=== fader_sink_flat ===
--- config.mk ---
export PLATFORM = sky130hd
export DESIGN_NAME = fader_sink_flat
export DESIGN_NICKNAME = d
export VERILOG_FILES = /design/src/rtl/fader_sink_if.sv /design/src/rtl/fader_sink.sv /design/src/flat_wrapper.sv
export SDC_FILE = /design/constraint.sdc
export NUM_CORES = 2
export LEC_CHECK = 0
export CORE_ASPECT_RATIO = 1.25
export CORE_MARGIN = 2
export CORE_UTILIZATION = 40
export CTS_CLUSTER_SIZE = 20
export DETAILED_ROUTE_END_ITERATION = 10
export HOLD_SLACK_MARGIN = 0.15
export PLACE_DENSITY = 0.64
export SYNTH_ARGS = -nofsm -noshare
export SYNTH_HDL_FRONTEND = slang
export SYNTH_SLANG_ARGS = --single-unit
--- constraint.sdc ---
create_clock -name clk -period 9.4 [get_ports clk]
set_input_delay 1.88 -clock clk [delete_from_list [all_inputs] [get_ports clk]]
set_output_delay 1.88 -clock clk [all_outputs]
set_load 0.02 [all_outputs]
--- src/rtl/fader_sink_if.sv ---
// Output sample stream of fader_sink: valid/ready handshake carrying one
// complex sample per transfer plus its channel, frame tag and end-of-frame marker.
interface fader_sink_if #(
  parameter int W  = 16,
  parameter int TW = 25
) ();
  logic                m_valid;
  logic                m_ready;
  logic [4:0]          m_chan;
  logic signed [W-1:0] m_real;
  logic signed [W-1:0] m_imag;
  logic                m_last;
  logic [TW-1:0]       m_t_index;

  modport master (output m_valid, m_chan, m_real, m_imag, m_last, m_t_index,
                  input  m_ready);
  modport slave  (input  m_valid, m_chan, m_real, m_imag, m_last, m_t_index,
                  output m_ready);
endinterface

--- src/rtl/fader_sink.sv ---
// Captures per-start fader bursts into a two-bank ping-pong buffer with
// channel-order checking and replays complete frames on a valid/ready stream.
module fader_sink #(
  parameter int NCHAN = 32,
  parameter int W     = 16,
  parameter int TW    = 25
) (
  input  logic                clk,
  input  logic                reset,
  input  logic                start,
  input  logic [TW-1:0]       t_index,
  input  logic                dv_in,
  input  logic [4:0]          chan_in,
  input  logic signed [W-1:0] zc_real_in,
  input  logic signed [W-1:0] zc_imag_in,
  fader_sink_if.master        m,
  input  logic                clear_err,
  output logic                err_order,
  output logic                err_short,
  output logic                err_overflow,
  output logic                err_stray,
  output logic [15:0]         frame_count
);
  localparam int         AW   = (NCHAN > 1) ? $clog2(NCHAN) : 1;
  localparam logic [4:0] LAST = 5'(NCHAN - 1);

  typedef enum logic [1:0] {S_IDLE, S_FILL, S_DROP} wstate_t;

  wstate_t        state, state_n;
  logic [4:0]     exp_chan, exp_chan_n;
  logic           wb, rb;
  logic [1:0]     full, iss_done;
  logic [TW-1:0]  tag [2];
  logic [2*W-1:0] mem [2**(AW+1)];
  logic           wr_en, cap_en, fill_done;
  logic           set_order, set_short, set_ovf, set_stray;

  // Write side: frame capture FSM
  always_comb begin
    state_n    = state;
    exp_chan_n = exp_chan;
    wr_en      = 1'b0;
    cap_en     = 1'b0;
    fill_done  = 1'b0;
    set_order  = 1'b0;
    set_short  = 1'b0;
    set_ovf    = 1'b0;
    set_stray  = 1'b0;
    if (start) begin
      // a start always wins over any dv_in in the same cycle
      if (state == S_FILL) set_short = 1'b1;
      if (!full[wb]) begin
        cap_en     = 1'b1;
        exp_chan_n = '0;
        state_n    = S_FILL;
      end else begin
        set_ovf = 1'b1;
        state_n = S_DROP;
      end
    end else begin
      unique case (state)
        S_IDLE: if (dv_in) set_stray = 1'b1;
        S_FILL: if (dv_in) begin
          if (chan_in == exp_chan) begin
            wr_en      = 1'b1;
            exp_chan_n = exp_chan + 5'd1;
            if (exp_chan == LAST) begin
              fill_done = 1'b1;
              state_n   = S_IDLE;
            end
          end else begin
            set_order = 1'b1;
            state_n   = S_DROP;
          end
        end
        default: ;
      endcase
    end
  end

  always_ff @(posedge clk) begin
    if (reset) begin
      state    <= S_IDLE;
      exp_chan <= '0;
      wb       <= 1'b0;
    end else begin
      state    <= state_n;
      exp_chan <= exp_chan_n;
      if (fill_done) wb <= ~wb;
    end
  end

  always_ff @(posedge clk) begin
    if (wr_en)  mem[{wb, exp_chan[AW-1:0]}] <= {zc_real_in, zc_imag_in};
    if (cap_en) tag[wb] <= t_index;
  end

  always_ff @(posedge clk) begin
    if (reset) begin
      err_order    <= 1'b0;
      err_short    <= 1'b0;
      err_overflow <= 1'b0;
      err_stray    <= 1'b0;
    end else begin
      err_order    <= (err_order    & ~clear_err) | set_order;
      err_short    <= (err_short    & ~clear_err) | set_short;
      err_overflow <= (err_overflow & ~clear_err) | set_ovf;
      err_stray    <= (err_stray    & ~clear_err) | set_stray;
    end
  end

  // Read side p0: issue RAM reads, at most two samples in flight beyond p0
  logic           bank_p0;
  logic [4:0]     chan_p0;
  logic           iss_en, xfer;
  logic [1:0]     occ_n;
  logic           vld_p1, last_p1;
  logic [4:0]     chan_p1;
  logic [TW-1:0]  tag_p1;
  logic [2*W-1:0] data_p1;
  logic           vld_p2, last_p2;
  logic [4:0]     chan_p2;
  logic [TW-1:0]  tag_p2;
  logic [2*W-1:0] data_p2;
  logic           skid_vld, skid_last;
  logic [4:0]     skid_chan;
  logic [TW-1:0]  skid_tag;
  logic [2*W-1:0] skid_data;

  assign xfer   = vld_p2 && m.m_ready;
  assign occ_n  = 2'(vld_p1) + 2'(vld_p2) + 2'(skid_vld) - 2'(xfer);
  assign iss_en = full[bank_p0] && !iss_done[bank_p0] && (occ_n < 2'd2);

  always_ff @(posedge clk) begin
    if (reset) begin
      bank_p0     <= 1'b0;
      chan_p0     <= '0;
      vld_p1      <= 1'b0;
      vld_p2      <= 1'b0;
      skid_vld    <= 1'b0;
      full        <= '0;
      iss_done    <= '0;
      rb          <= 1'b0;
      frame_count <= '0;
    end else begin
      vld_p1 <= iss_en;
      if (iss_en) begin
        chan_p0 <= (chan_p0 == LAST) ? 5'd0 : chan_p0 + 5'd1;
        if (chan_p0 == LAST) begin
          bank_p0           <= ~bank_p0;
          iss_done[bank_p0] <= 1'b1;
        end
      end
      if (!vld_p2 || xfer) begin
        vld_p2   <= skid_vld || vld_p1;
        skid_vld <= skid_vld && vld_p1;
      end else if (vld_p1) begin
        skid_vld <= 1'b1;
      end
      if (fill_done) full[wb] <= 1'b1;
      // the drained bank is writable from the next cycle on
      if (xfer && last_p2) begin
        full[rb]     <= 1'b0;
        iss_done[rb] <= 1'b0;
        rb           <= ~rb;
        frame_count  <= frame_count + 16'd1;
      end
    end
  end

  // p1: registered RAM read
  always_ff @(posedge clk) begin
    if (iss_en) begin
      data_p1 <= mem[{bank_p0, chan_p0[AW-1:0]}];
      chan_p1 <= chan_p0;
      last_p1 <= (chan_p0 == LAST);
      tag_p1  <= tag[bank_p0];
    end
    if ((!vld_p2 || xfer) ? (skid_vld && vld_p1) : vld_p1) begin
      skid_data <= data_p1;
      skid_chan <= chan_p1;
      skid_last <= last_p1;
      skid_tag  <= tag_p1;
    end
  end

  // p2: output register, refilled from the skid entry first to keep order
  always_ff @(posedge clk) begin
    if (reset) begin
      data_p2 <= '0;
      chan_p2 <= '0;
      last_p2 <= 1'b0;
      tag_p2  <= '0;
    end else if (!vld_p2 || xfer) begin
      if (skid_vld) begin
        data_p2 <= skid_data;
        chan_p2 <= skid_chan;
        last_p2 <= skid_last;
        tag_p2  <= skid_tag;
      end else if (vld_p1) begin
        data_p2 <= data_p1;
        chan_p2 <= chan_p1;
        last_p2 <= last_p1;
        tag_p2  <= tag_p1;
      end
    end
  end

  assign m.m_valid   = vld_p2;
  assign m.m_chan    = chan_p2;
  assign m.m_real    = data_p2[2*W-1:W];
  assign m.m_imag    = data_p2[W-1:0];
  assign m.m_last    = vld_p2 && last_p2;
  assign m.m_t_index = tag_p2;
endmodule

--- src/flat_wrapper.sv ---
// flat-port wrapper written by rule: the top's interface ports become plain ports
module fader_sink_flat 
#(
  parameter int NCHAN = 32,
  parameter int W     = 16,
  parameter int TW    = 25
)
  (clk, reset, start, t_index, dv_in, chan_in, zc_real_in, zc_imag_in, clear_err, err_order, err_short, err_overflow, err_stray, frame_count, m_m_valid, m_m_chan, m_m_real, m_m_imag, m_m_last, m_m_t_index, m_m_ready);
  fader_sink_if #(.W(W), .TW(TW)) m_i ();
  input  logic clk;
  input  logic reset;
  input  logic start;
  input  logic [TW-1:0] t_index;
  input  logic dv_in;
  input  logic [4:0] chan_in;
  input  logic signed [W-1:0] zc_real_in;
  input  logic signed [W-1:0] zc_imag_in;
  input  logic clear_err;
  output logic err_order;
  output logic err_short;
  output logic err_overflow;
  output logic err_stray;
  output logic [15:0] frame_count;
  output wire logic [$bits(m_i.m_valid)-1:0] m_m_valid;
  output wire logic [$bits(m_i.m_chan)-1:0] m_m_chan;
  output wire logic [$bits(m_i.m_real)-1:0] m_m_real;
  output wire logic [$bits(m_i.m_imag)-1:0] m_m_imag;
  output wire logic [$bits(m_i.m_last)-1:0] m_m_last;
  output wire logic [$bits(m_i.m_t_index)-1:0] m_m_t_index;
  input wire logic [$bits(m_i.m_ready)-1:0] m_m_ready;
  assign m_m_valid = m_i.m_valid;
  assign m_m_chan = m_i.m_chan;
  assign m_m_real = m_i.m_real;
  assign m_m_imag = m_i.m_imag;
  assign m_m_last = m_i.m_last;
  assign m_m_t_index = m_i.m_t_index;
  assign m_i.m_ready = m_m_ready;
  fader_sink #(.NCHAN(NCHAN), .W(W), .TW(TW)) u_core (.clk(clk), .reset(reset), .start(start), .t_index(t_index), .dv_in(dv_in), .chan_in(chan_in), .zc_real_in(zc_real_in), .zc_imag_in(zc_imag_in), .m(m_i), .clear_err(clear_err), .err_order(err_order), .err_short(err_short), .err_overflow(err_overflow), .err_stray(err_stray), .frame_count(frame_count));
endmodule
=== throw_launcher_flat ===
===== config.mk =====
export PLATFORM = sky130hd
export DESIGN_NAME = throw_launcher_flat
export DESIGN_NICKNAME = d
export VERILOG_FILES = /design/src/rtl/variable_pkg.sv /design/src/rtl/throw_launcher_if.sv /design/src/rtl/trajectory_step.sv /design/src/rtl/throw_launcher.sv /design/src/flat_wrapper.sv
export SDC_FILE = /design/constraint.sdc
export NUM_CORES = 1
export LEC_CHECK = 0
export CORE_ASPECT_RATIO = 1.4
export CORE_MARGIN = 1.5
export CORE_UTILIZATION = 60
export DETAILED_ROUTE_END_ITERATION = 16
export MAX_ROUTING_LAYER = met4
export PLACE_DENSITY_LB_ADDON = 0.3
export SLEW_MARGIN = 40
export SYNTH_ARGS = -nofsm -noshare
export SYNTH_HDL_FRONTEND = slang
export SYNTH_SLANG_ARGS = --single-unit
export TNS_END_PERCENT = 1

===== constraint.sdc =====
create_clock -name clk60MHz -period 2.86 [get_ports clk60MHz]
set_input_delay 0.286 -clock clk60MHz [delete_from_list [all_inputs] [get_ports clk60MHz]]
set_output_delay 0.286 -clock clk60MHz [all_outputs]
set_load 0.005 [all_outputs]

===== src/rtl/variable_pkg.sv =====
// rtl/variable_pkg.sv - shared player ids, launcher constants and launcher state enum
package variable_pkg;

  localparam logic [1:0]  PLAYER_1      = 2'd1;
  localparam logic [1:0]  PLAYER_2      = 2'd2;

  localparam logic [11:0] Y_START       = 12'd300;
  localparam logic [11:0] Y_GROUND      = 12'd472;
  localparam logic [11:0] Y_IDLE        = 12'd768;
  localparam logic [7:0]  VY0           = 8'd12;
  localparam logic [7:0]  GRAVITY       = 8'd1;
  localparam logic [4:0]  SPEED_MIN     = 5'd4;
  localparam logic [4:0]  SPEED_MAX     = 5'd31;
  localparam int          TIMEOUT_TICKS = 400;

  typedef enum logic [1:0] {
    IDLE   = 2'd0,
    CHARGE = 2'd1,
    FLIGHT = 2'd2
  } launcher_state_t;

  // The local station may throw only when its role matches the current turn.
  function automatic logic my_turn_f(input logic [1:0] player, input logic turn);
    return ((player == PLAYER_1) && !turn) || ((player == PLAYER_2) && turn);
  endfunction

endpackage


===== src/rtl/throw_launcher_if.sv =====
// rtl/throw_launcher_if.sv - button/simulation handshake bundle of the throw launcher
interface throw_launcher_if;

  logic        btn_throw;
  logic [1:0]  current_player;
  logic        turn;
  logic        end_throw;
  logic        throw_flag;
  logic [4:0]  speed;
  logic [11:0] ypos_prebuff;
  logic        busy;
  logic        timeout;

  modport master (
    input  btn_throw, current_player, turn, end_throw,
    output throw_flag, speed, ypos_prebuff, busy, timeout
  );

  modport slave (
    output btn_throw, current_player, turn, end_throw,
    input  throw_flag, speed, ypos_prebuff, busy, timeout
  );

endinterface


===== src/rtl/trajectory_step.sv =====
// rtl/trajectory_step.sv - registered vertical position/velocity update with saturation
module trajectory_step
  import variable_pkg::*;
(
  input  logic        clk,
  input  logic        rst_n,
  input  logic        clear,
  input  logic        load,
  input  logic        tick,
  output logic [11:0] ypos_o
);

  logic [11:0]        ypos_q, ypos_d;
  logic signed [7:0]  vy_q, vy_d;
  logic signed [12:0] ysum;
  logic signed [8:0]  vsum;

  // Next position/velocity: clear beats load beats a trajectory tick.
  always_comb begin
    ypos_d = ypos_q;
    vy_d   = vy_q;
    ysum   = $signed({1'b0, ypos_q}) + $signed({{5{vy_q[7]}}, vy_q});
    vsum   = $signed({vy_q[7], vy_q}) + $signed({1'b0, GRAVITY});
    if (clear) begin
      ypos_d = Y_IDLE;
      vy_d   = 8'sd0;
    end else if (load) begin
      ypos_d = Y_START;
      vy_d   = $signed(8'd0 - VY0);
    end else if (tick) begin
      if (ysum < 13'sd0) begin
        ypos_d = 12'd0;
      end else if (ysum > $signed({1'b0, Y_GROUND})) begin
        ypos_d = Y_GROUND;
      end else begin
        ypos_d = ysum[11:0];
      end
      if (vsum > 9'sd127) begin
        vy_d = 8'sd127;
      end else begin
        vy_d = vsum[7:0];
      end
    end
  end

  // Trajectory state registers.
  always_ff @(posedge clk or negedge rst_n) begin
    if (!rst_n) begin
      ypos_q <= Y_IDLE;
      vy_q   <= 8'sd0;
    end else begin
      ypos_q <= ypos_d;
      vy_q   <= vy_d;
    end
  end

  assign ypos_o = ypos_q;

endmodule


===== src/rtl/throw_launcher.sv =====
// rtl/throw_launcher.sv - charge/launch/flight FSM for a local throw; THROW_TIMEOUT_EN adds a flight watchdog
module throw_launcher
  import variable_pkg::*;
#(
  parameter int TICK_CYCLES   = 250000,
  parameter int CHARGE_CYCLES = 3000000
) (
  input  logic               clk60MHz,
  input  logic               rst_n,
  throw_launcher_if.master   bus
);

  localparam int TW = $clog2(TICK_CYCLES + 1);
  localparam int CW = $clog2(CHARGE_CYCLES + 1);

  launcher_state_t state_q;
  logic [4:0]      speed_q;
  logic            busy_q;
  logic            flag_q;
  logic            btn_q;
  logic [CW-1:0]   charge_cnt_q;
  logic [TW-1:0]   tick_cnt_q;
  logic [11:0]     ypos;

  logic my_turn, btn_rise, charge_wrap, tick, expire, load, clear;

  assign my_turn     = my_turn_f(bus.current_player, bus.turn);
  assign btn_rise    = bus.btn_throw && !btn_q;
  assign charge_wrap = (charge_cnt_q == CW'(CHARGE_CYCLES - 1));
  assign tick        = (state_q == FLIGHT) && (tick_cnt_q == TW'(TICK_CYCLES - 1));
  assign load        = (state_q == CHARGE) && my_turn && !bus.btn_throw;
  assign clear       = (state_q == FLIGHT) && (bus.end_throw || expire);

`ifdef THROW_TIMEOUT_EN
  localparam int NW = $clog2(TIMEOUT_TICKS + 1);
  logic [NW-1:0] tick_num_q;
  logic          timeout_q;

  assign expire = tick && (tick_num_q == NW'(TIMEOUT_TICKS - 1));

  // Flight watchdog: counts trajectory ticks since launch, pulses on expiry.
  always_ff @(posedge clk60MHz or negedge rst_n) begin
    if (!rst_n) begin
      tick_num_q <= '0;
      timeout_q  <= 1'b0;
    end else begin
      timeout_q <= expire && !bus.end_throw;
      if (load) begin
        tick_num_q <= '0;
      end else if (tick) begin
        tick_num_q <= tick_num_q + 1'b1;
      end
    end
  end

  assign bus.timeout = timeout_q;
`else
  assign expire      = 1'b0;
  assign bus.timeout = 1'b0;
`endif

  // Button edge register: only a fresh press in IDLE starts a charge.
  always_ff @(posedge clk60MHz or negedge rst_n) begin
    if (!rst_n) begin
      btn_q <= 1'b0;
    end else begin
      btn_q <= bus.btn_throw;
    end
  end

  // Launcher FSM with charge counter, tick divider and registered outputs.
  always_ff @(posedge clk60MHz or negedge rst_n) begin
    if (!rst_n) begin
      state_q      <= IDLE;
      speed_q      <= 5'd0;
      busy_q       <= 1'b0;
      flag_q       <= 1'b0;
      charge_cnt_q <= '0;
      tick_cnt_q   <= '0;
    end else begin
      flag_q <= 1'b0;
      case (state_q)
        IDLE: begin
          if (btn_rise && my_turn) begin
            state_q      <= CHARGE;
            speed_q      <= SPEED_MIN;
            charge_cnt_q <= '0;
            busy_q       <= 1'b1;
          end
        end
        CHARGE: begin
          if (!my_turn) begin
            state_q <= IDLE;
            speed_q <= 5'd0;
            busy_q  <= 1'b0;
          end else if (!bus.btn_throw) begin
            state_q    <= FLIGHT;
            flag_q     <= 1'b1;
            tick_cnt_q <= '0;
          end else if (charge_wrap) begin
            charge_cnt_q <= '0;
            if (speed_q != SPEED_MAX) begin
              speed_q <= speed_q + 5'd1;
            end
          end else begin
            charge_cnt_q <= charge_cnt_q + 1'b1;
          end
        end
        FLIGHT: begin
          if (bus.end_throw || expire) begin
            state_q <= IDLE;
            speed_q <= 5'd0;
            busy_q  <= 1'b0;
          end else if (tick) begin
            tick_cnt_q <= '0;
          end else begin
            tick_cnt_q <= tick_cnt_q + 1'b1;
          end
        end
        default: begin
          state_q <= IDLE;
          speed_q <= 5'd0;
          busy_q  <= 1'b0;
        end
      endcase
    end
  end

  trajectory_step u_traj (
    .clk    (clk60MHz),
    .rst_n  (rst_n),
    .clear  (clear),
    .load   (load),
    .tick   (tick && !bus.end_throw),
    .ypos_o (ypos)
  );

  assign bus.throw_flag   = flag_q;
  assign bus.speed        = speed_q;
  assign bus.busy         = busy_q;
  assign bus.ypos_prebuff = ypos;

endmodule


===== src/flat_wrapper.sv =====
// flat-port wrapper written by rule: the top's interface ports become plain ports
module throw_launcher_flat import variable_pkg::*;
#(
  parameter int TICK_CYCLES   = 250000,
  parameter int CHARGE_CYCLES = 3000000
)
  (clk60MHz, rst_n, bus_btn_throw, bus_current_player, bus_turn, bus_end_throw, bus_throw_flag, bus_speed, bus_ypos_prebuff, bus_busy, bus_timeout);
  throw_launcher_if bus_i ();
  input  logic clk60MHz;
  input  logic rst_n;
  input wire logic [$bits(bus_i.btn_throw)-1:0] bus_btn_throw;
  input wire logic [$bits(bus_i.current_player)-1:0] bus_current_player;
  input wire logic [$bits(bus_i.turn)-1:0] bus_turn;
  input wire logic [$bits(bus_i.end_throw)-1:0] bus_end_throw;
  output wire logic [$bits(bus_i.throw_flag)-1:0] bus_throw_flag;
  output wire logic [$bits(bus_i.speed)-1:0] bus_speed;
  output wire logic [$bits(bus_i.ypos_prebuff)-1:0] bus_ypos_prebuff;
  output wire logic [$bits(bus_i.busy)-1:0] bus_busy;
  output wire logic [$bits(bus_i.timeout)-1:0] bus_timeout;
  assign bus_i.btn_throw = bus_btn_throw;
  assign bus_i.current_player = bus_current_player;
  assign bus_i.turn = bus_turn;
  assign bus_i.end_throw = bus_end_throw;
  assign bus_throw_flag = bus_i.throw_flag;
  assign bus_speed = bus_i.speed;
  assign bus_ypos_prebuff = bus_i.ypos_prebuff;
  assign bus_busy = bus_i.busy;
  assign bus_timeout = bus_i.timeout;
  throw_launcher #(.TICK_CYCLES(TICK_CYCLES), .CHARGE_CYCLES(CHARGE_CYCLES)) u_core (.clk60MHz(clk60MHz), .rst_n(rst_n), .bus(bus_i));
endmodule

==> throw_launcher_flat/placement.png <==
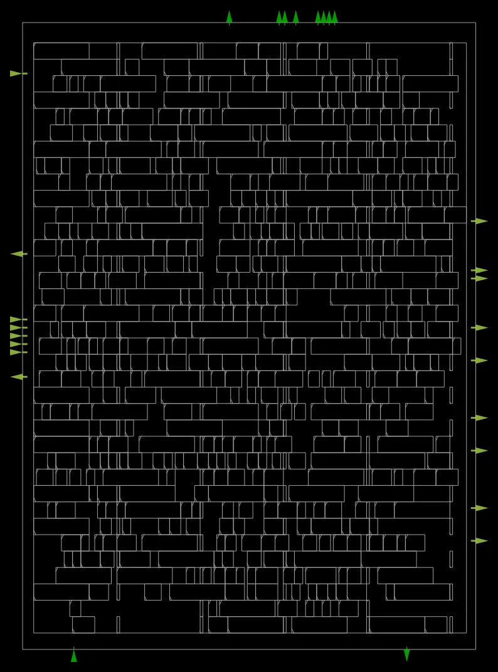
flop count: 70
well tap count: 95

==> results.sh, throw_launcher_flat <==
# yosys + openroad results
export IMPL_synthDominantCellAreaShare=0.389
export IMPL_placed_cell_area_um2=4790
export IMPL_edf_count=0
export IMPL_ys_types=67
export IMPL_syn_to_final_growth_pct=15.5
export IMPL_status="complete, no violations"
export IMPL_clockNetworkAreaShare=0.0426
export IMPL_hp_start="bus_btn_throw"
export IMPL_ys_flops=70
export IMPL_chip_area_um2=7810
export IMPL_htree_num_levels=3
export IMPL_seq_share=0.348
export IMPL_whs_endpoint="u_core.btn_q"
export IMPL_reg2reg_slack_ps=130
export IMPL_fp_nets=525
export IMPL_warning_count=29
export IMPL_fin_skew_ps=6.88
export IMPL_grt_pass1_wl_mm=17.6
export IMPL_num_rows=36
export IMPL_crit_chain="inv_1 > fa_1 > nor2b_1 > o311ai_2 > a21oi_2 > a31oi_1 > xor2_2 > buf_4 > nand2_1 > o21ai_0"
export IMPL_place_ws_ps=-106
export IMPL_yosys_area_um2=4370
export IMPL_hold_path_class="in -> reg"
==> throw_launcher_flat: where the power goes <==
group	internal [mW]	total, mW	switching [mW]	leakage (nW)
clock	0.512	0.875	0.362	0.110
combinational	0.225	0.518	0.293	1.23
sequential	1.04	1.10	0.0594	0.948
==> throw_launcher_flat: placed cells by master, fill, tap and decap left out, drive strengths merged, types with 5 or more instances in the layout <==
cell / n
and3: 19
o31ai: 6
nand2: 53
nand2b: 6
clkdlybuf4s50: 24
clkbuf: 12
ha: 18
nand3: 21
o41ai: 5
nand4: 14
dfrtp: 68
nor3b: 5
o21ai: 37
a21o: 8
buf: 17
nor2: 41
a31oi: 9
inv: 21
xnor2: 7
nor2b: 5
and2: 10
xor2: 16
nor3: 12
o22a: 5
a21oi: 29
==> throw_launcher_flat: state kept, by name, summed over array words and instances, names as in the netlist <==
signal and cells:
u_core.bus.speed 5, u_core.charge_cnt_q 22, u_core.bus.busy 1, u_core.u_traj.ypos_o 12, u_core.btn_q 1, u_core.bus.throw_flag 1
u_core.tick_cnt_q 18, u_core.u_traj.vy_q 8, u_core.state_q 2
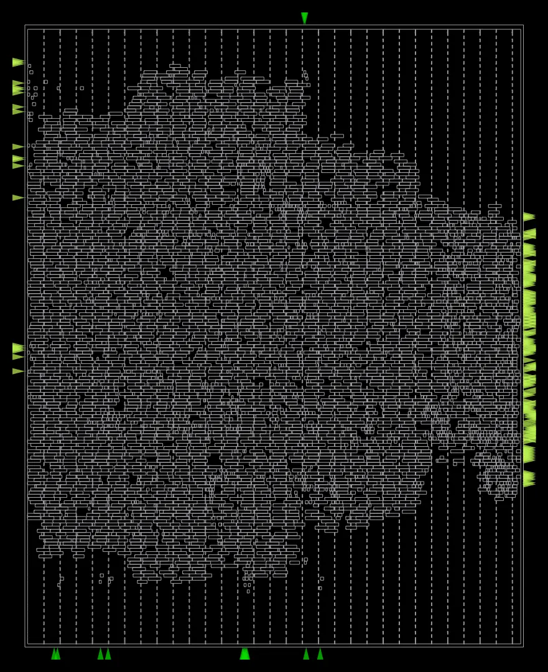
(fader_sink_flat/placement.png)
final core utilization: 0.460
flop count: 2329
# rows: 193
sequential share of cell area: 0.677
core area: 221000 um^2

==> results.sh, fader_sink_flat <==
# yosys + openroad results
export IMPL_synthDominantCellAreaShare=0.750
export IMPL_ys_seq_share=0.774
export IMPL_buffers=268
export IMPL_simple_gate_share=0.0216
export IMPL_status="complete, no violations"
export IMPL_p_seq_frac=0.545
export IMPL_mux_share=0.157
export IMPL_warning_count=30
export IMPL_cp_max_fo=32
export IMPL_grt_pass1_vias=42800
export IMPL_path_class="in -> reg"
export IMPL_r2r_start="u_core.chan_p0[0]"
export IMPL_path_depth=6
export IMPL_clockNetworkAreaShare=0.0749
export IMPL_slowest_delay_ps=1210
fader_sink_flat: stage by stage:
step | instances | total power [mW] | cell area (um^2)
final | 7563 | 20.8 | 102000
after global routing | 7561 | 21.3 | 102000
after CTS | 7560 | 21.0 | 102000
after detailed placement | 7134 | 11.8 | 94200
after global placement | 7134 | 11.8 | 94200
after floorplan | 4177 | 11.6 | 89000
fader_sink_flat: per-layer routing:
layer,up-vias,track usage,wire length [um]
met4,8,0.0524,5400
met5,-,0.00342,149
met2,1742,0.306,106000
met1,22800,0.255,86300
li1,18000,-,-
met3,299,0.0409,18300
fader_sink_flat: layout by cell type, fill, tap and decap left out, types with 16 or more instances in the layout:
cell type	netlist	layout
a211o_1	18	18
a211oi_1	71	71
a21oi_1	55	55
a221oi_1	24	24
buf_2	48	32
buf_4	23	112
bufinv_16	0	31
clkbuf_1	94	40
clkbuf_16	0	226
clkdlybuf4s50_1	0	118
clkinv_1	1	59
clkinv_2	0	39
dfxtp_1	105	98
edfxtp_1	2224	2224
mux2_2	82	82
mux2i_1	201	201
mux4_2	491	491
nand2_1	110	110
nand3_1	20	20
nand4_1	16	16
nor2_1	208	142
nor2_4	0	66
o21ai_0	25	25
o221ai_1	22	22
o22ai_1	49	49

=== dmem_sequencer_flat ===
==> dmem_sequencer_flat/placement_by_type.png <==
Drawn at 2 px/um.
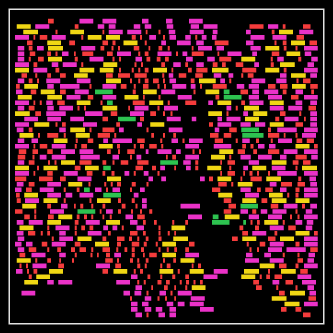

[config.mk]
export PLATFORM = sky130hd
export DESIGN_NAME = dmem_sequencer_flat
export DESIGN_NICKNAME = d
export VERILOG_FILES = /design/src/rtl/rv32i_types.sv /design/src/rtl/dmem_sequencer_if.sv /design/src/rtl/dmem_lane_gen.sv /design/src/rtl/dmem_sequencer.sv /design/src/flat_wrapper.sv
export SDC_FILE = /design/constraint.sdc
export NUM_CORES = 1
export LEC_CHECK = 0
export ABC_AREA = 1
export CAP_MARGIN = 20
export CELL_PAD_IN_SITES_DETAIL_PLACEMENT = 2
export CELL_PAD_IN_SITES_GLOBAL_PLACEMENT = 2
export CORE_MARGIN = 2
export CORE_UTILIZATION = 19
export CTS_CLUSTER_DIAMETER = 60
export CTS_CLUSTER_SIZE = 24
export DETAILED_ROUTE_END_ITERATION = 16
export PLACE_DENSITY = 0.8
export SLEW_MARGIN = 30
export SYNTH_ARGS = -nofsm -noshare
export SYNTH_HDL_FRONTEND = slang
export SYNTH_SLANG_ARGS = --single-unit
[constraint.sdc]
create_clock -name clk -period 1.2 [get_ports clk]
set_input_delay 0.24 -clock clk [delete_from_list [all_inputs] [get_ports clk]]
set_output_delay 0.24 -clock clk [all_outputs]
set_load 0.05 [all_outputs]
[src/rtl/rv32i_types.sv]
// Shared RV32I types for the data-memory path.
// Holds the sequencer state encoding and the funct3 access-width codes.
// Ports: none (package).
package rv32i_types;

  typedef enum logic [1:0] {
    IDLE = 2'd0,
    BUSY = 2'd1,
    DONE = 2'd2
  } dmem_state_t;

  // funct3[1:0] access width; 2'b11 is not a legal RV32I width and is
  // handled as a word.
  localparam logic [1:0] F3_BYTE = 2'b00;
  localparam logic [1:0] F3_HALF = 2'b01;
  localparam logic [1:0] F3_WORD = 2'b10;

endpackage

[src/rtl/dmem_sequencer_if.sv]
// Bundle between the mem stage, the data memory and dmem_sequencer.
// Ports: request (req_*), memory bus (dmem_*), pipeline control (stall) and
// response (rsp_*). misaligned exists only with DMEM_MISALIGN_TRAP_EN.
interface dmem_sequencer_if;
  logic        req_valid;
  logic        req_is_load;
  logic        req_is_store;
  logic [31:0] req_addr;
  logic [31:0] req_wdata;
  logic [2:0]  req_funct3;

  logic [31:0] dmem_addr;
  logic [3:0]  dmem_rmask;
  logic [3:0]  dmem_wmask;
  logic [31:0] dmem_wdata;
  logic [31:0] dmem_rdata;
  logic        dmem_resp;

  logic        stall;
  logic        rsp_valid;
  logic [31:0] rsp_rdata;
  logic [3:0]  rsp_rmask;
`ifdef DMEM_MISALIGN_TRAP_EN
  logic        misaligned;

  modport master (
    output req_valid, req_is_load, req_is_store, req_addr, req_wdata, req_funct3,
    output dmem_rdata, dmem_resp,
    input  dmem_addr, dmem_rmask, dmem_wmask, dmem_wdata,
    input  stall, rsp_valid, rsp_rdata, rsp_rmask, misaligned
  );

  modport slave (
    input  req_valid, req_is_load, req_is_store, req_addr, req_wdata, req_funct3,
    input  dmem_rdata, dmem_resp,
    output dmem_addr, dmem_rmask, dmem_wmask, dmem_wdata,
    output stall, rsp_valid, rsp_rdata, rsp_rmask, misaligned
  );
`else
  modport master (
    output req_valid, req_is_load, req_is_store, req_addr, req_wdata, req_funct3,
    output dmem_rdata, dmem_resp,
    input  dmem_addr, dmem_rmask, dmem_wmask, dmem_wdata,
    input  stall, rsp_valid, rsp_rdata, rsp_rmask
  );

  modport slave (
    input  req_valid, req_is_load, req_is_store, req_addr, req_wdata, req_funct3,
    input  dmem_rdata, dmem_resp,
    output dmem_addr, dmem_rmask, dmem_wmask, dmem_wdata,
    output stall, rsp_valid, rsp_rdata, rsp_rmask
  );
`endif
endinterface

[src/rtl/dmem_lane_gen.sv]
// Combinational byte-lane mask and store-data shifter for one access.
// Ports: width/offset/wdata/is_load/is_store in; rmask, wmask and the
// lane-shifted wdata_lane out. Word and halfword ignore the low offset bits.
module dmem_lane_gen
  import rv32i_types::*;
(
  input  logic [1:0]  width,
  input  logic [1:0]  offset,
  input  logic [31:0] wdata,
  input  logic        is_load,
  input  logic        is_store,
  output logic [3:0]  rmask,
  output logic [3:0]  wmask,
  output logic [31:0] wdata_lane
);

  logic [3:0] lanes;

  always_comb begin
    lanes      = 4'b1111;
    wdata_lane = wdata;
    case (width)
      F3_BYTE: begin
        lanes      = 4'b0001 << offset;
        wdata_lane = {24'b0, wdata[7:0]} << {offset, 3'b000};
      end
      F3_HALF: begin
        lanes      = 4'b0011 << {offset[1], 1'b0};
        wdata_lane = {16'b0, wdata[15:0]} << {offset[1], 4'b0000};
      end
      default: begin
        lanes      = 4'b1111;
        wdata_lane = wdata;
      end
    endcase
  end

  // A load never enables write lanes, even if both type bits are set.
  assign rmask = is_load ? lanes : 4'b0000;
  assign wmask = (is_store && !is_load) ? lanes : 4'b0000;

endmodule

[src/rtl/dmem_sequencer.sv]
// Data-memory access sequencer: IDLE -> BUSY (wait dmem_resp) -> DONE.
// Ports: clk, rst (sync, active-high), bus (dmem_sequencer_if.slave).
// Optional DMEM_MISALIGN_TRAP_EN: misaligned half/word accesses skip BUSY and trap in DONE.
module dmem_sequencer
  import rv32i_types::*;
(
  input  logic             clk,
  input  logic             rst,
  dmem_sequencer_if.slave  bus
);

  dmem_state_t state, state_n;

  logic        accept;
  logic        mis_req;
  logic [3:0]  gen_rmask, gen_wmask;
  logic [31:0] gen_wdata;

  logic [31:0] addr_q, wdata_q, rdata_q;
  logic [3:0]  rmask_q, wmask_q, rsp_rmask_q;

  logic        stall_c, rsp_valid_c;
  logic [3:0]  rmask_c, wmask_c;

  // Signedness (funct3[2]) is applied by the writeback aligner, not here.
  logic unused_signedness;
  assign unused_signedness = bus.req_funct3[2];

  assign accept = bus.req_valid && (bus.req_is_load || bus.req_is_store);

  dmem_lane_gen u_lane_gen (
    .width      (bus.req_funct3[1:0]),
    .offset     (bus.req_addr[1:0]),
    .wdata      (bus.req_wdata),
    .is_load    (bus.req_is_load),
    .is_store   (bus.req_is_store),
    .rmask      (gen_rmask),
    .wmask      (gen_wmask),
    .wdata_lane (gen_wdata)
  );

`ifdef DMEM_MISALIGN_TRAP_EN
  always_comb begin
    mis_req = 1'b0;
    case (bus.req_funct3[1:0])
      F3_BYTE: mis_req = 1'b0;
      F3_HALF: mis_req = bus.req_addr[0];
      default: mis_req = (bus.req_addr[1:0] != 2'b00);
    endcase
  end
`else
  assign mis_req = 1'b0;
`endif

  always_ff @(posedge clk) begin
    if (rst) state <= IDLE;
    else     state <= state_n;
  end

  // Access capture: request fields latch on accept, read data on dmem_resp.
  always_ff @(posedge clk) begin
    if (rst) begin
      addr_q      <= 32'b0;
      wdata_q     <= 32'b0;
      rmask_q     <= 4'b0;
      wmask_q     <= 4'b0;
      rdata_q     <= 32'b0;
      rsp_rmask_q <= 4'b0;
    end else begin
      case (state)
        IDLE: begin
          if (accept) begin
            addr_q  <= {bus.req_addr[31:2], 2'b00};
            wdata_q <= gen_wdata;
            rmask_q <= mis_req ? 4'b0 : gen_rmask;
            wmask_q <= mis_req ? 4'b0 : gen_wmask;
            // A trapped access reports no lanes read.
            if (mis_req) rsp_rmask_q <= 4'b0;
          end
        end
        BUSY: begin
          if (bus.dmem_resp) begin
            rdata_q     <= bus.dmem_rdata;
            rsp_rmask_q <= rmask_q;
          end
        end
        default: ;
      endcase
    end
  end

  always_comb begin
    state_n     = state;
    stall_c     = 1'b0;
    rsp_valid_c = 1'b0;
    rmask_c     = 4'b0;
    wmask_c     = 4'b0;
    case (state)
      IDLE: begin
        if (accept) begin
          stall_c = 1'b1;
          state_n = mis_req ? DONE : BUSY;
        end
      end
      BUSY: begin
        stall_c = 1'b1;
        rmask_c = rmask_q;
        wmask_c = wmask_q;
        if (bus.dmem_resp) state_n = DONE;
      end
      DONE: begin
        rsp_valid_c = 1'b1;
        state_n     = IDLE;
      end
      default: state_n = IDLE;
    endcase
    // Reset wins over an in-flight access and over a simultaneous request.
    if (rst) begin
      state_n     = IDLE;
      stall_c     = 1'b0;
      rsp_valid_c = 1'b0;
      rmask_c     = 4'b0;
      wmask_c     = 4'b0;
    end
  end

  assign bus.stall      = stall_c;
  assign bus.rsp_valid  = rsp_valid_c;
  assign bus.dmem_rmask = rmask_c;
  assign bus.dmem_wmask = wmask_c;
  assign bus.dmem_addr  = addr_q;
  assign bus.dmem_wdata = wdata_q;
  assign bus.rsp_rdata  = rdata_q;
  assign bus.rsp_rmask  = rsp_rmask_q;

`ifdef DMEM_MISALIGN_TRAP_EN
  logic mis_q;

  always_ff @(posedge clk) begin
    if (rst)                        mis_q <= 1'b0;
    else if (state == IDLE && accept) mis_q <= mis_req;
  end

  assign bus.misaligned = mis_q && (state == DONE) && !rst;
`endif

endmodule

[src/flat_wrapper.sv]
// flat-port wrapper written by rule: the top's interface ports become plain ports
module dmem_sequencer_flat import rv32i_types::*;
  (clk, rst, bus_req_valid, bus_req_is_load, bus_req_is_store, bus_req_addr, bus_req_wdata, bus_req_funct3, bus_dmem_rdata, bus_dmem_resp, bus_dmem_addr, bus_dmem_rmask, bus_dmem_wmask, bus_dmem_wdata, bus_stall, bus_rsp_valid, bus_rsp_rdata, bus_rsp_rmask);
  dmem_sequencer_if bus_i ();
  input  logic clk;
  input  logic rst;
  input wire logic [$bits(bus_i.req_valid)-1:0] bus_req_valid;
  input wire logic [$bits(bus_i.req_is_load)-1:0] bus_req_is_load;
  input wire logic [$bits(bus_i.req_is_store)-1:0] bus_req_is_store;
  input wire logic [$bits(bus_i.req_addr)-1:0] bus_req_addr;
  input wire logic [$bits(bus_i.req_wdata)-1:0] bus_req_wdata;
  input wire logic [$bits(bus_i.req_funct3)-1:0] bus_req_funct3;
  input wire logic [$bits(bus_i.dmem_rdata)-1:0] bus_dmem_rdata;
  input wire logic [$bits(bus_i.dmem_resp)-1:0] bus_dmem_resp;
  output wire logic [$bits(bus_i.dmem_addr)-1:0] bus_dmem_addr;
  output wire logic [$bits(bus_i.dmem_rmask)-1:0] bus_dmem_rmask;
  output wire logic [$bits(bus_i.dmem_wmask)-1:0] bus_dmem_wmask;
  output wire logic [$bits(bus_i.dmem_wdata)-1:0] bus_dmem_wdata;
  output wire logic [$bits(bus_i.stall)-1:0] bus_stall;
  output wire logic [$bits(bus_i.rsp_valid)-1:0] bus_rsp_valid;
  output wire logic [$bits(bus_i.rsp_rdata)-1:0] bus_rsp_rdata;
  output wire logic [$bits(bus_i.rsp_rmask)-1:0] bus_rsp_rmask;
  assign bus_i.req_valid = bus_req_valid;
  assign bus_i.req_is_load = bus_req_is_load;
  assign bus_i.req_is_store = bus_req_is_store;
  assign bus_i.req_addr = bus_req_addr;
  assign bus_i.req_wdata = bus_req_wdata;
  assign bus_i.req_funct3 = bus_req_funct3;
  assign bus_i.dmem_rdata = bus_dmem_rdata;
  assign bus_i.dmem_resp = bus_dmem_resp;
  assign bus_dmem_addr = bus_i.dmem_addr;
  assign bus_dmem_rmask = bus_i.dmem_rmask;
  assign bus_dmem_wmask = bus_i.dmem_wmask;
  assign bus_dmem_wdata = bus_i.dmem_wdata;
  assign bus_stall = bus_i.stall;
  assign bus_rsp_valid = bus_i.rsp_valid;
  assign bus_rsp_rdata = bus_i.rsp_rdata;
  assign bus_rsp_rmask = bus_i.rsp_rmask;
  dmem_sequencer u_core (.clk(clk), .rst(rst), .bus(bus_i));
endmodule
=== seq_detect_param ===
**config.mk**
```make
export PLATFORM = sky130hd
export DESIGN_NAME = seq_detect_param
export DESIGN_NICKNAME = d
export VERILOG_FILES = /design/src/rtl/seq_detect_param.sv
export SDC_FILE = /design/constraint.sdc
export NUM_CORES = 1
export LEC_CHECK = 0
export ABC_AREA = 1
export CORE_MARGIN = 2
export CORE_UTILIZATION = 59
export DETAILED_ROUTE_END_ITERATION = 8
export GPL_TIMING_DRIVEN = 1
export PLACE_DENSITY_LB_ADDON = 0.2
export SLEW_MARGIN = 20
export SYNTH_ARGS = -nofsm -noshare
export SYNTH_HDL_FRONTEND = slang
export SYNTH_SLANG_ARGS = --single-unit
```
**constraint.sdc**
```tcl
create_clock -name clk -period 6.3 [get_ports clk]
set_clock_uncertainty 0.2 [all_clocks]
set_input_delay 1.575 -clock clk [delete_from_list [all_inputs] [get_ports clk]]
set_output_delay 1.575 -clock clk [all_outputs]
set_load 0.02 [all_outputs]
```
**src/rtl/seq_detect_param.sv**
```systemverilog
// Runtime-programmable serial pattern detector: 1..PAT_W bit pattern, optional
// overlapping matches, din qualifier, saturating match counter and cfg error pulse.
module seq_detect_param #(
  parameter int               PAT_W       = 8,
  parameter logic [PAT_W-1:0] DEF_PATTERN = 8'b0001_0110,
  parameter int               DEF_LEN     = 5,
  parameter bit               DEF_OVERLAP = 1'b1,
  parameter int               CNT_W       = 16,
  localparam int              LEN_W       = $clog2(PAT_W + 1)
) (
  input  logic             clk,
  input  logic             rst_n,
  input  logic             din_vld,
  input  logic             din,
  input  logic             cfg_we,
  input  logic [PAT_W-1:0] cfg_pattern,
  input  logic [LEN_W-1:0] cfg_len,
  input  logic             cfg_overlap,
  input  logic             cnt_clr,
  output logic             result,
  output logic [CNT_W-1:0] match_cnt,
  output logic             cfg_err
);

  localparam logic [LEN_W-1:0] MAX_LEN = LEN_W'(PAT_W);

  logic [PAT_W-1:0] pattern_q, pattern_d;
  logic [LEN_W-1:0] len_q, len_d;
  logic             overlap_q, overlap_d;
  // Only PAT_W-1 history bits are stored; the incoming bit completes the window.
  logic [PAT_W-2:0] hist_q, hist_d;
  logic [LEN_W-1:0] fill_q, fill_d;
  logic             result_q, result_d;
  logic [CNT_W-1:0] match_cnt_q, match_cnt_d;
  logic             cfg_err_q, cfg_err_d;

  logic [PAT_W-1:0] win;
  logic [PAT_W-1:0] len_mask;
  logic             match;

  always_comb begin
    pattern_d   = pattern_q;
    len_d       = len_q;
    overlap_d   = overlap_q;
    hist_d      = hist_q;
    fill_d      = fill_q;
    result_d    = 1'b0;
    cfg_err_d   = 1'b0;
    match_cnt_d = match_cnt_q;
    match       = 1'b0;
    win         = {hist_q, din};

    for (int i = 0; i < PAT_W; i++) begin
      len_mask[i] = (LEN_W'(i) < len_q);
    end

    if (cfg_we) begin
      if ((cfg_len != '0) && (cfg_len <= MAX_LEN)) begin
        pattern_d = cfg_pattern;
        len_d     = cfg_len;
        overlap_d = cfg_overlap;
        hist_d    = '0;
        fill_d    = '0;
      end else begin
        cfg_err_d = 1'b1;
      end
    end else if (din_vld) begin
      hist_d = win[PAT_W-2:0];
      fill_d = (fill_q == MAX_LEN) ? fill_q : fill_q + 1'b1;
      match  = (fill_d >= len_q) && (((win ^ pattern_q) & len_mask) == '0);
      if (match) begin
        result_d = 1'b1;
        // Non-overlap mode: the matched bits may not seed the next match.
        if (!overlap_q) fill_d = '0;
      end
    end

    if (cnt_clr) begin
      match_cnt_d = '0;
    end else if (match && !(&match_cnt_q)) begin
      match_cnt_d = match_cnt_q + 1'b1;
    end
  end

  always_ff @(posedge clk or negedge rst_n) begin
    if (!rst_n) begin
      pattern_q   <= DEF_PATTERN;
      len_q       <= LEN_W'(DEF_LEN);
      overlap_q   <= DEF_OVERLAP;
      hist_q      <= '0;
      fill_q      <= '0;
      result_q    <= 1'b0;
      match_cnt_q <= '0;
      cfg_err_q   <= 1'b0;
    end else begin
      pattern_q   <= pattern_d;
      len_q       <= len_d;
      overlap_q   <= overlap_d;
      hist_q      <= hist_d;
      fill_q      <= fill_d;
      result_q    <= result_d;
      match_cnt_q <= match_cnt_d;
      cfg_err_q   <= cfg_err_d;
    end
  end

  assign result    = result_q;
  assign match_cnt = match_cnt_q;
  assign cfg_err   = cfg_err_q;

endmodule

```
=== instr_fetch ===
--- config.mk ---
export PLATFORM = sky130hd
export DESIGN_NAME = instr_fetch
export DESIGN_NICKNAME = d
export VERILOG_FILES = /design/src/rtl/instr_fetch_pkg.sv /design/src/rtl/instr_fetch_fields.sv /design/src/rtl/instr_fetch.sv
export SDC_FILE = /design/constraint.sdc
export NUM_CORES = 1
export LEC_CHECK = 0
export CAP_MARGIN = 40
export CORE_ASPECT_RATIO = 2
export CORE_MARGIN = 3
export CORE_UTILIZATION = 46
export DETAILED_ROUTE_END_ITERATION = 7
export GPL_TIMING_DRIVEN = 0
export PLACE_DENSITY = 0.85
export SYNTH_ARGS = -nofsm -noshare
export SYNTH_HDL_FRONTEND = slang
export SYNTH_SLANG_ARGS = --single-unit
--- constraint.sdc ---
create_clock -name clk -period 2.3 [get_ports clk]
set_clock_uncertainty 0.2 [all_clocks]
set_input_delay 0.46 -clock clk [delete_from_list [all_inputs] [get_ports clk]]
set_output_delay 0.46 -clock clk [all_outputs]
set_load 0.02 [all_outputs]
--- src/rtl/instr_fetch_pkg.sv ---
// Shared opcode constants, NOP encoding and fetch FSM states.
// Used by the fetch stage and the control unit.
package instr_fetch_pkg;

    localparam logic [6:0] OP_RTYPE = 7'b0110011;
    localparam logic [6:0] OP_STORE = 7'b0100011;
    localparam logic [6:0] OP_LUI   = 7'b0110111;
    localparam logic [6:0] OP_IMM   = 7'b0010011;
    localparam logic [6:0] OP_LOAD  = 7'b0000011;

    localparam logic [31:0] NOP_INSTR = 32'h0000_0013;

    typedef enum logic [2:0] {
        IDLE,
        FETCH,
        DRAIN,
        VALID,
        HALT
    } fetch_state_e;

    // True for the opcodes this core implements.
    function automatic logic op_supported(input logic [6:0] op);
        logic ok;
        ok = 1'b0;
        case (op)
            OP_RTYPE, OP_STORE, OP_LUI, OP_IMM, OP_LOAD: ok = 1'b1;
            default: ok = 1'b0;
        endcase
        return ok;
    endfunction

endpackage

--- src/rtl/instr_fetch_fields.sv ---
// Combinational slicer of a 32-bit instruction into its fields.
// No sign extension; later stages reuse this block.
module instr_fields (
    input  logic [31:0] instr_i,
    output logic [6:0]  opcode_o,
    output logic [2:0]  funct3_o,
    output logic [6:0]  funct7_o,
    output logic [4:0]  rd_o,
    output logic [4:0]  rs1_o,
    output logic [4:0]  rs2_o
);

    assign opcode_o = instr_i[6:0];
    assign rd_o     = instr_i[11:7];
    assign funct3_o = instr_i[14:12];
    assign rs1_o    = instr_i[19:15];
    assign rs2_o    = instr_i[24:20];
    assign funct7_o = instr_i[31:25];

endmodule

--- src/rtl/instr_fetch.sv ---
// Instruction fetch stage: PC, imem req/ack, instruction register.
// Optional ILLEGAL_OP_TRAP_EN halts on unsupported opcodes.
module instr_fetch
    import instr_fetch_pkg::*;
#(
    parameter int                     PC_WIDTH = 32,
    parameter logic [PC_WIDTH-1:0]    RESET_PC = '0
) (
    input  logic                clk,
    input  logic                rst,
    output logic                imem_req,
    output logic [PC_WIDTH-1:0] imem_addr,
    input  logic                imem_ack,
    input  logic [31:0]         imem_rdata,
    input  logic                redirect_valid,
    input  logic [PC_WIDTH-1:0] redirect_pc,
    input  logic                dec_ready,
    output logic                instr_valid,
    output logic [31:0]         instr,
    output logic [PC_WIDTH-1:0] pc_out,
    output logic [6:0]          opcode,
    output logic [2:0]          funct3,
    output logic [6:0]          funct7,
    output logic [4:0]          rd,
    output logic [4:0]          rs1,
    output logic [4:0]          rs2,
    output logic                illegal
);

    localparam logic [PC_WIDTH-1:0] ALIGN_MASK = ~PC_WIDTH'(3);
    localparam logic [PC_WIDTH-1:0] RESET_AL   = RESET_PC & ALIGN_MASK;

    fetch_state_e        state_q;
    logic [PC_WIDTH-1:0] pc_q;
    logic [PC_WIDTH-1:0] addr_q;
    logic [PC_WIDTH-1:0] pc_out_q;
    logic [31:0]         instr_q;
    logic                req_q;
    logic                valid_q;
    logic                illegal_q;

    logic [PC_WIDTH-1:0] redir_pc_d;
    logic [PC_WIDTH-1:0] pc_inc_d;
    logic                trap_d;

    assign redir_pc_d = redirect_pc & ALIGN_MASK;
    assign pc_inc_d   = pc_q + PC_WIDTH'(4);

`ifdef ILLEGAL_OP_TRAP_EN
    assign trap_d = !op_supported(imem_rdata[6:0]);
`else
    assign trap_d = 1'b0;
`endif

    // Fetch FSM: PC, request address and instruction register.
    always_ff @(posedge clk) begin
        if (rst) begin
            state_q   <= IDLE;
            pc_q      <= RESET_AL;
            addr_q    <= RESET_AL;
            pc_out_q  <= RESET_AL;
            instr_q   <= NOP_INSTR;
            req_q     <= 1'b0;
            valid_q   <= 1'b0;
            illegal_q <= 1'b0;
        end else begin
            unique case (state_q)
                IDLE: begin
                    state_q <= FETCH;
                    req_q   <= 1'b1;
                    if (redirect_valid) begin
                        pc_q   <= redir_pc_d;
                        addr_q <= redir_pc_d;
                    end else begin
                        addr_q <= pc_q;
                    end
                end
                FETCH: begin
                    if (redirect_valid) begin
                        pc_q <= redir_pc_d;
                        if (imem_ack) begin
                            // Word discarded; restart at target.
                            addr_q <= redir_pc_d;
                        end else begin
                            // Old request must still complete.
                            state_q <= DRAIN;
                        end
                    end else if (imem_ack) begin
                        instr_q  <= imem_rdata;
                        pc_out_q <= pc_q;
                        req_q    <= 1'b0;
                        if (trap_d) begin
                            illegal_q <= 1'b1;
                            state_q   <= HALT;
                        end else begin
                            pc_q    <= pc_inc_d;
                            valid_q <= 1'b1;
                            state_q <= VALID;
                        end
                    end
                end
                DRAIN: begin
                    if (redirect_valid) begin
                        pc_q <= redir_pc_d;
                    end
                    if (imem_ack) begin
                        state_q <= FETCH;
                        addr_q  <= redirect_valid ? redir_pc_d : pc_q;
                    end
                end
                VALID: begin
                    if (redirect_valid || dec_ready) begin
                        valid_q <= 1'b0;
                        req_q   <= 1'b1;
                        state_q <= FETCH;
                        if (redirect_valid) begin
                            pc_q   <= redir_pc_d;
                            addr_q <= redir_pc_d;
                        end else begin
                            addr_q <= pc_q;
                        end
                    end
                end
                HALT: begin
                    req_q   <= 1'b0;
                    valid_q <= 1'b0;
                end
                default: begin
                    state_q <= IDLE;
                    req_q   <= 1'b0;
                    valid_q <= 1'b0;
                end
            endcase
        end
    end

    assign imem_req    = req_q;
    assign imem_addr   = addr_q;
    assign instr_valid = valid_q;
    assign instr       = instr_q;
    assign pc_out      = pc_out_q;
    assign illegal     = illegal_q;

    instr_fields u_fields (
        .instr_i  (instr_q),
        .opcode_o (opcode),
        .funct3_o (funct3),
        .funct7_o (funct7),
        .rd_o     (rd),
        .rs1_o    (rs1),
        .rs2_o    (rs2)
    );

endmodule


==> screenshots <==
Metal layers overlaid.
shot_01.png
Drawn at 6 px/um. Two of the layers only.
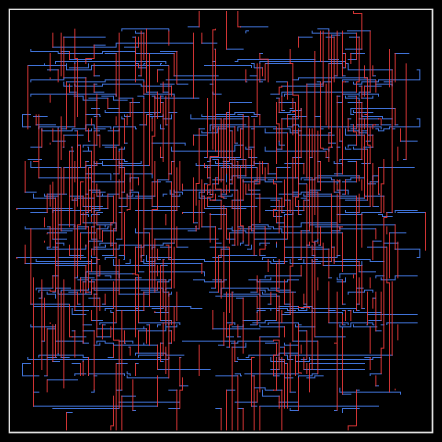
shot_02.png
Drawn at 2 px/um. Two of the layers only.
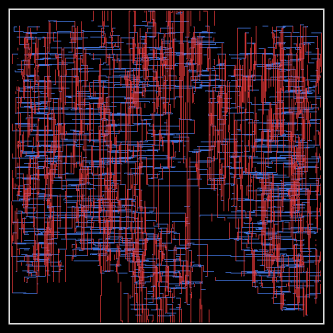
shot_03.png
Drawn at 3 px/um. Two of the layers only.
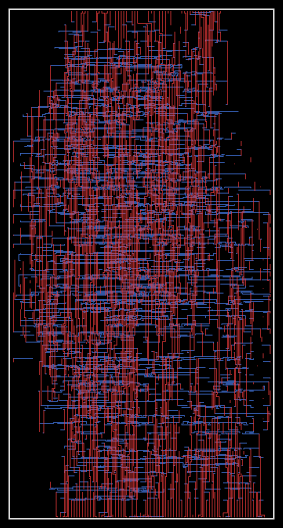
instr_fetch -> shot_03.png
seq_detect_param -> shot_01.png
dmem_sequencer_flat -> shot_02.png

==> seq_detect_param/placement_by_type.png <==
Drawn at 4 px/um.
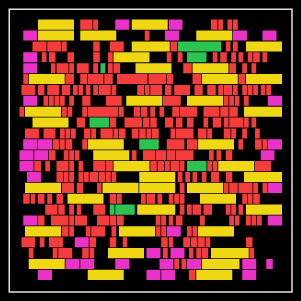
[combinational and other logic] red | cells: 278 | share of their area: 49%
[clock drivers and dummy loads] green | cells: 8 | share of their area: 3.5%
[remaining buffers and delay cells] magenta | cells: 36 | share of their area: 12%
[sequential cells] yellow | cells: 42 | share of their area: 35%
Final Cell Area: 3070 um^2
# rows: 24
core area: 4290 um^2
sequential share of cell area: 0.345

==> results.sh, seq_detect_param <==
# yosys + openroad results
export IMPL_relSlewSlack=0.294
export IMPL_warning_count=27
export IMPL_wl_per_cell_um=13.2
export IMPL_largest_reg_flops=16
export IMPL_final_util=0.714
export IMPL_crit_top_cell="nand2_1"
export IMPL_use_met1=0.295
export IMPL_sh_comb_area=0.419
export IMPL_lay_top_count="nand2_1"
export IMPL_yosysWarnings=0
export IMPL_n_clock_buffer=7
export IMPL_inverters_excl_clock=52
export IMPL_status="complete, no violations"
export IMPL_whs_endpoint="overlap_q"
export IMPL_peakVddDrop_mv=0.143
export IMPL_grt_pass1_vias=2205
export IMPL_cp_end_kind="register"
export IMPL_antennaDiodeCount=0
export IMPL_cap_viol_max_count=0
export IMPL_drive_gt1_frac=0.132
export IMPL_wl_met2_mm=2.86
export IMPL_grt_busiest_layer="met2"
[seq_detect_param: power by group through the flow]
stage               clock (mW)  sequential (mW)  combinational, mW
floorplan                    0            0.311              0.110
global placement             0            0.315              0.144
detailed placement           0            0.315              0.150
CTS                      0.213            0.311              0.151
global route             0.224            0.313              0.174
finish                   0.210            0.311              0.151
[seq_detect_param: cells in the mapped netlist (2+ instances only)]
cell	number
a21oi_1	12
buf_2	2
buf_6	3
clkbuf_1	3
dfrtp_1	36
dfstp_2	6
ha_1	7
inv_1	48
inv_2	4
nand2_1	73
nand2_2	8
nand3_1	45
nand3_2	11
nand4_1	3
nor2_1	22
nor2_2	4
nor2_4	4
o21ai_0	7
o22ai_1	7
xnor2_1	2
xor2_1	14
[seq_detect_param: cells by family (layout without fill, tap and decap cells)]
family,count (synthesis),after routing,synth area share
AND-OR/OR-AND,27,27,0.0564
XOR/XNOR,16,16,0.0540
adder cells (fa/ha/maj),7,7,0.0338
buffers and inverters,60,96,0.0965
flip-flops,42,42,0.408
multiplexers,1,1,0.00434
AND/OR/NAND/NOR,175,175,0.347
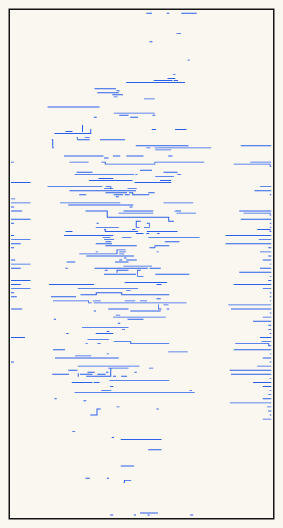
(instr_fetch/layer_met3.png)
Drawn at 3 px/um.
nets with wire on the layer: 183
longest straight run: 39.8 um
share of all routed wire: 6.7%
met3 Resource Use GR: 0.0578
DR vias: 6857
drt total wl: 22.5 mm

==> results.sh, instr_fetch <==
# yosys + openroad results
export IMPL_drc_errors=0
export IMPL_placed_cell_area_um2=8280
export IMPL_tns_ps=0
export IMPL_ff_type="dfxtp_1"
export IMPL_ys_flops=132
export IMPL_area_leaders="dfxtp_1, nand2_1, a21oi_1"
export IMPL_grt_overflow_total=0
export IMPL_maxPowerGroup="registers"
export IMPL_clock_power_share=0.356
export IMPL_htree_num_levels=4
export IMPL_num_rows=59
export IMPL_worst_pin_slew_ps=765
export IMPL_synthXorXnorAreaFrac=0.00856
export IMPL_startpoint="pc_q[14]"
export IMPL_met2_usage=0.533
export IMPL_relSlewSlack=0.490
export IMPL_peakVddDrop_mv=0.625
export IMPL_status="complete, no violations"
export IMPL_aoi_share=0.224
export IMPL_synth_comb_largest_family="simple AND/OR/NAND/NOR gates"
export IMPL_p_comb_frac=0.252
export IMPL_layout_top_cells="clkdlybuf4s50_1, nand2_1, dfxtp_1"
export IMPL_drive_gt1_frac=0.140
export IMPL_seq_cell_power_mw=2.69
export IMPL_final_nets=1088
export IMPL_io_buffers=194
export IMPL_synth_cells=793
export IMPL_synthAdderAreaFrac=0.0122
[instr_fetch: metal layers]
metal	wire, um	share of wire	vias to the layer above
met1	7710	0.34	3167
met2	11800	0.52	385
met4	1550	0.069	0
met3	1510	0.067	113
met5	0	0	-
li1	-	-	3192
[instr_fetch: final cells by class]
type | instances | share of cell area
Timing Repair Buffer | 202 | 0.221
Clock buffer | 19 | 0.0487
Multi-Input combinational cell | 550 | 0.337
Buffer | 98 | 0.0661
Clock inverter | 13 | 0.00936
Tap cell | 152 | 0.0209
Sequential cell | 132 | 0.292
Inverter | 12 | 0.00496
Antenna cell | 1 | 0.000275
[instr_fetch: worst paths after layout]
kind	to	slack (ps)	cells past startpoint
worst max-delay path	pc_q[18]	20	4
worst min-delay path	pc_out[19]	250	2
worst max register to register	pc_q[18]	20	4
worst min register to register	pc_out[19]	250	2
[instr_fetch: through the flow]
stage | std cells | utilization | power, mW
after global placement | 1139 | 0.633 | 4.29
after global routing | 1179 | 0.696 | 7.12
after floorplan | 793 | - | 3.56
after detailed placement | 1140 | 0.634 | 4.32
after CTS | 1176 | 0.686 | 6.80
final | 1179 | 0.696 | 6.86
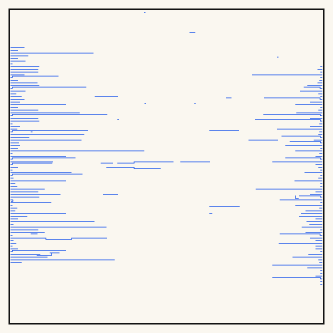
(dmem_sequencer_flat/layer_met3.png)
Drawn at 2 px/um.
longest straight run: 66.5 um
share of all routed wire: 8.4%
met3 Resource Use GR: 0.0762
drt total wl: 25.0 mm
DR vias: 5300

Notes on dmem_sequencer_flat/placement_by_type.png above:
[clock drivers and dummy loads] green | cells: 16 | share of their area: 3.1%
[remaining buffers and delay cells] magenta | cells: 298 | share of their area: 44%
[sequential cells] yellow | cells: 108 | share of their area: 22%
[combinational and other logic] red | cells: 468 | share of their area: 31%
# rows: 55
sequential share of cell area: 0.214

==> results.sh, dmem_sequencer_flat <==
# yosys + openroad results
export IMPL_drt_met1_wl_mm=8.74
export IMPL_grt_pass1_vias=6139
export IMPL_violations="negative setup slack"
export IMPL_cp_max_fo=5
export IMPL_top_cells_by_count="nand2_1, dfxtp_1, nor2_1"
export IMPL_setup_viol=117
export IMPL_yosysMostFrequentCell="nand2_1"
export IMPL_area_leaders="dfxtp_1, nand2_1, nor2_1"
export IMPL_cp_end_kind="output pin"
export IMPL_die_x_um=157
export IMPL_status="finished with violations"
export IMPL_path_clk_slew_ps=70
export IMPL_postCtsHoldBufs=0
export IMPL_grt_busiest_layer="met2"
export IMPL_place_ws_ps=-655
export IMPL_hpwl_mm=16.1
export IMPL_whs_endpoint="u_core.rmask_q[1]"
export IMPL_fin_ws_ps=-468
export IMPL_grtUsageTotal=0.194
export IMPL_synthXorXnorAreaFrac=0
export IMPL_reg2regPathDepth=10
export IMPL_drc_errors=0
export IMPL_io_pins=215
export IMPL_largest_area_cell="dfxtp_1"
export IMPL_slowest_stage="dfxtp_4"
-- dmem_sequencer_flat: where the power goes --
group          internal (mW)  total, mW  switching (mW)
logic                   2.11       4.38            2.26
registers               3.85       4.15           0.299
clock network           1.66       3.20            1.54
-- dmem_sequencer_flat: placed cells by master, fill, tap and decap left out, drive strengths merged --
master           n
buf            194
nand2          165
nor2           111
dfxtp          108
clkdlybuf4s50  100
a21oi           57
o21ai           49
inv             35
nand3           31
clkbuf          11
nand4            9
o22ai            8
clkinv           4
diode            2
conb             2
bufinv           2
nor3             1
o21a             1
dlymetal6s2s     1
dlygate4sd2      1
-- dmem_sequencer_flat: worst reg2reg max path: stages, from the launching register on --
cell	delay [ps]
dfxtp_4	350
buf_4	140
nor2_4	120
buf_6	110
buf_6	90
inv_2	40
nor2_4	160
buf_12	180
clkbuf_16	190
nand3_1	70
a21oi_1	150
-- dmem_sequencer_flat: flip-flops by register name (all words and copies together), names as in the netlist --
signal and flops:
u_core.state 2, u_core.bus.rsp_rdata 32, u_core.bus.dmem_wdata 32, u_core.wmask_q 4, u_core.rmask_q 4, u_core.bus.dmem_addr 30
u_core.bus.rsp_rmask 4

=== pixel_buffer ===
==> pixel_buffer/placement_by_type.png <==
Drawn at 1 px/um.
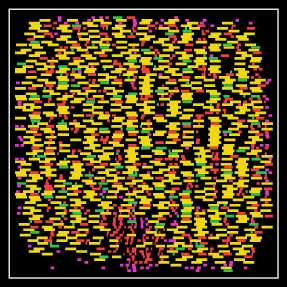

### src/rtl/pixel_buffer.sv
// First-word-fall-through pixel buffer between the intersect arbiter and the frame-buffer writer.
// Optional `PB_FRAME_DONE_EN adds a drain counter and a registered frame_done pulse.
module pixel_buffer #(
    parameter int DEPTH      = 16,
    parameter int NUM_PIXELS = 307200
) (
    input  logic                     clk,
    input  logic                     rst,
    input  logic                     pb_we,
    input  logic [42:0]              pb_data,
    output logic                     pb_full,
    output logic [$clog2(DEPTH):0]   pb_count,
    output logic                     fb_valid,
    output logic [42:0]              fb_data,
    input  logic                     fb_stall
`ifdef PB_FRAME_DONE_EN
    ,
    output logic                     frame_done
`endif
);
    localparam int AW = $clog2(DEPTH);

    logic [AW:0] wptr;
    logic [AW:0] rptr;
    logic [42:0] mem [DEPTH];
    logic        push;
    logic        pop;

    // Flags come from registered pointers only, so no input reaches an output in the same cycle.
    assign pb_full  = (wptr[AW] != rptr[AW]) && (wptr[AW-1:0] == rptr[AW-1:0]);
    assign fb_valid = (wptr != rptr);
    assign pb_count = wptr - rptr;
    assign fb_data  = mem[rptr[AW-1:0]];

    assign push = pb_we & ~pb_full;
    assign pop  = fb_valid & ~fb_stall;

    always_ff @(posedge clk or negedge rst) begin
        if (!rst) begin
            wptr <= '0;
            rptr <= '0;
        end else begin
            if (push) wptr <= wptr + 1'b1;
            if (pop)  rptr <= rptr + 1'b1;
        end
    end

    // Storage is deliberately left uncleared on reset.
    always_ff @(posedge clk) begin
        if (push) mem[wptr[AW-1:0]] <= pb_data;
    end

`ifdef PB_FRAME_DONE_EN
    localparam int CW = (NUM_PIXELS > 1) ? $clog2(NUM_PIXELS) : 1;
    localparam logic [CW-1:0] LAST = CW'(NUM_PIXELS - 1);

    logic [CW-1:0] drain_cnt;

    always_ff @(posedge clk or negedge rst) begin
        if (!rst) begin
            drain_cnt  <= '0;
            frame_done <= 1'b0;
        end else begin
            frame_done <= pop && (drain_cnt == LAST);
            if (pop) drain_cnt <= (drain_cnt == LAST) ? '0 : drain_cnt + 1'b1;
        end
    end
`endif

endmodule

### config.mk
export PLATFORM = sky130hd
export DESIGN_NAME = pixel_buffer
export DESIGN_NICKNAME = d
export VERILOG_FILES = /design/src/rtl/pixel_buffer.sv
export SDC_FILE = /design/constraint.sdc
export NUM_CORES = 1
export LEC_CHECK = 0
export ABC_CLOCK_PERIOD_IN_PS = 16379
export CELL_PAD_IN_SITES_DETAIL_PLACEMENT = 2
export CELL_PAD_IN_SITES_GLOBAL_PLACEMENT = 2
export CORE_MARGIN = 4
export CORE_UTILIZATION = 40
export CTS_CLUSTER_DIAMETER = 80
export DETAILED_ROUTE_END_ITERATION = 8
export HOLD_SLACK_MARGIN = 0.05
export PLACE_DENSITY_LB_ADDON = 0.1
export RECOVER_POWER = 50
export SETUP_SLACK_MARGIN = 0.2
export SLEW_MARGIN = 20
export SYNTH_ARGS = -nofsm -noshare
export SYNTH_HDL_FRONTEND = slang
export SYNTH_SLANG_ARGS = --single-unit
### constraint.sdc
create_clock -name clk -period 16.38 [get_ports clk]
set_clock_uncertainty 0.15 [all_clocks]
set_input_delay 1.638 -clock clk [delete_from_list [all_inputs] [get_ports clk]]
set_output_delay 1.638 -clock clk [all_outputs]
set_load 0.005 [all_outputs]
=== axis_rr_arbiter ===
## src/rtl/axis_arb_pkg.sv

```systemverilog
// ---------------------------------------------------------------------------
// axis_arb_pkg
//   Shared definitions for the packet-aware AXI-Stream round-robin arbiter.
//   Contents:
//     arb_state_e   - arbiter FSM states (IDLE: arbitrate, BUSY: packet lock)
//     DEF_*         - default values for N_SRC, DATA_W and MAX_BEATS
//     clog2()       - ceil(log2(value)), never less than 1, so that a
//                     1-bit field still exists for tiny parameter values
// ---------------------------------------------------------------------------
package axis_arb_pkg;

  typedef enum logic {
    IDLE = 1'b0,
    BUSY = 1'b1
  } arb_state_e;

  localparam int DEF_N_SRC     = 4;
  localparam int DEF_DATA_W    = 32;
  localparam int DEF_MAX_BEATS = 256;

  function automatic int clog2(input int value);
    int r;
    r = 0;
    while ((1 << r) < value) begin
      r = r + 1;
    end
    if (r == 0) begin
      r = 1;
    end
    return r;
  endfunction

endpackage

```

## src/rtl/axis_rr_pick.sv

```systemverilog
// ---------------------------------------------------------------------------
// axis_rr_pick
//   Purely combinational round-robin picker. Searches the request vector
//   starting at rr_ptr, then rr_ptr+1, ... wrapping modulo N_SRC, and returns
//   the first requesting index.
//   Ports:
//     req      in   N_SRC   request vector (one bit per source)
//     rr_ptr   in   IDX_W   index with the highest priority this round
//     pick     out  IDX_W   selected index (0 when any_req is low)
//     any_req  out  1       at least one request bit is set
// ---------------------------------------------------------------------------
module axis_rr_pick
  import axis_arb_pkg::*;
#(
  parameter int  N_SRC = DEF_N_SRC,
  localparam int IDX_W = clog2(N_SRC)
) (
  input  logic [N_SRC-1:0] req,
  input  logic [IDX_W-1:0] rr_ptr,
  output logic [IDX_W-1:0] pick,
  output logic             any_req
);

  // One extra bit so rr_ptr + offset cannot overflow before the wrap.
  logic [IDX_W:0] cand;

  always_comb begin
    pick    = '0;
    any_req = 1'b0;
    cand    = '0;
    for (int i = 0; i < N_SRC; i++) begin
      cand = {1'b0, rr_ptr} + (IDX_W+1)'(i);
      // Explicit wrap: N_SRC need not be a power of two.
      if (cand >= (IDX_W+1)'(N_SRC)) begin
        cand = cand - (IDX_W+1)'(N_SRC);
      end
      if (!any_req && req[cand[IDX_W-1:0]]) begin
        any_req = 1'b1;
        pick    = cand[IDX_W-1:0];
      end
    end
  end

endmodule

```

## src/rtl/axis_rr_arbiter.sv

```systemverilog
// ---------------------------------------------------------------------------
// axis_rr_arbiter
//   Packet-aware round-robin arbiter sharing one AXI-Stream sink between
//   N_SRC AXI-Stream sources. A grant is held from the first beat through
//   TLAST (or until MAX_BEATS beats, where TLAST is forced and a sticky error
//   flag is raised). The output goes through a single register stage and
//   carries the source index on m_axis_id.
//   Ports:
//     i_clk         in   1              clock, rising edge
//     i_rst         in   1              asynchronous active-low reset
//     s_axis_data   in   N_SRC*DATA_W   source k at [k*DATA_W +: DATA_W]
//     s_axis_valid  in   N_SRC          per-source TVALID
//     s_axis_last   in   N_SRC          per-source TLAST
//     s_axis_ready  out  N_SRC          per-source TREADY (granted source only)
//     m_axis_data   out  DATA_W         registered output data
//     m_axis_valid  out  1              registered output valid
//     m_axis_last   out  1              registered TLAST (real or forced)
//     m_axis_id     out  IDX_W          source index of the output beat
//     m_axis_ready  in   1              sink TREADY
//     o_trunc_err   out  1              sticky: a packet hit MAX_BEATS
// ---------------------------------------------------------------------------
module axis_rr_arbiter
  import axis_arb_pkg::*;
#(
  parameter int  N_SRC     = DEF_N_SRC,
  parameter int  DATA_W    = DEF_DATA_W,
  parameter int  MAX_BEATS = DEF_MAX_BEATS,
  localparam int IDX_W     = clog2(N_SRC),
  localparam int CNT_W     = clog2(MAX_BEATS + 1)
) (
  input  logic                    i_clk,
  input  logic                    i_rst,
  input  logic [N_SRC*DATA_W-1:0] s_axis_data,
  input  logic [N_SRC-1:0]        s_axis_valid,
  input  logic [N_SRC-1:0]        s_axis_last,
  output logic [N_SRC-1:0]        s_axis_ready,
  output logic [DATA_W-1:0]       m_axis_data,
  output logic                    m_axis_valid,
  output logic                    m_axis_last,
  output logic [IDX_W-1:0]        m_axis_id,
  input  logic                    m_axis_ready,
  output logic                    o_trunc_err
);

  arb_state_e        state_q, state_d;
  logic [IDX_W-1:0]  rr_ptr_q, rr_ptr_d;
  logic [IDX_W-1:0]  grant_q, grant_d;
  logic [CNT_W-1:0]  beat_cnt_q, beat_cnt_d;
  logic [DATA_W-1:0] m_data_q, m_data_d;
  logic              m_valid_q, m_valid_d;
  logic              m_last_q, m_last_d;
  logic [IDX_W-1:0]  m_id_q, m_id_d;
  logic              trunc_q, trunc_d;

  logic [IDX_W-1:0]  pick_idx;
  logic              any_req;

  logic [DATA_W-1:0] src_data [N_SRC];
  logic              busy;
  logic              out_free;
  logic              accept;
  logic              at_limit;
  logic              end_pkt;
  logic [IDX_W-1:0]  grant_inc;

  axis_rr_pick #(
    .N_SRC (N_SRC)
  ) u_pick (
    .req     (s_axis_valid),
    .rr_ptr  (rr_ptr_q),
    .pick    (pick_idx),
    .any_req (any_req)
  );

  // Unpack the flat source bus and gate ready onto the granted source only.
  // Ready depends combinationally on the sink so that a draining output
  // register can be refilled in the same cycle (1 beat/cycle throughput).
  generate
    for (genvar gi = 0; gi < N_SRC; gi++) begin : g_src
      assign src_data[gi]     = s_axis_data[gi*DATA_W +: DATA_W];
      assign s_axis_ready[gi] = busy && (grant_q == IDX_W'(gi)) && out_free;
    end
  endgenerate

  assign busy     = (state_q == BUSY);
  assign out_free = !m_valid_q || m_axis_ready;
  assign accept   = busy && s_axis_valid[grant_q] && out_free;
  assign at_limit = (beat_cnt_q == CNT_W'(MAX_BEATS - 1));
  // A packet ends on a real TLAST or when the beat limit is reached.
  assign end_pkt  = accept && (s_axis_last[grant_q] || at_limit);

  // Explicit wrap for non-power-of-two N_SRC.
  assign grant_inc = (grant_q == IDX_W'(N_SRC - 1)) ? '0 : grant_q + IDX_W'(1);

  // FSM, pointer and beat counter.
  always_comb begin
    state_d    = state_q;
    rr_ptr_d   = rr_ptr_q;
    grant_d    = grant_q;
    beat_cnt_d = beat_cnt_q;
    trunc_d    = trunc_q;
    case (state_q)
      IDLE: begin
        // Arbitration cycle: no data moves, the final beat of the previous
        // packet may still be waiting in the output register.
        if (any_req) begin
          grant_d = pick_idx;
          state_d = BUSY;
        end
      end
      BUSY: begin
        if (accept) begin
          beat_cnt_d = beat_cnt_q + CNT_W'(1);
          if (end_pkt) begin
            state_d    = IDLE;
            rr_ptr_d   = grant_inc;
            beat_cnt_d = '0;
            if (!s_axis_last[grant_q]) begin
              trunc_d = 1'b1;
            end
          end
        end
      end
      default: begin
        state_d = IDLE;
      end
    endcase
  end

  // Output register: load on accept, otherwise drain when the sink takes
  // the beat; payload holds while stalled.
  always_comb begin
    m_data_d  = m_data_q;
    m_valid_d = m_valid_q;
    m_last_d  = m_last_q;
    m_id_d    = m_id_q;
    if (accept) begin
      m_data_d  = src_data[grant_q];
      m_id_d    = grant_q;
      m_valid_d = 1'b1;
      m_last_d  = end_pkt;
    end else if (m_axis_ready) begin
      m_valid_d = 1'b0;
    end
  end

  always_ff @(posedge i_clk or negedge i_rst) begin
    if (!i_rst) begin
      state_q    <= IDLE;
      rr_ptr_q   <= '0;
      grant_q    <= '0;
      beat_cnt_q <= '0;
      m_data_q   <= '0;
      m_valid_q  <= 1'b0;
      m_last_q   <= 1'b0;
      m_id_q     <= '0;
      trunc_q    <= 1'b0;
    end else begin
      state_q    <= state_d;
      rr_ptr_q   <= rr_ptr_d;
      grant_q    <= grant_d;
      beat_cnt_q <= beat_cnt_d;
      m_data_q   <= m_data_d;
      m_valid_q  <= m_valid_d;
      m_last_q   <= m_last_d;
      m_id_q     <= m_id_d;
      trunc_q    <= trunc_d;
    end
  end

  assign m_axis_data  = m_data_q;
  assign m_axis_valid = m_valid_q;
  assign m_axis_last  = m_last_q;
  assign m_axis_id    = m_id_q;
  assign o_trunc_err  = trunc_q;

endmodule

```

## config.mk

```make
export PLATFORM = sky130hd
export DESIGN_NAME = axis_rr_arbiter
export DESIGN_NICKNAME = d
export VERILOG_FILES = /design/src/rtl/axis_arb_pkg.sv /design/src/rtl/axis_rr_pick.sv /design/src/rtl/axis_rr_arbiter.sv
export SDC_FILE = /design/constraint.sdc
export NUM_CORES = 1
export LEC_CHECK = 0
export CORE_MARGIN = 1
export CORE_UTILIZATION = 33
export CTS_BUF_LIST = sky130_fd_sc_hd__clkbuf_4
export CTS_CLUSTER_SIZE = 8
export DETAILED_ROUTE_END_ITERATION = 8
export GPL_TIMING_DRIVEN = 1
export PLACE_DENSITY = 0.81
export SLEW_MARGIN = 0
export SYNTH_ARGS = -nofsm -noshare
export SYNTH_HDL_FRONTEND = slang
export SYNTH_SLANG_ARGS = --single-unit
```

## constraint.sdc

```tcl
create_clock -name i_clk -period 2.5 [get_ports i_clk]
set_clock_uncertainty 0.05 [all_clocks]
set_input_delay 0.5 -clock i_clk [delete_from_list [all_inputs] [get_ports i_clk]]
set_output_delay 0.5 -clock i_clk [all_outputs]
set_load 0.005 [all_outputs]
```

==> axis_rr_arbiter/placement_by_type.png <==
Drawn at 3 px/um.
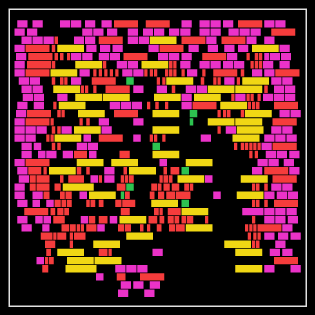
[remaining buffers and delay cells] magenta | cells: 200 | share of their area: 39%
[sequential cells] yellow | cells: 51 | share of their area: 26%
[combinational and other logic] red | cells: 219 | share of their area: 34%
[clock drivers and dummy loads] green | cells: 8 | share of their area: 1.1%
sequential share of cell area: 0.250
final core utilization: 0.580

==> results.sh, axis_rr_arbiter <==
# yosys + openroad results
export IMPL_max_freq_ghz=0.417
export IMPL_path_clk_slew_ps=150
export IMPL_hold_viol_final=0
export IMPL_power_mw=4.95
export IMPL_cp_start_kind="register"
export IMPL_cts_buffer_depth=2
export IMPL_p_clk_mw=0.367
export IMPL_initial_utilization=0.347
export IMPL_post_cts_repair_setup_buffers=6
export IMPL_avgViaCountPerCell=5.09
export IMPL_status="finished with violations"
export IMPL_drtIter0Drc=144
export IMPL_yosys_area_um2=3070
export IMPL_path_class="reg -> out"
export IMPL_drc_errors=13
export IMPL_final_nets=622
export IMPL_antenna_found_initial=0
export IMPL_violations="design-rule violations"
export IMPL_numCtsBuffers=5
axis_rr_arbiter: flip-flops by register name, summed over array words and instances (netlist names):
| register | cells |
|---|---|
| beat_cnt_q | 9 |
| rr_ptr_q | 2 |
| grant_q | 2 |
| o_trunc_err | 1 |
| m_axis_valid | 1 |
| busy | 1 |
| m_axis_id | 2 |
| m_axis_data | 32 |
| m_axis_last | 1 |
axis_rr_arbiter: worst max-delay path by stage:
stage	endpoint	slack [ps]	start	depth (start not counted)
after floorplan	rr_ptr_q[1]	400	beat_cnt_q[0]	9
after global placement	beat_cnt_q[6]	6	m_axis_ready	7
after detailed placement	beat_cnt_q[2]	-50	m_axis_ready	7
after CTS	s_axis_ready[3]	30	m_axis_ready	4
after global routing	s_axis_ready[0]	2	grant_q[0]	4
final	s_axis_ready[2]	100	grant_q[0]	4
axis_rr_arbiter: kinds of logic after synthesis:
family          after synthesis  synth area share
fa+ha+maj                     6            0.0244
buf+inv                      26            0.0403
flops                        51             0.415
compound gates               28            0.0591
simple gates                139             0.192
mux                          39             0.268
axis_rr_arbiter: layer usage:
metal	up-vias	GRT usage
li1	1400	-
met1	1443	0.234
met2	131	0.372
met3	7	0.0546
met4	0	0.0482
met5	-	0
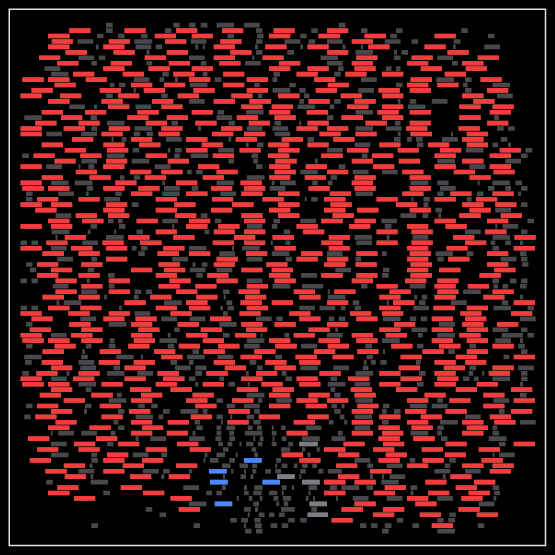
(pixel_buffer/flops_by_reg.png)
Drawn at 2 px/um.
[mem] red | flops: 688 | where: spread over the die
[wptr] blue | flops: 5 | where: bottom middle
not colored: 5
sequential share of cell area: 0.672
register area: 20900 um^2
final core utilization: 0.470
P_seq: 2.26 mW

## Picture notes: pixel_buffer/placement_by_type.png
[sequential cells] yellow | cells: 698 | share of their area: 70%
[combinational and other logic] red | cells: 463 | share of their area: 19%
[clock drivers and dummy loads] green | cells: 130 | share of their area: 7.6%
[remaining buffers and delay cells] magenta | cells: 120 | share of their area: 3.9%
# rows: 94
core area: 66200 um^2
Final Cell Area: 31100 um^2

==> results.sh, pixel_buffer <==
# yosys + openroad results
export IMPL_status="finished with violations"
export IMPL_violations="max-capacitance violations, max-slew violations"
export IMPL_slew_viol_final=33
export IMPL_ys_flops=698
export IMPL_clock_sinks=698
export IMPL_period_needed_ps=7030
export IMPL_chip_area_um2=71500
export IMPL_gp_congestion=0.670
export IMPL_hold_path_class="reg -> reg"
export IMPL_avgViaCountPerCell=5.71
export IMPL_logic_gate_count=451
export IMPL_grt_max_degree=122
export IMPL_peakVddDrop_mv=0.147
export IMPL_slowest_delay_ps=1930
export IMPL_fin_ws_ps=9350
export IMPL_antenna_found_initial=9
export IMPL_path_class="reg -> out"
export IMPL_cap_viol_max_count=1
export IMPL_async_reset_ff_frac=0.0143
export IMPL_ys_types=32
export IMPL_inverters_excl_clock=12
export IMPL_area_leaders="edfxtp_1, mux4_2, mux2i_1"
export IMPL_r2r_start="rptr[0]"
export IMPL_path_clk_slew_ps=60
export IMPL_min_delay_path_depth=1
export IMPL_tap_cells=864
export IMPL_numCtsBuffers=76
[pixel_buffer: logic make-up (layout without fill, tap and decap cells)]
group / Yosys count / count (layout) / share of synthesized area
DFF: 698 / 698 / 0.777
muxes: 258 / 258 / 0.156
other: 0 / 3 / 0
buffers and inverters: 80 / 262 / 0.0153
and+or+nand+nor: 33 / 33 / 0.00670
AOI/OAI and AO/OA: 138 / 138 / 0.0359
xor gates and xnor gates: 12 / 12 / 0.00391
adders and majority gates: 10 / 10 / 0.00493
[pixel_buffer: sequential cells by signal (all words and copies together) (netlist names)]
| signal | cells |
|---|---|
| mem | 688 |
| rptr | 5 |
| wptr | 5 |
[pixel_buffer: worst max-delay path by stage]
stage	startpoint	endpoint	slack [ps]	depth (start not counted)
6_report	rptr[0]	fb_data[1]	9350	7
5_1_grt	rptr[0]	fb_data[1]	8810	7
4_1_cts	rptr[1]	fb_data[1]	9790	7
3_5_place_dp	rptr[1]	fb_data[1]	10460	7
3_3_place_gp	rptr[1]	fb_data[2]	10510	7
2_1_floorplan	pb_we	mem[1][0]	9790	2
[pixel_buffer: power breakdown]
group	total, mW	switching, mW	internal [mW]
Sequential	2.26	0.103	2.16
Clock	1.59	0.686	0.908
Combinational	1.77	0.966	0.807

=== keypad_scanner ===
==> keypad_scanner/placement_by_type.png <==
Drawn at 3 px/um.
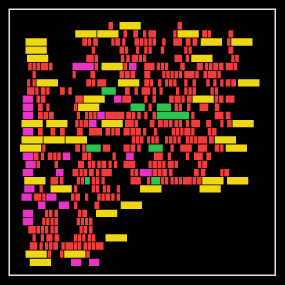

[config.mk]
export PLATFORM = sky130hd
export DESIGN_NAME = keypad_scanner
export DESIGN_NICKNAME = d
export VERILOG_FILES = /design/src/rtl/keypad_scanner.sv
export SDC_FILE = /design/constraint.sdc
export NUM_CORES = 1
export LEC_CHECK = 0
export ABC_AREA = 1
export CORE_MARGIN = 2
export CORE_UTILIZATION = 35
export CTS_CLUSTER_SIZE = 16
export DETAILED_ROUTE_END_ITERATION = 16
export SETUP_SLACK_MARGIN = 0.15
export SLEW_MARGIN = 40
export SYNTH_ARGS = -nofsm -noshare
export SYNTH_HDL_FRONTEND = slang
export SYNTH_SLANG_ARGS = --single-unit
export TNS_END_PERCENT = 20
[constraint.sdc]
create_clock -name clk -period 2.3 [get_ports clk]
set_input_delay 0.46 -clock clk [delete_from_list [all_inputs] [get_ports clk]]
set_output_delay 0.46 -clock clk [all_outputs]
set_load 0.02 [all_outputs]
[src/rtl/keypad_scanner.sv]
// 4x4 matrix keypad scanner: rotates an active-low row drive, debounces press and release, reports row*4+col.
// Optional KEYPAD_AUTOREPEAT_EN re-pulses key_valid every REPEAT_CYCLES while a key stays held.
module keypad_scanner #(
  parameter int SCAN_CYCLES     = 1000,
  parameter int DEBOUNCE_CYCLES = 20000,
  parameter int REPEAT_CYCLES   = 2000000
) (
  input  logic       clk,
  input  logic       reset,
  input  logic [3:0] cols_sync,
  output logic [3:0] rows,
  output logic [3:0] key_code,
  output logic       key_valid,
  output logic       key_held
);

  localparam int SD_MAX     = (SCAN_CYCLES > DEBOUNCE_CYCLES) ? SCAN_CYCLES : DEBOUNCE_CYCLES;
  localparam int MAX_CYCLES = (SD_MAX > REPEAT_CYCLES) ? SD_MAX : REPEAT_CYCLES;
  localparam int CNT_W      = $clog2(MAX_CYCLES) + 1;

  localparam logic [CNT_W-1:0] CNT_MAX   = '1;
  localparam logic [CNT_W-1:0] SCAN_LAST = CNT_W'(SCAN_CYCLES - 1);
  localparam logic [CNT_W-1:0] DEB_LAST  = CNT_W'(DEBOUNCE_CYCLES - 1);
`ifdef KEYPAD_AUTOREPEAT_EN
  localparam logic [CNT_W-1:0] REP_LAST  = CNT_W'(REPEAT_CYCLES - 1);
`endif

  localparam logic [1:0] ST_SCAN     = 2'd0;
  localparam logic [1:0] ST_DEBOUNCE = 2'd1;
  localparam logic [1:0] ST_HELD     = 2'd2;
  localparam logic [1:0] ST_RELEASE  = 2'd3;

  localparam logic [3:0] NO_KEY   = 4'hF;
  localparam logic [3:0] ROW_HOME = 4'b1110;

  logic [1:0]       state;
  logic [1:0]       next_state;
  logic [CNT_W-1:0] cnt;
  logic [3:0]       col_pat;
  logic [1:0]       key_row;

  logic cnt_clear;
  logic cnt_inc;
  logic row_advance;
  logic row_home;
  logic latch_key;
  logic accept;
  logic repeat_fire;

  function automatic logic single_low(input logic [3:0] v);
    case (v)
      4'b1110, 4'b1101, 4'b1011, 4'b0111: single_low = 1'b1;
      default:                            single_low = 1'b0;
    endcase
  endfunction

  function automatic logic [1:0] low_index(input logic [3:0] v);
    case (v)
      4'b1101: low_index = 2'd1;
      4'b1011: low_index = 2'd2;
      4'b0111: low_index = 2'd3;
      default: low_index = 2'd0;
    endcase
  endfunction

  // Columns are only examined on the final cycle of a row dwell so the synchronizer has settled.
  always_comb begin
    next_state  = state;
    cnt_clear   = 1'b0;
    cnt_inc     = 1'b0;
    row_advance = 1'b0;
    row_home    = 1'b0;
    latch_key   = 1'b0;
    accept      = 1'b0;
    repeat_fire = 1'b0;
    case (state)
      ST_SCAN: begin
        if (cnt == SCAN_LAST) begin
          cnt_clear = 1'b1;
          if (single_low(cols_sync)) begin
            latch_key  = 1'b1;
            next_state = ST_DEBOUNCE;
          end else begin
            row_advance = 1'b1;
          end
        end else begin
          cnt_inc = 1'b1;
        end
      end
      ST_DEBOUNCE: begin
        if (cols_sync != col_pat) begin
          next_state  = ST_SCAN;
          cnt_clear   = 1'b1;
          row_advance = 1'b1;
        end else if (cnt == DEB_LAST) begin
          accept     = 1'b1;
          cnt_clear  = 1'b1;
          next_state = ST_HELD;
        end else begin
          cnt_inc = 1'b1;
        end
      end
      ST_HELD: begin
        if (cols_sync == NO_KEY) begin
          next_state = ST_RELEASE;
          cnt_clear  = 1'b1;
        end
`ifdef KEYPAD_AUTOREPEAT_EN
        else if (cnt == REP_LAST) begin
          repeat_fire = 1'b1;
          cnt_clear   = 1'b1;
        end else begin
          cnt_inc = 1'b1;
        end
`endif
      end
      ST_RELEASE: begin
        if (cols_sync != NO_KEY) begin
          cnt_clear = 1'b1;
        end else if (cnt == DEB_LAST) begin
          next_state = ST_SCAN;
          cnt_clear  = 1'b1;
          row_home   = 1'b1;
        end else begin
          cnt_inc = 1'b1;
        end
      end
      default: begin
        next_state = ST_SCAN;
        cnt_clear  = 1'b1;
        row_home   = 1'b1;
      end
    endcase
  end

  always_ff @(posedge clk) begin
    if (!reset) begin
      state <= ST_SCAN;
    end else begin
      state <= next_state;
    end
  end

  // Shared dwell/debounce/repeat counter; it saturates so a stuck condition can never wrap into a false match.
  always_ff @(posedge clk) begin
    if (!reset) begin
      cnt <= '0;
    end else if (cnt_clear) begin
      cnt <= '0;
    end else if (cnt_inc && (cnt != CNT_MAX)) begin
      cnt <= cnt + 1'b1;
    end
  end

  always_ff @(posedge clk) begin
    if (!reset) begin
      rows <= ROW_HOME;
    end else if (row_home) begin
      rows <= ROW_HOME;
    end else if (row_advance) begin
      rows <= {rows[2:0], rows[3]};
    end
  end

  always_ff @(posedge clk) begin
    if (!reset) begin
      col_pat <= NO_KEY;
      key_row <= 2'd0;
    end else if (latch_key) begin
      col_pat <= cols_sync;
      key_row <= low_index(rows);
    end
  end

  always_ff @(posedge clk) begin
    if (!reset) begin
      key_code  <= 4'd0;
      key_valid <= 1'b0;
    end else begin
      key_valid <= accept | repeat_fire;
      if (accept) begin
        key_code <= {key_row, low_index(col_pat)};
      end
    end
  end

  assign key_held = (state == ST_HELD) || (state == ST_RELEASE);

endmodule

=== keypad_matrix_scanner_flat ===
**config.mk**
```make
export PLATFORM = sky130hd
export DESIGN_NAME = keypad_matrix_scanner_flat
export DESIGN_NICKNAME = d
export VERILOG_FILES = /design/src/rtl/keypad_matrix_scanner_if.sv /design/src/rtl/keypad_matrix_scanner.sv /design/src/flat_wrapper.sv
export SDC_FILE = /design/constraint.sdc
export NUM_CORES = 1
export LEC_CHECK = 0
export CAP_MARGIN = 20
export CORE_ASPECT_RATIO = 0.5
export CORE_MARGIN = 3
export CORE_UTILIZATION = 64
export CTS_CLUSTER_DIAMETER = 120
export DETAILED_ROUTE_END_ITERATION = 8
export PLACE_DENSITY_LB_ADDON = 0.15
export SLEW_MARGIN = 20
export SYNTH_ARGS = -nofsm -noshare
export SYNTH_HDL_FRONTEND = slang
export SYNTH_SLANG_ARGS = --single-unit
```
**constraint.sdc**
```tcl
create_clock -name hwclk -period 24.8 [get_ports hwclk]
set_clock_uncertainty 0.05 [all_clocks]
set_input_delay 4.96 -clock hwclk [delete_from_list [all_inputs] [get_ports hwclk]]
set_output_delay 4.96 -clock hwclk [all_outputs]
set_load 0.03 [all_outputs]
```
**src/rtl/keypad_matrix_scanner_if.sv**
```systemverilog
// Keypad pin/event bundle: column strobes and row sense toward the matrix,
// debounced key events toward the consuming logic.
interface keypad_matrix_scanner_if;
  logic [3:0] col_n;
  logic [3:0] row_n;
  logic [3:0] key_code;
  logic       key_valid;
  logic       key_down;

  modport master (
    output col_n,
    input  row_n,
    output key_code,
    output key_valid,
    output key_down
  );

  modport slave (
    input  col_n,
    output row_n,
    input  key_code,
    input  key_valid,
    input  key_down
  );
endinterface

```
**src/rtl/keypad_matrix_scanner.sv**
```systemverilog
// 4x4 keypad scanner: strobes columns, debounces full-matrix frames, emits key events.
// Optional auto-repeat while a key is held is enabled by defining KEYPAD_REPEAT_EN.
module keypad_matrix_scanner #(
  parameter int SCAN_DIV        = 1024,
  parameter int DEBOUNCE_FRAMES = 4,
  parameter int REPEAT_FRAMES   = 32
) (
  input  logic                      hwclk,
  input  logic                      rst,
  keypad_matrix_scanner_if.master   kp
);

  localparam int                 DIV_W      = (SCAN_DIV > 2) ? $clog2(SCAN_DIV) : 1;
  localparam logic [DIV_W-1:0]   DWELL_LAST = DIV_W'(SCAN_DIV - 1);
  localparam logic [7:0]         DB_LAST    = 8'(DEBOUNCE_FRAMES);
`ifdef KEYPAD_REPEAT_EN
  localparam logic [7:0]         REP_LAST   = 8'(REPEAT_FRAMES);
`endif

  typedef enum logic [1:0] {IDLE, PRESS_DB, HELD, RELEASE_DB} state_t;

  logic [3:0]       r_row_p0, r_row_p1;
  logic [DIV_W-1:0] r_dwell;
  logic [1:0]       r_col;
  logic [3:0]       r_col_n;
  logic [11:0]      r_frame;
  state_t           r_state, w_state_nxt;
  logic [3:0]       r_cand, w_cand_nxt;
  logic [7:0]       r_db_cnt, w_db_nxt;
  logic [3:0]       r_key_code, w_code_nxt;
  logic             r_key_valid, w_valid_nxt;
  logic             r_key_down, w_down_nxt;
  logic             w_accept;
`ifdef KEYPAD_REPEAT_EN
  logic [7:0]       r_rep_cnt, w_rep_nxt;
`endif

  logic [3:0]  w_rows;
  logic        w_sample;
  logic        w_frame_done;
  logic [15:0] w_frame_full;
  logic [4:0]  w_pop;
  logic [3:0]  w_k;
  logic        w_none, w_single;

  assign w_rows       = ~r_row_p1;
  assign w_sample     = (r_dwell == DWELL_LAST);
  assign w_frame_done = w_sample && (r_col == 2'd3);
  // Column 3 is classified from the live sample, so the decision lands on its sample cycle
  assign w_frame_full = {w_rows, r_frame};

  // Stage p0/p1: row synchroniser, column dwell and frame capture
  always_ff @(posedge hwclk or posedge rst) begin
    if (rst) begin
      r_row_p0 <= 4'hF;
      r_row_p1 <= 4'hF;
      r_dwell  <= '0;
      r_col    <= 2'd0;
      r_col_n  <= 4'b1110;
      r_frame  <= '0;
    end else begin
      r_row_p0 <= kp.row_n;
      r_row_p1 <= r_row_p0;
      if (w_sample) begin
        r_dwell <= '0;
        r_col   <= r_col + 2'd1;
        r_col_n <= {r_col_n[2:0], r_col_n[3]};
        case (r_col)
          2'd0:    r_frame[3:0]  <= w_rows;
          2'd1:    r_frame[7:4]  <= w_rows;
          2'd2:    r_frame[11:8] <= w_rows;
          default: ;
        endcase
      end else begin
        r_dwell <= r_dwell + DIV_W'(1);
      end
    end
  end

  always_comb begin
    w_pop = '0;
    w_k   = '0;
    for (int i = 0; i < 16; i++) begin
      if (w_frame_full[i]) begin
        w_pop = w_pop + 5'd1;
        w_k   = 4'(i);
      end
    end
  end

  assign w_none   = (w_pop == 5'd0);
  assign w_single = (w_pop == 5'd1);

  always_comb begin
    w_state_nxt = r_state;
    w_cand_nxt  = r_cand;
    w_db_nxt    = r_db_cnt;
    w_code_nxt  = r_key_code;
    w_valid_nxt = 1'b0;
    w_down_nxt  = r_key_down;
    w_accept    = 1'b0;
`ifdef KEYPAD_REPEAT_EN
    w_rep_nxt   = r_rep_cnt;
`endif
    if (w_frame_done) begin
      case (r_state)
        IDLE: begin
          if (w_single) begin
            w_cand_nxt = w_k;
            w_db_nxt   = 8'd1;
            if (DB_LAST <= 8'd1) w_accept = 1'b1;
            else                 w_state_nxt = PRESS_DB;
          end
        end
        PRESS_DB: begin
          if (w_single && (w_k == r_cand)) begin
            w_db_nxt = r_db_cnt + 8'd1;
            if (w_db_nxt >= DB_LAST) w_accept = 1'b1;
          end else if (w_single) begin
            w_cand_nxt = w_k;
            w_db_nxt   = 8'd1;
          end else begin
            w_state_nxt = IDLE;
          end
        end
        HELD: begin
          if (w_none) begin
            w_db_nxt = 8'd1;
            if (DB_LAST <= 8'd1) begin
              w_state_nxt = IDLE;
              w_down_nxt  = 1'b0;
            end else begin
              w_state_nxt = RELEASE_DB;
            end
          end
`ifdef KEYPAD_REPEAT_EN
          else if (w_single && (w_k == r_key_code)) begin
            if ((r_rep_cnt + 8'd1) >= REP_LAST) begin
              w_valid_nxt = 1'b1;
              w_rep_nxt   = 8'd0;
            end else begin
              w_rep_nxt   = r_rep_cnt + 8'd1;
            end
          end
`endif
        end
        RELEASE_DB: begin
          if (w_none) begin
            w_db_nxt = r_db_cnt + 8'd1;
            if (w_db_nxt >= DB_LAST) begin
              w_state_nxt = IDLE;
              w_down_nxt  = 1'b0;
            end
          end else begin
            w_state_nxt = HELD;
          end
        end
        default: w_state_nxt = IDLE;
      endcase
      if (w_accept) begin
        w_code_nxt  = w_cand_nxt;
        w_valid_nxt = 1'b1;
        w_down_nxt  = 1'b1;
        w_state_nxt = HELD;
`ifdef KEYPAD_REPEAT_EN
        w_rep_nxt   = 8'd0;
`endif
      end
`ifdef KEYPAD_REPEAT_EN
      if (w_state_nxt != HELD) w_rep_nxt = 8'd0;
`endif
    end
  end

  // Stage p2: debounce FSM and event registers
  always_ff @(posedge hwclk or posedge rst) begin
    if (rst) begin
      r_state     <= IDLE;
      r_cand      <= '0;
      r_db_cnt    <= '0;
      r_key_code  <= '0;
      r_key_valid <= 1'b0;
      r_key_down  <= 1'b0;
`ifdef KEYPAD_REPEAT_EN
      r_rep_cnt   <= '0;
`endif
    end else begin
      r_state     <= w_state_nxt;
      r_cand      <= w_cand_nxt;
      r_db_cnt    <= w_db_nxt;
      r_key_code  <= w_code_nxt;
      r_key_valid <= w_valid_nxt;
      r_key_down  <= w_down_nxt;
`ifdef KEYPAD_REPEAT_EN
      r_rep_cnt   <= w_rep_nxt;
`endif
    end
  end

  assign kp.col_n     = r_col_n;
  assign kp.key_code  = r_key_code;
  assign kp.key_valid = r_key_valid;
  assign kp.key_down  = r_key_down;

endmodule

```
**src/flat_wrapper.sv**
```systemverilog
// flat-port wrapper written by rule: the top's interface ports become plain ports
module keypad_matrix_scanner_flat 
#(
  parameter int SCAN_DIV        = 1024,
  parameter int DEBOUNCE_FRAMES = 4,
  parameter int REPEAT_FRAMES   = 32
)
  (hwclk, rst, kp_col_n, kp_row_n, kp_key_code, kp_key_valid, kp_key_down);
  keypad_matrix_scanner_if kp_i ();
  input  logic hwclk;
  input  logic rst;
  output wire logic [$bits(kp_i.col_n)-1:0] kp_col_n;
  input wire logic [$bits(kp_i.row_n)-1:0] kp_row_n;
  output wire logic [$bits(kp_i.key_code)-1:0] kp_key_code;
  output wire logic [$bits(kp_i.key_valid)-1:0] kp_key_valid;
  output wire logic [$bits(kp_i.key_down)-1:0] kp_key_down;
  assign kp_col_n = kp_i.col_n;
  assign kp_i.row_n = kp_row_n;
  assign kp_key_code = kp_i.key_code;
  assign kp_key_valid = kp_i.key_valid;
  assign kp_key_down = kp_i.key_down;
  keypad_matrix_scanner #(.SCAN_DIV(SCAN_DIV), .DEBOUNCE_FRAMES(DEBOUNCE_FRAMES), .REPEAT_FRAMES(REPEAT_FRAMES)) u_core (.hwclk(hwclk), .rst(rst), .kp(kp_i));
endmodule
```
=== rf_wport_arbiter ===
File: config.mk
export PLATFORM = sky130hd
export DESIGN_NAME = rf_wport_arbiter
export DESIGN_NICKNAME = d
export VERILOG_FILES = /design/src/rtl/rf_wport_arbiter_pkg.sv /design/src/rtl/rf_wb_fifo.sv /design/src/rtl/rf_wport_arbiter.sv
export SDC_FILE = /design/constraint.sdc
export NUM_CORES = 1
export LEC_CHECK = 0
export CORE_ASPECT_RATIO = 0.9
export CORE_MARGIN = 5
export CORE_UTILIZATION = 48
export DETAILED_ROUTE_END_ITERATION = 10
export PLACE_DENSITY_LB_ADDON = 0.2
export SKIP_CTS_REPAIR_TIMING = 1
export SLEW_MARGIN = 15
export SYNTH_ARGS = -nofsm -noshare
export SYNTH_HDL_FRONTEND = slang
export SYNTH_SLANG_ARGS = --single-unit
File: constraint.sdc
create_clock -name clk -period 3.01 [get_ports clk]
set_clock_uncertainty 0.2 [all_clocks]
set_input_delay 0.4515 -clock clk [delete_from_list [all_inputs] [get_ports clk]]
set_output_delay 0.4515 -clock clk [all_outputs]
set_load 0.05 [all_outputs]
File: src/rtl/rf_wport_arbiter_pkg.sv
// Shared types for the register-file write-port arbiter: widths, the r0 constant
// and the buffered writeback entry.
package rf_wport_arbiter_pkg;

  localparam int unsigned REG_W  = 5;
  localparam int unsigned DATA_W = 32;

  localparam logic [REG_W-1:0] REG_ZERO = '0;

  typedef struct packed {
    logic              live;
    logic [REG_W-1:0]  wn;
    logic [DATA_W-1:0] d;
  } fifo_entry_t;

endpackage

File: src/rtl/rf_wb_fifo.sv
// Circular buffer for long-latency writebacks; entries can be killed in place by
// register number so a newer main-pipeline write wins.
module rf_wb_fifo
  import rf_wport_arbiter_pkg::*;
#(
  parameter int unsigned DEPTH = 4
) (
  input  logic                       clk,
  input  logic                       clrn,
  input  logic                       push,
  input  fifo_entry_t                push_entry,
  input  logic                       pop,
  input  logic                       squash,
  input  logic [REG_W-1:0]           squash_wn,
  output fifo_entry_t                head,
  output logic [$clog2(DEPTH):0]     count,
  output logic [DEPTH-1:0]           ent_occ,
  output logic [DEPTH-1:0]           ent_live,
  output logic [REG_W-1:0]           ent_wn [DEPTH]
);

  localparam int unsigned PTR_W = $clog2(DEPTH);
  localparam int unsigned CNT_W = PTR_W + 1;

  fifo_entry_t        mem_q [DEPTH];
  logic [PTR_W-1:0]   rd_q, wr_q;
  logic [CNT_W-1:0]   cnt_q;
  logic [PTR_W-1:0]   off;

  always_ff @(posedge clk) begin
    if (!clrn) begin
      rd_q  <= '0;
      wr_q  <= '0;
      cnt_q <= '0;
      for (int i = 0; i < DEPTH; i++) mem_q[i].live <= 1'b0;
    end else begin
      for (int i = 0; i < DEPTH; i++) begin
        if (squash && mem_q[i].wn == squash_wn) mem_q[i].live <= 1'b0;
      end
      // The pushed entry already accounts for this cycle's squash.
      if (push) begin
        mem_q[wr_q] <= push_entry;
        wr_q        <= wr_q + 1'b1;
      end
      if (pop) rd_q <= rd_q + 1'b1;
      unique case ({push, pop})
        2'b10:   cnt_q <= cnt_q + 1'b1;
        2'b01:   cnt_q <= cnt_q - 1'b1;
        default: cnt_q <= cnt_q;
      endcase
    end
  end

  always_comb begin
    off = '0;
    for (int i = 0; i < DEPTH; i++) begin
      off         = PTR_W'(i) - rd_q;
      ent_occ[i]  = ({1'b0, off} < cnt_q);
      ent_live[i] = mem_q[i].live;
      ent_wn[i]   = mem_q[i].wn;
    end
  end

  assign head  = mem_q[rd_q];
  assign count = cnt_q;

endmodule

File: src/rtl/rf_wport_arbiter.sv
// Arbitrates the register-file write port between the main pipeline (A) and a
// buffered long-latency source (B), with a starvation stall and pending flags.
module rf_wport_arbiter
  import rf_wport_arbiter_pkg::*;
#(
  parameter int unsigned DEPTH    = 4,
  parameter int unsigned MAX_WAIT = 3
) (
  input  logic                   clk,
  input  logic                   clrn,
  input  logic                   a_we,
  input  logic [REG_W-1:0]       a_wn,
  input  logic [DATA_W-1:0]      a_d,
  input  logic                   b_valid,
  output logic                   b_ready,
  input  logic [REG_W-1:0]       b_wn,
  input  logic [DATA_W-1:0]      b_d,
  output logic                   stall_a,
  output logic                   rf_we,
  output logic [REG_W-1:0]       rf_wn,
  output logic [DATA_W-1:0]      rf_d,
  input  logic [REG_W-1:0]       rna,
  input  logic [REG_W-1:0]       rnb,
  output logic                   pend_a,
  output logic                   pend_b,
  output logic [$clog2(DEPTH):0] fifo_cnt
);

  localparam int unsigned CNT_W  = $clog2(DEPTH) + 1;
  localparam int unsigned WAIT_W = $clog2(MAX_WAIT + 1);

  fifo_entry_t        head;
  fifo_entry_t        push_entry;
  logic [CNT_W-1:0]   cnt;
  logic [DEPTH-1:0]   ent_occ, ent_live;
  logic [REG_W-1:0]   ent_wn [DEPTH];
  logic [WAIT_W-1:0]  wait_q, wait_d;

  logic a_act, head_live, stall, a_grant, head_grant, pop;
  logic can_push, hs, enq, pend_a_raw, pend_b_raw;

  assign a_act      = a_we & (a_wn != REG_ZERO);
  assign head_live  = (cnt != '0) & head.live;
  assign stall      = head_live & (wait_q == WAIT_W'(MAX_WAIT));
  assign a_grant    = a_act & ~stall;
  assign head_grant = head_live & ~a_grant;
  // A killed head drains one per cycle without using the port.
  assign pop        = (cnt != '0) & (head_grant | ~head.live);

  assign can_push   = (cnt < CNT_W'(DEPTH));
  assign hs         = b_valid & can_push & clrn;
  assign enq        = hs & (b_wn != REG_ZERO) & ~(a_grant & (b_wn == a_wn));
  assign push_entry = '{live: 1'b1, wn: b_wn, d: b_d};

  rf_wb_fifo #(
    .DEPTH (DEPTH)
  ) u_fifo (
    .clk        (clk),
    .clrn       (clrn),
    .push       (enq),
    .push_entry (push_entry),
    .pop        (pop),
    .squash     (a_grant),
    .squash_wn  (a_wn),
    .head       (head),
    .count      (cnt),
    .ent_occ    (ent_occ),
    .ent_live   (ent_live),
    .ent_wn     (ent_wn)
  );

  always_comb begin
    wait_d = wait_q;
    if (!head_live || head_grant) begin
      wait_d = '0;
    end else if (wait_q != WAIT_W'(MAX_WAIT)) begin
      wait_d = wait_q + 1'b1;
    end
  end

  always_ff @(posedge clk) begin
    if (!clrn) wait_q <= '0;
    else       wait_q <= wait_d;
  end

  always_comb begin
    pend_a_raw = 1'b0;
    pend_b_raw = 1'b0;
    for (int i = 0; i < DEPTH; i++) begin
      if (ent_occ[i] && ent_live[i] && ent_wn[i] == rna) pend_a_raw = 1'b1;
      if (ent_occ[i] && ent_live[i] && ent_wn[i] == rnb) pend_b_raw = 1'b1;
    end
  end

  always_comb begin
    rf_we    = 1'b0;
    rf_wn    = '0;
    rf_d     = '0;
    b_ready  = 1'b0;
    stall_a  = 1'b0;
    pend_a   = 1'b0;
    pend_b   = 1'b0;
    fifo_cnt = '0;
    if (clrn) begin
      b_ready  = can_push;
      stall_a  = stall;
      pend_a   = pend_a_raw & (rna != REG_ZERO);
      pend_b   = pend_b_raw & (rnb != REG_ZERO);
      fifo_cnt = cnt;
      if (a_grant) begin
        rf_we = 1'b1;
        rf_wn = a_wn;
        rf_d  = a_d;
      end else if (head_grant) begin
        rf_we = 1'b1;
        rf_wn = head.wn;
        rf_d  = head.d;
      end
    end
  end

endmodule

=== i2s_rx_deser ===
$ cat config.mk
export PLATFORM = sky130hd
export DESIGN_NAME = i2s_rx_deser
export DESIGN_NICKNAME = d
export VERILOG_FILES = /design/src/rtl/i2s_rx_deser.sv
export SDC_FILE = /design/constraint.sdc
export NUM_CORES = 1
export LEC_CHECK = 0
export CORE_MARGIN = 2
export CORE_UTILIZATION = 38
export DETAILED_ROUTE_END_ITERATION = 8
export SYNTH_ARGS = -nofsm -noshare
export SYNTH_HDL_FRONTEND = slang
export SYNTH_SLANG_ARGS = --single-unit
export TNS_END_PERCENT = 50
$ cat constraint.sdc
create_clock -name clk -period 1.92 [get_ports clk]
set_input_delay 0.48 -clock clk [delete_from_list [all_inputs] [get_ports clk]]
set_output_delay 0.48 -clock clk [all_outputs]
set_load 0.01 [all_outputs]
$ cat src/rtl/i2s_rx_deser.sv
// rtl/i2s_rx_deser.sv - I2S receive deserialiser delivering stereo frames on a valid/ready port
// Optional slot-length frame check is enabled by defining I2S_RX_FRAME_CHECK_EN.
module i2s_rx_deser #(
    parameter int DATA_W = 16
) (
    input  logic              clk,
    input  logic              rst_n,
    input  logic              bclk,
    input  logic              lrclk,
    input  logic              sdin,
    output logic [DATA_W-1:0] sample_l,
    output logic [DATA_W-1:0] sample_r,
    output logic              sample_valid,
    input  logic              sample_ready,
    output logic              overrun,
    output logic              frame_err
);
    localparam int            CW      = $clog2(DATA_W + 1);
    localparam logic [CW-1:0] CNT_MAX = CW'(DATA_W);

    typedef enum logic [1:0] {HUNT, LEFT, RIGHT} state_t;
    state_t state, state_d;

    logic              bclk_s1, bclk_s2, bclk_d;
    logic              lr_s1, lr, sd_s1, sd;
    logic              lr_prev;
    logic [CW-1:0]     cnt;
    logic [DATA_W-1:0] sh, word, hold_l;
    logic              brise, trans, latch_l, close_r, bad, deliver;

    assign brise = bclk_s2 & ~bclk_d;
    assign trans = brise & (lr != lr_prev);

    // sh is kept left-justified, so the current bit lands at position DATA_W-1-cnt
    always_comb begin
        word = sh;
        for (int i = 0; i < DATA_W; i++) begin
            if (cnt == CW'(DATA_W - 1 - i)) begin
                word[i] = sd;
            end
        end
    end

    always_comb begin
        state_d = state;
        latch_l = 1'b0;
        close_r = 1'b0;
        case (state)
            HUNT: begin
                if (trans && !lr) begin
                    state_d = LEFT;
                end
            end
            LEFT: begin
                if (trans && lr) begin
                    latch_l = 1'b1;
                    state_d = RIGHT;
                end
            end
            RIGHT: begin
                if (trans && !lr) begin
                    close_r = 1'b1;
                    state_d = LEFT;
                end
            end
            default: state_d = HUNT;
        endcase
    end

    assign deliver = close_r & ~bad;

    always_ff @(posedge clk) begin
        if (!rst_n) begin
            state <= HUNT;
        end else begin
            state <= state_d;
        end
    end

    always_ff @(posedge clk) begin
        if (!rst_n) begin
            bclk_s1      <= 1'b0;
            bclk_s2      <= 1'b0;
            bclk_d       <= 1'b0;
            lr_s1        <= 1'b0;
            lr           <= 1'b0;
            sd_s1        <= 1'b0;
            sd           <= 1'b0;
            lr_prev      <= 1'b0;
            cnt          <= '0;
            sh           <= '0;
            hold_l       <= '0;
            sample_l     <= '0;
            sample_r     <= '0;
            sample_valid <= 1'b0;
            overrun      <= 1'b0;
        end else begin
            bclk_s1 <= bclk;
            bclk_s2 <= bclk_s1;
            bclk_d  <= bclk_s2;
            lr_s1   <= lrclk;
            lr      <= lr_s1;
            sd_s1   <= sdin;
            sd      <= sd_s1;

            if (brise) begin
                lr_prev <= lr;
                if (trans) begin
                    cnt <= '0;
                    sh  <= '0;
                end else begin
                    sh <= word;
                    if (cnt < CNT_MAX) begin
                        cnt <= cnt + 1'b1;
                    end
                end
            end

            if (latch_l) begin
                hold_l <= word;
            end

            // a delivery coinciding with acceptance is not an overrun
            if (deliver) begin
                sample_l     <= hold_l;
                sample_r     <= word;
                sample_valid <= 1'b1;
                if (sample_valid && !sample_ready) begin
                    overrun <= 1'b1;
                end
            end else if (sample_ready) begin
                sample_valid <= 1'b0;
            end
        end
    end

`ifdef I2S_RX_FRAME_CHECK_EN
    logic [5:0] len, len_l, len_cur;

    assign len_cur = (len == 6'd63) ? len : len + 6'd1;
    assign bad     = (len_l != len_cur) || (len_cur < 6'(DATA_W));

    always_ff @(posedge clk) begin
        if (!rst_n) begin
            len       <= '0;
            len_l     <= '0;
            frame_err <= 1'b0;
        end else begin
            frame_err <= close_r & bad;
            if (brise) begin
                len <= trans ? 6'd0 : len_cur;
            end
            if (latch_l) begin
                len_l <= len_cur;
            end
        end
    end
`else
    assign bad       = 1'b0;
    assign frame_err = 1'b0;
`endif

endmodule

==> keypad_scanner/flops_by_reg.png <==
Drawn at 6 px/um.
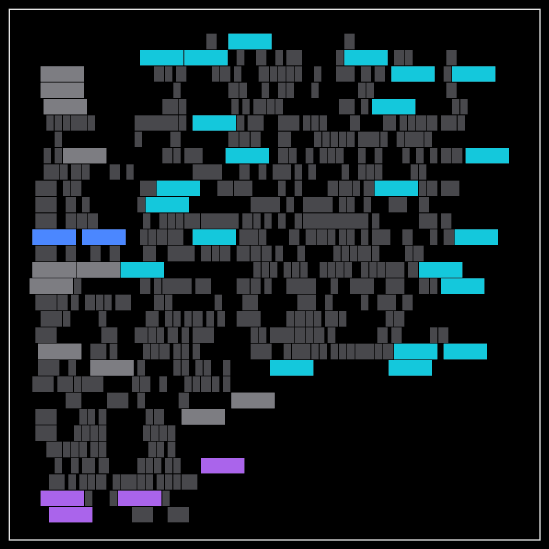
[col_pat] purple | flops: 4 | where: bottom left
[key_row] blue | flops: 2
[cnt] cyan | flops: 22
not colored: 11
final core utilization: 0.422
P_seq: 0.683 mW
register area: 781 um^2
sequential share of cell area: 0.271

## Picture notes: keypad_scanner/placement_by_type.png
[combinational and other logic] red | cells: 349 | share of their area: 59%
[clock drivers and dummy loads] green | cells: 8 | share of their area: 4.1%
[remaining buffers and delay cells] magenta | cells: 25 | share of their area: 8.7%
[sequential cells] yellow | cells: 39 | share of their area: 28%
Final Cell Area: 2880 um^2
core area: 6830 um^2

==> results.sh, keypad_scanner <==
# yosys + openroad results
export IMPL_status="complete, no violations"
export IMPL_finalWirelength_mm=6.16
export IMPL_reg2reg_slack_ps=370
export IMPL_fin_skew_ps=10.4
export IMPL_period_needed_ps=1940
export IMPL_arrival_ps=2170
export IMPL_antenna_found_initial=0
export IMPL_power_mw=1.35
export IMPL_timing_hold_ws_ps=490
export IMPL_ant_nets=0
export IMPL_drtIter0Drc=163
export IMPL_clk_latency_ps=300
export IMPL_gp_congestion=0.891
export IMPL_edf_count=0
export IMPL_ys_flops=39
export IMPL_clock_power_share=0.440
export IMPL_clock_sinks=39
export IMPL_path_class="in -> reg"
export IMPL_drive_gt1_frac=0.0665
export IMPL_p_seq_frac=0.507
==> keypad_scanner: layout make-up <==
type	count	area [um^2]
clock buffer	5	68.8
clock inverter	3	43.8
fill	752	3950
inverter	40	150
multi-input combinational	309	1480
sequential	39	781
tap	96	120
timing repair buffer	25	241
==> keypad_scanner: kinds of logic (layout without fill, tap and decap cells) <==
family                     count (synthesis)  after routing  synth area share
AOI/OAI and AO/OA                         45             45             0.100
buffers and inverters                     55             73            0.0938
xor gates and xnor gates                  15             15            0.0530
adders and majority gates                  1              1           0.00504
DFF                                       39             39             0.315
and+or+nand+nor                          248            248             0.433
==> keypad_scanner: metal layers <==
layer  vias up  track usage  wire, um
met5         -            0         0
met4         0       0.0303        31
met3         4       0.0368       292
met2        58        0.273      2830
met1      1123        0.239      3000
li1       1316            -         -
==> keypad_scanner: timing repair <==
action,in CTS,in global routing
resized,0,3
endpoints found under the setup margin,0,22
hold buffers,0,0
==> keypad_scanner: state kept, by name, indices dropped and copies added, names as in the netlist, named ones only <==
| register | flops |
|---|---|
| state | 1 |
| key_valid | 1 |
| key_code | 4 |
| col_pat | 4 |
| cnt | 22 |
| rows | 4 |
| key_row | 2 |
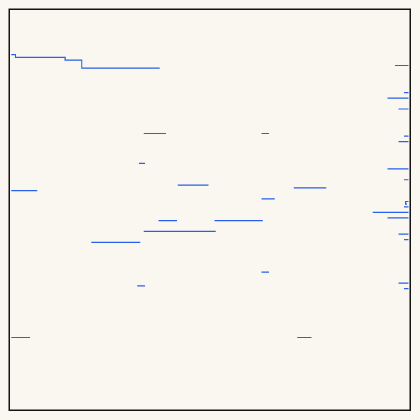
(i2s_rx_deser/layer_met3.png)
Drawn at 4 px/um.
nets with wire on the layer: 24
wire length on this layer: 171 um
met3 Resource Use GR: 0.0258
drt total wl: 7.55 mm
DR vias: 2683

==> results.sh, i2s_rx_deser <==
# yosys + openroad results
export IMPL_wl_per_cell_um=15.4
export IMPL_cp_max_fo=20
export IMPL_worst_pin_slew_ps=651
export IMPL_slowest_delay_ps=720
export IMPL_antennaDiodeCount=0
export IMPL_whs_endpoint="bclk_s2"
export IMPL_syn_to_final_growth_pct=19.8
export IMPL_core_region_area_um2=8810
export IMPL_r2r_end="sample_r[9]"
export IMPL_rsz0062_at_grt="false"
export IMPL_crit_buf_inv=0
export IMPL_ys_cells=343
export IMPL_clk_latency_ps=360
export IMPL_status="complete, no violations"
export IMPL_async_reset_ff_frac=0
export IMPL_met2_usage=0.235
export IMPL_nFillCells=828
export IMPL_drtIter0Drc=133
export IMPL_fin_ws_ps=142
export IMPL_final_nets=387
export IMPL_hp_start="bclk_s1"
[i2s_rx_deser: final cells by class]
| class | count | share of cell area |
|---|---|---|
| Timing Repair Buffer | 56 | 0.133 |
| Clock buffer | 9 | 0.0296 |
| Inverter | 7 | 0.00628 |
| Tap cell | 108 | 0.0323 |
| Multi-Input combinational cell | 221 | 0.392 |
| Clock inverter | 7 | 0.0197 |
| Sequential cell | 81 | 0.387 |
[i2s_rx_deser: power breakdown]
group	leakage [nW]	switching [mW]	internal (mW)
combinational	0.604	0.0741	0.0467
clock	0.0988	0.682	0.624
sequential	0.654	0.00869	1.69
total	1.36	0.765	2.36
[i2s_rx_deser: cell usage after synthesis, drive strengths merged, types with 5 or more instances]
master / count / share of area
dfxtp: 81 / 0.46
nor4bb: 5 / 0.014
a21oi: 53 / 0.076
ha: 5 / 0.018
a211oi: 32 / 0.084
clkbuf: 11 / 0.013
nand2: 8 / 0.0086
buf: 23 / 0.048
o2bb2ai: 15 / 0.038
mux2i: 16 / 0.046
nand3: 20 / 0.029
nand4b: 5 / 0.013
and2: 8 / 0.015
o21ai: 17 / 0.024
inv: 7 / 0.0075
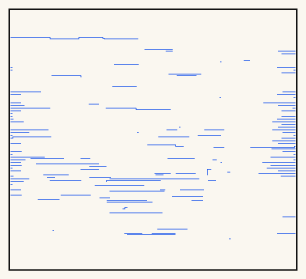
(rf_wport_arbiter/layer_met3.png)
Drawn at 2 px/um.
main direction: horizontal
wire length on this layer: 1230 um
nets with wire on the layer: 108
drt total wl: 18.4 mm
DR vias: 4870
met3 Resource Use GR: 0.0450

==> results.sh, rf_wport_arbiter <==
# yosys + openroad results
export IMPL_status="finished with violations"
export IMPL_violations="negative setup slack"
export IMPL_lay_top_count="edfxtp_1"
export IMPL_grt_pass1_wl_mm=27.8
export IMPL_relSlewSlack=0.618
export IMPL_fin_ws_ps=-18.9
export IMPL_intPower_mw=5.22
export IMPL_setup_viol=5
export IMPL_warning_count=31
export IMPL_slowest_delay_ps=510
export IMPL_cp_end_kind="output pin"
export IMPL_finalClockPeriodUsage=1.01
export IMPL_ff_type="edfxtp_1"
export IMPL_placed_cell_area_um2=9950
export IMPL_p_clk_mw=2.39
export IMPL_p_seq_frac=0.384
export IMPL_p_comb_mw=2.01
## rf_wport_arbiter: logic make-up (layout without fill, tap and decap cells)
group           after synthesis  after routing  synth area share
mux                          41             41             0.116
xor+xnor                     69             69            0.0791
simple gates                 95             95            0.0722
buf+inv                      49            223            0.0277
flops                       163            163             0.621
fa+ha+maj                    11             11            0.0190
compound gates               65             65            0.0649
## rf_wport_arbiter: final cells by class
class | instances | area [um^2]
Sequential cell | 163 | 4750
Fill cell | 1017 | 4630
Multi-Input combinational cell | 281 | 2910
Timing Repair Buffer | 180 | 2250
Clock buffer | 19 | 433
Tap cell | 202 | 253
Clock inverter | 13 | 229
Inverter | 11 | 41.3
## rf_wport_arbiter: worst max-delay path, delay by kind of cell (launching register included)
family	cells	cell delay, ps
simple gates	2	350
compound gates	2	280
mux	1	510
buf+inv	3	440
flops	1	360
## rf_wport_arbiter: final timing paths
check	endpoint	slack, ps	cells after the start
min	wait_q[0]	230	1
max reg2reg	u_fifo.count[2]	80	13
min reg2reg	wait_q[0]	230	1
max	rf_wn[4]	-20	8
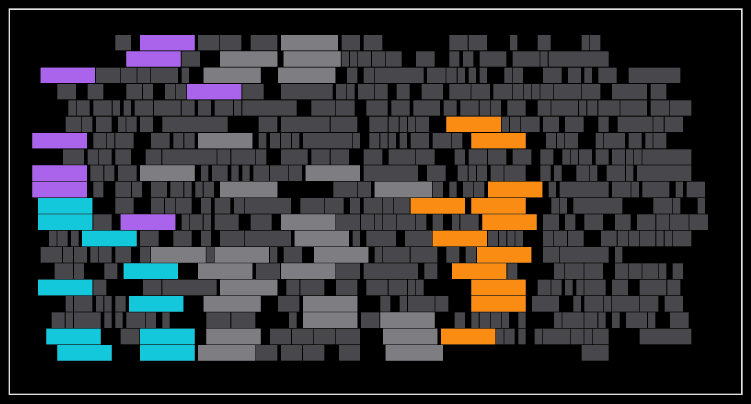
(keypad_matrix_scanner_flat/flops_by_reg.png)
Drawn at 6 px/um.
[u_core.r_frame] orange | flops: 12
[u_core.r_dwell] cyan | flops: 10
[u_core.r_db_cnt] purple | flops: 8
not colored: 26
final core utilization: 0.739
sequential share of cell area: 0.305
register area: 1420 um^2
P_seq: 0.0941 mW

==> results.sh, keypad_matrix_scanner_flat <==
# yosys + openroad results
export IMPL_synthAdderAreaFrac=0.0641
export IMPL_initial_utilization=0.684
export IMPL_status="complete, no violations"
export IMPL_grt_overflow_total=0
export IMPL_clk_latency_ps=290
export IMPL_period_needed_ps=10710
export IMPL_synth_comb_largest_family="simple AND/OR/NAND/NOR gates"
export IMPL_slowest_delay_ps=600
export IMPL_tns_ps=0
export IMPL_cp_required_ps=24930
export IMPL_num_rows=20
export IMPL_synthDominantCellAreaShare=0.262
export IMPL_antenna_found_initial=0
export IMPL_ys_seq_share=0.329
export IMPL_hp_start="u_core.r_row_p0[0]"
export IMPL_lay_top_count="dfrtp_1"
export IMPL_largest_area_cell="dfrtp_1"
export IMPL_drive_gt1_frac=0.108
export IMPL_chip_area_um2=7790
export IMPL_min_delay_path_depth=0
==> keypad_matrix_scanner_flat: final cells by class <==
| cell class | count | share of cell area |
|---|---|---|
| clock inverters | 2 | 0.00836 |
| flip-flops and latches | 56 | 0.305 |
| clock buffers | 6 | 0.0299 |
| multi-input cells | 363 | 0.584 |
| inverters | 20 | 0.0165 |
| well taps | 88 | 0.0237 |
| repair buffers | 15 | 0.0324 |
==> keypad_matrix_scanner_flat: per-stage QoR <==
| stage | total power, mW | utilization | worst slack [ps] | std cells | area [um^2] |
|---|---|---|---|---|---|
| floorplan | 0.103 | - | 15450 | 461 | 4300 |
| global placement | 0.105 | 0.710 | 14730 | 542 | 4460 |
| detailed placement | 0.106 | 0.710 | 14170 | 542 | 4460 |
| CTS | 0.188 | 0.738 | 14150 | 550 | 4640 |
| global route | 0.194 | 0.739 | 13150 | 550 | 4640 |
| finish | 0.187 | 0.739 | 14090 | 550 | 4640 |
==> keypad_matrix_scanner_flat: power by group <==
group	switching, mW	total, mW	internal (mW)
combinational	0.00693	0.0107	0.00373
clock	0.0317	0.0823	0.0506
sequential	0.00155	0.0941	0.0926


==> gallery <==
Cells colored by class.
panel A
Drawn at 2 px/um.
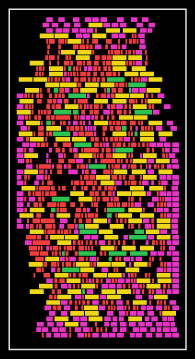
panel B
Drawn at 3 px/um.
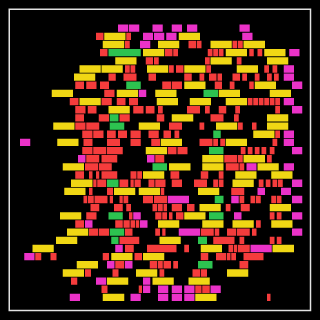
panel C
Drawn at 3 px/um.
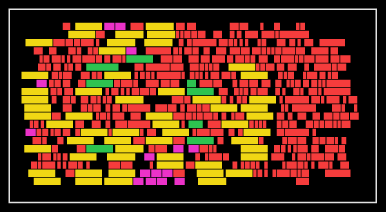
panel D
Drawn at 1 px/um.
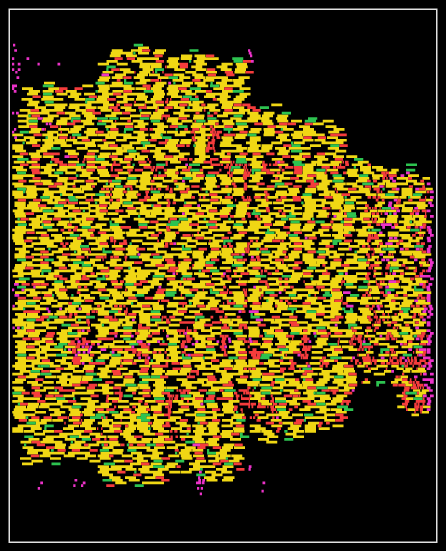
panel E
Drawn at 3 px/um.
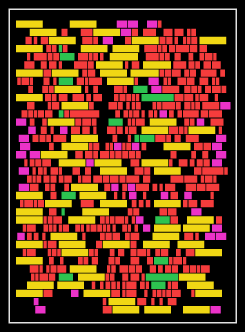
panel F
Drawn at 2 px/um.
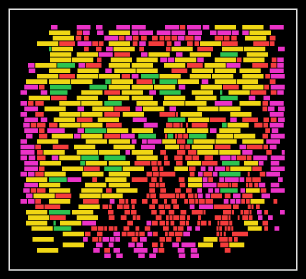
| picture | from |
|---|---|
| panel A | instr_fetch |
| panel E | throw_launcher_flat |
| panel D | fader_sink_flat |
| panel B | i2s_rx_deser |
| panel C | keypad_matrix_scanner_flat |
| panel F | rf_wport_arbiter |
Of these, largest die: panel D
Of these, most sequential cells: panel D


==> notes/layouts.md <==
Pictures saved along the way, in no particular order.

Register map, names as in the netlist.
image #1
Drawn at 4 px/um.
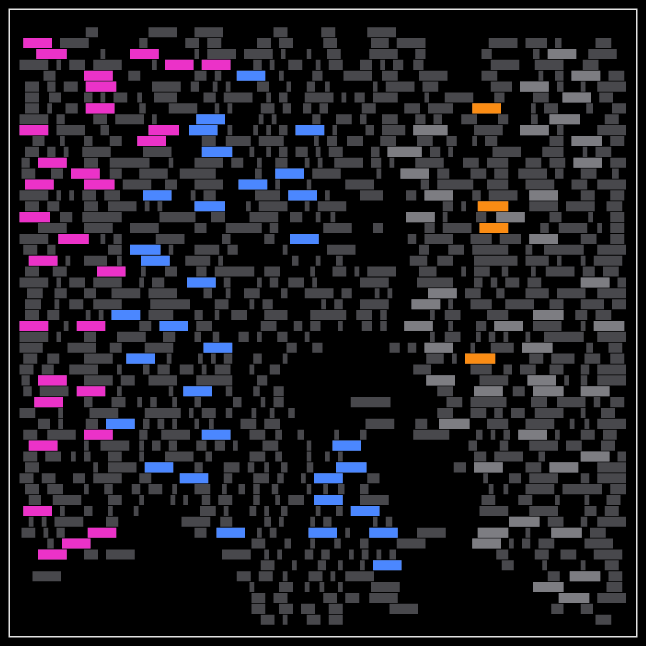
image #2
Drawn at 4 px/um.
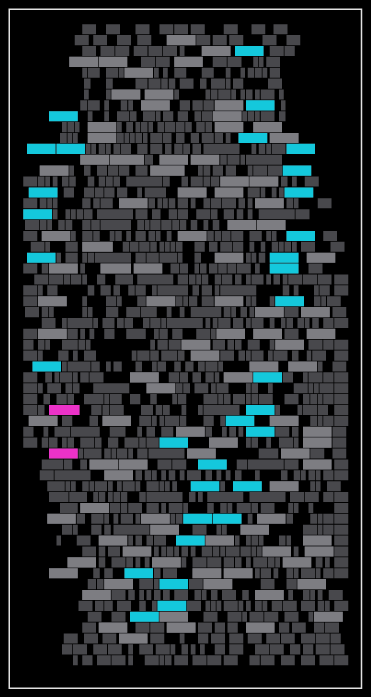
image #3
Drawn at 1 px/um.
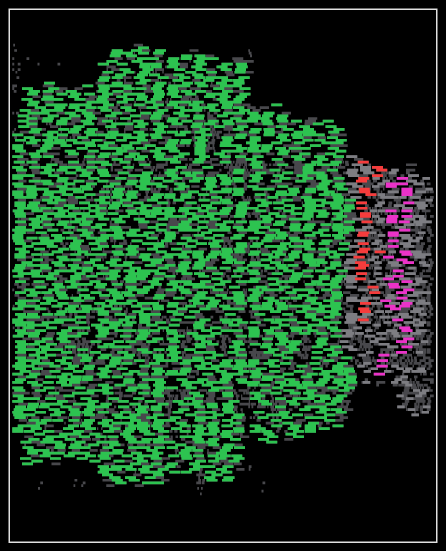
image #4
Drawn at 6 px/um.
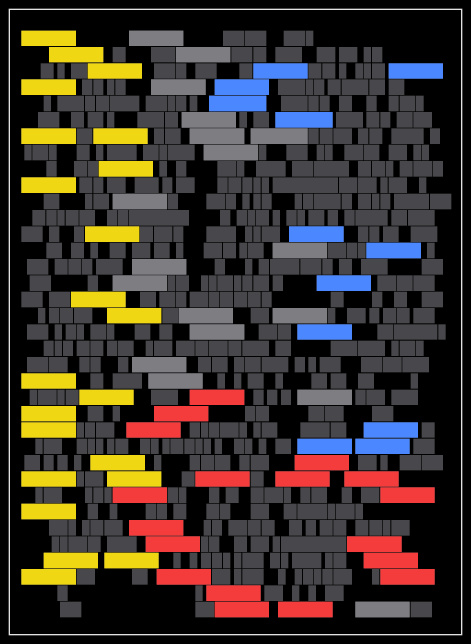
image #5
Drawn at 8 px/um.
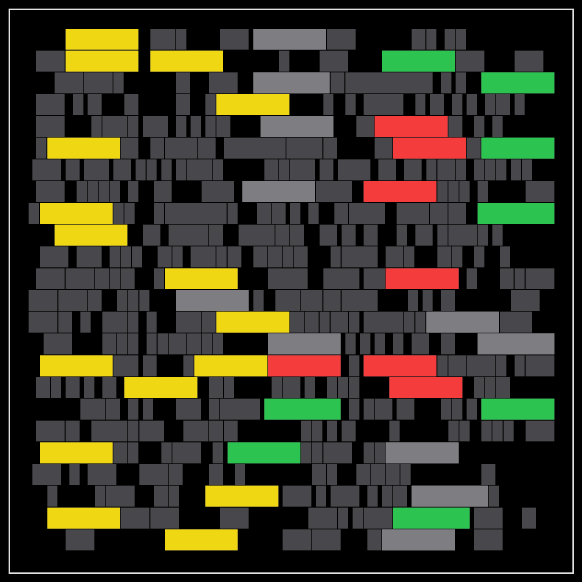
image #6
Drawn at 4 px/um.
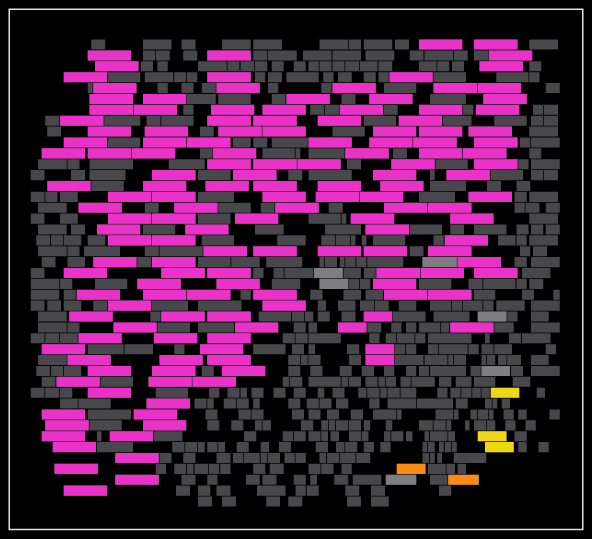
image #3 -> fader_sink_flat
image #1 -> dmem_sequencer_flat
image #6 -> rf_wport_arbiter
image #4 -> throw_launcher_flat
image #2 -> instr_fetch
image #5 -> seq_detect_param

No activity file was given, so power comes from the tool's default toggle rates.
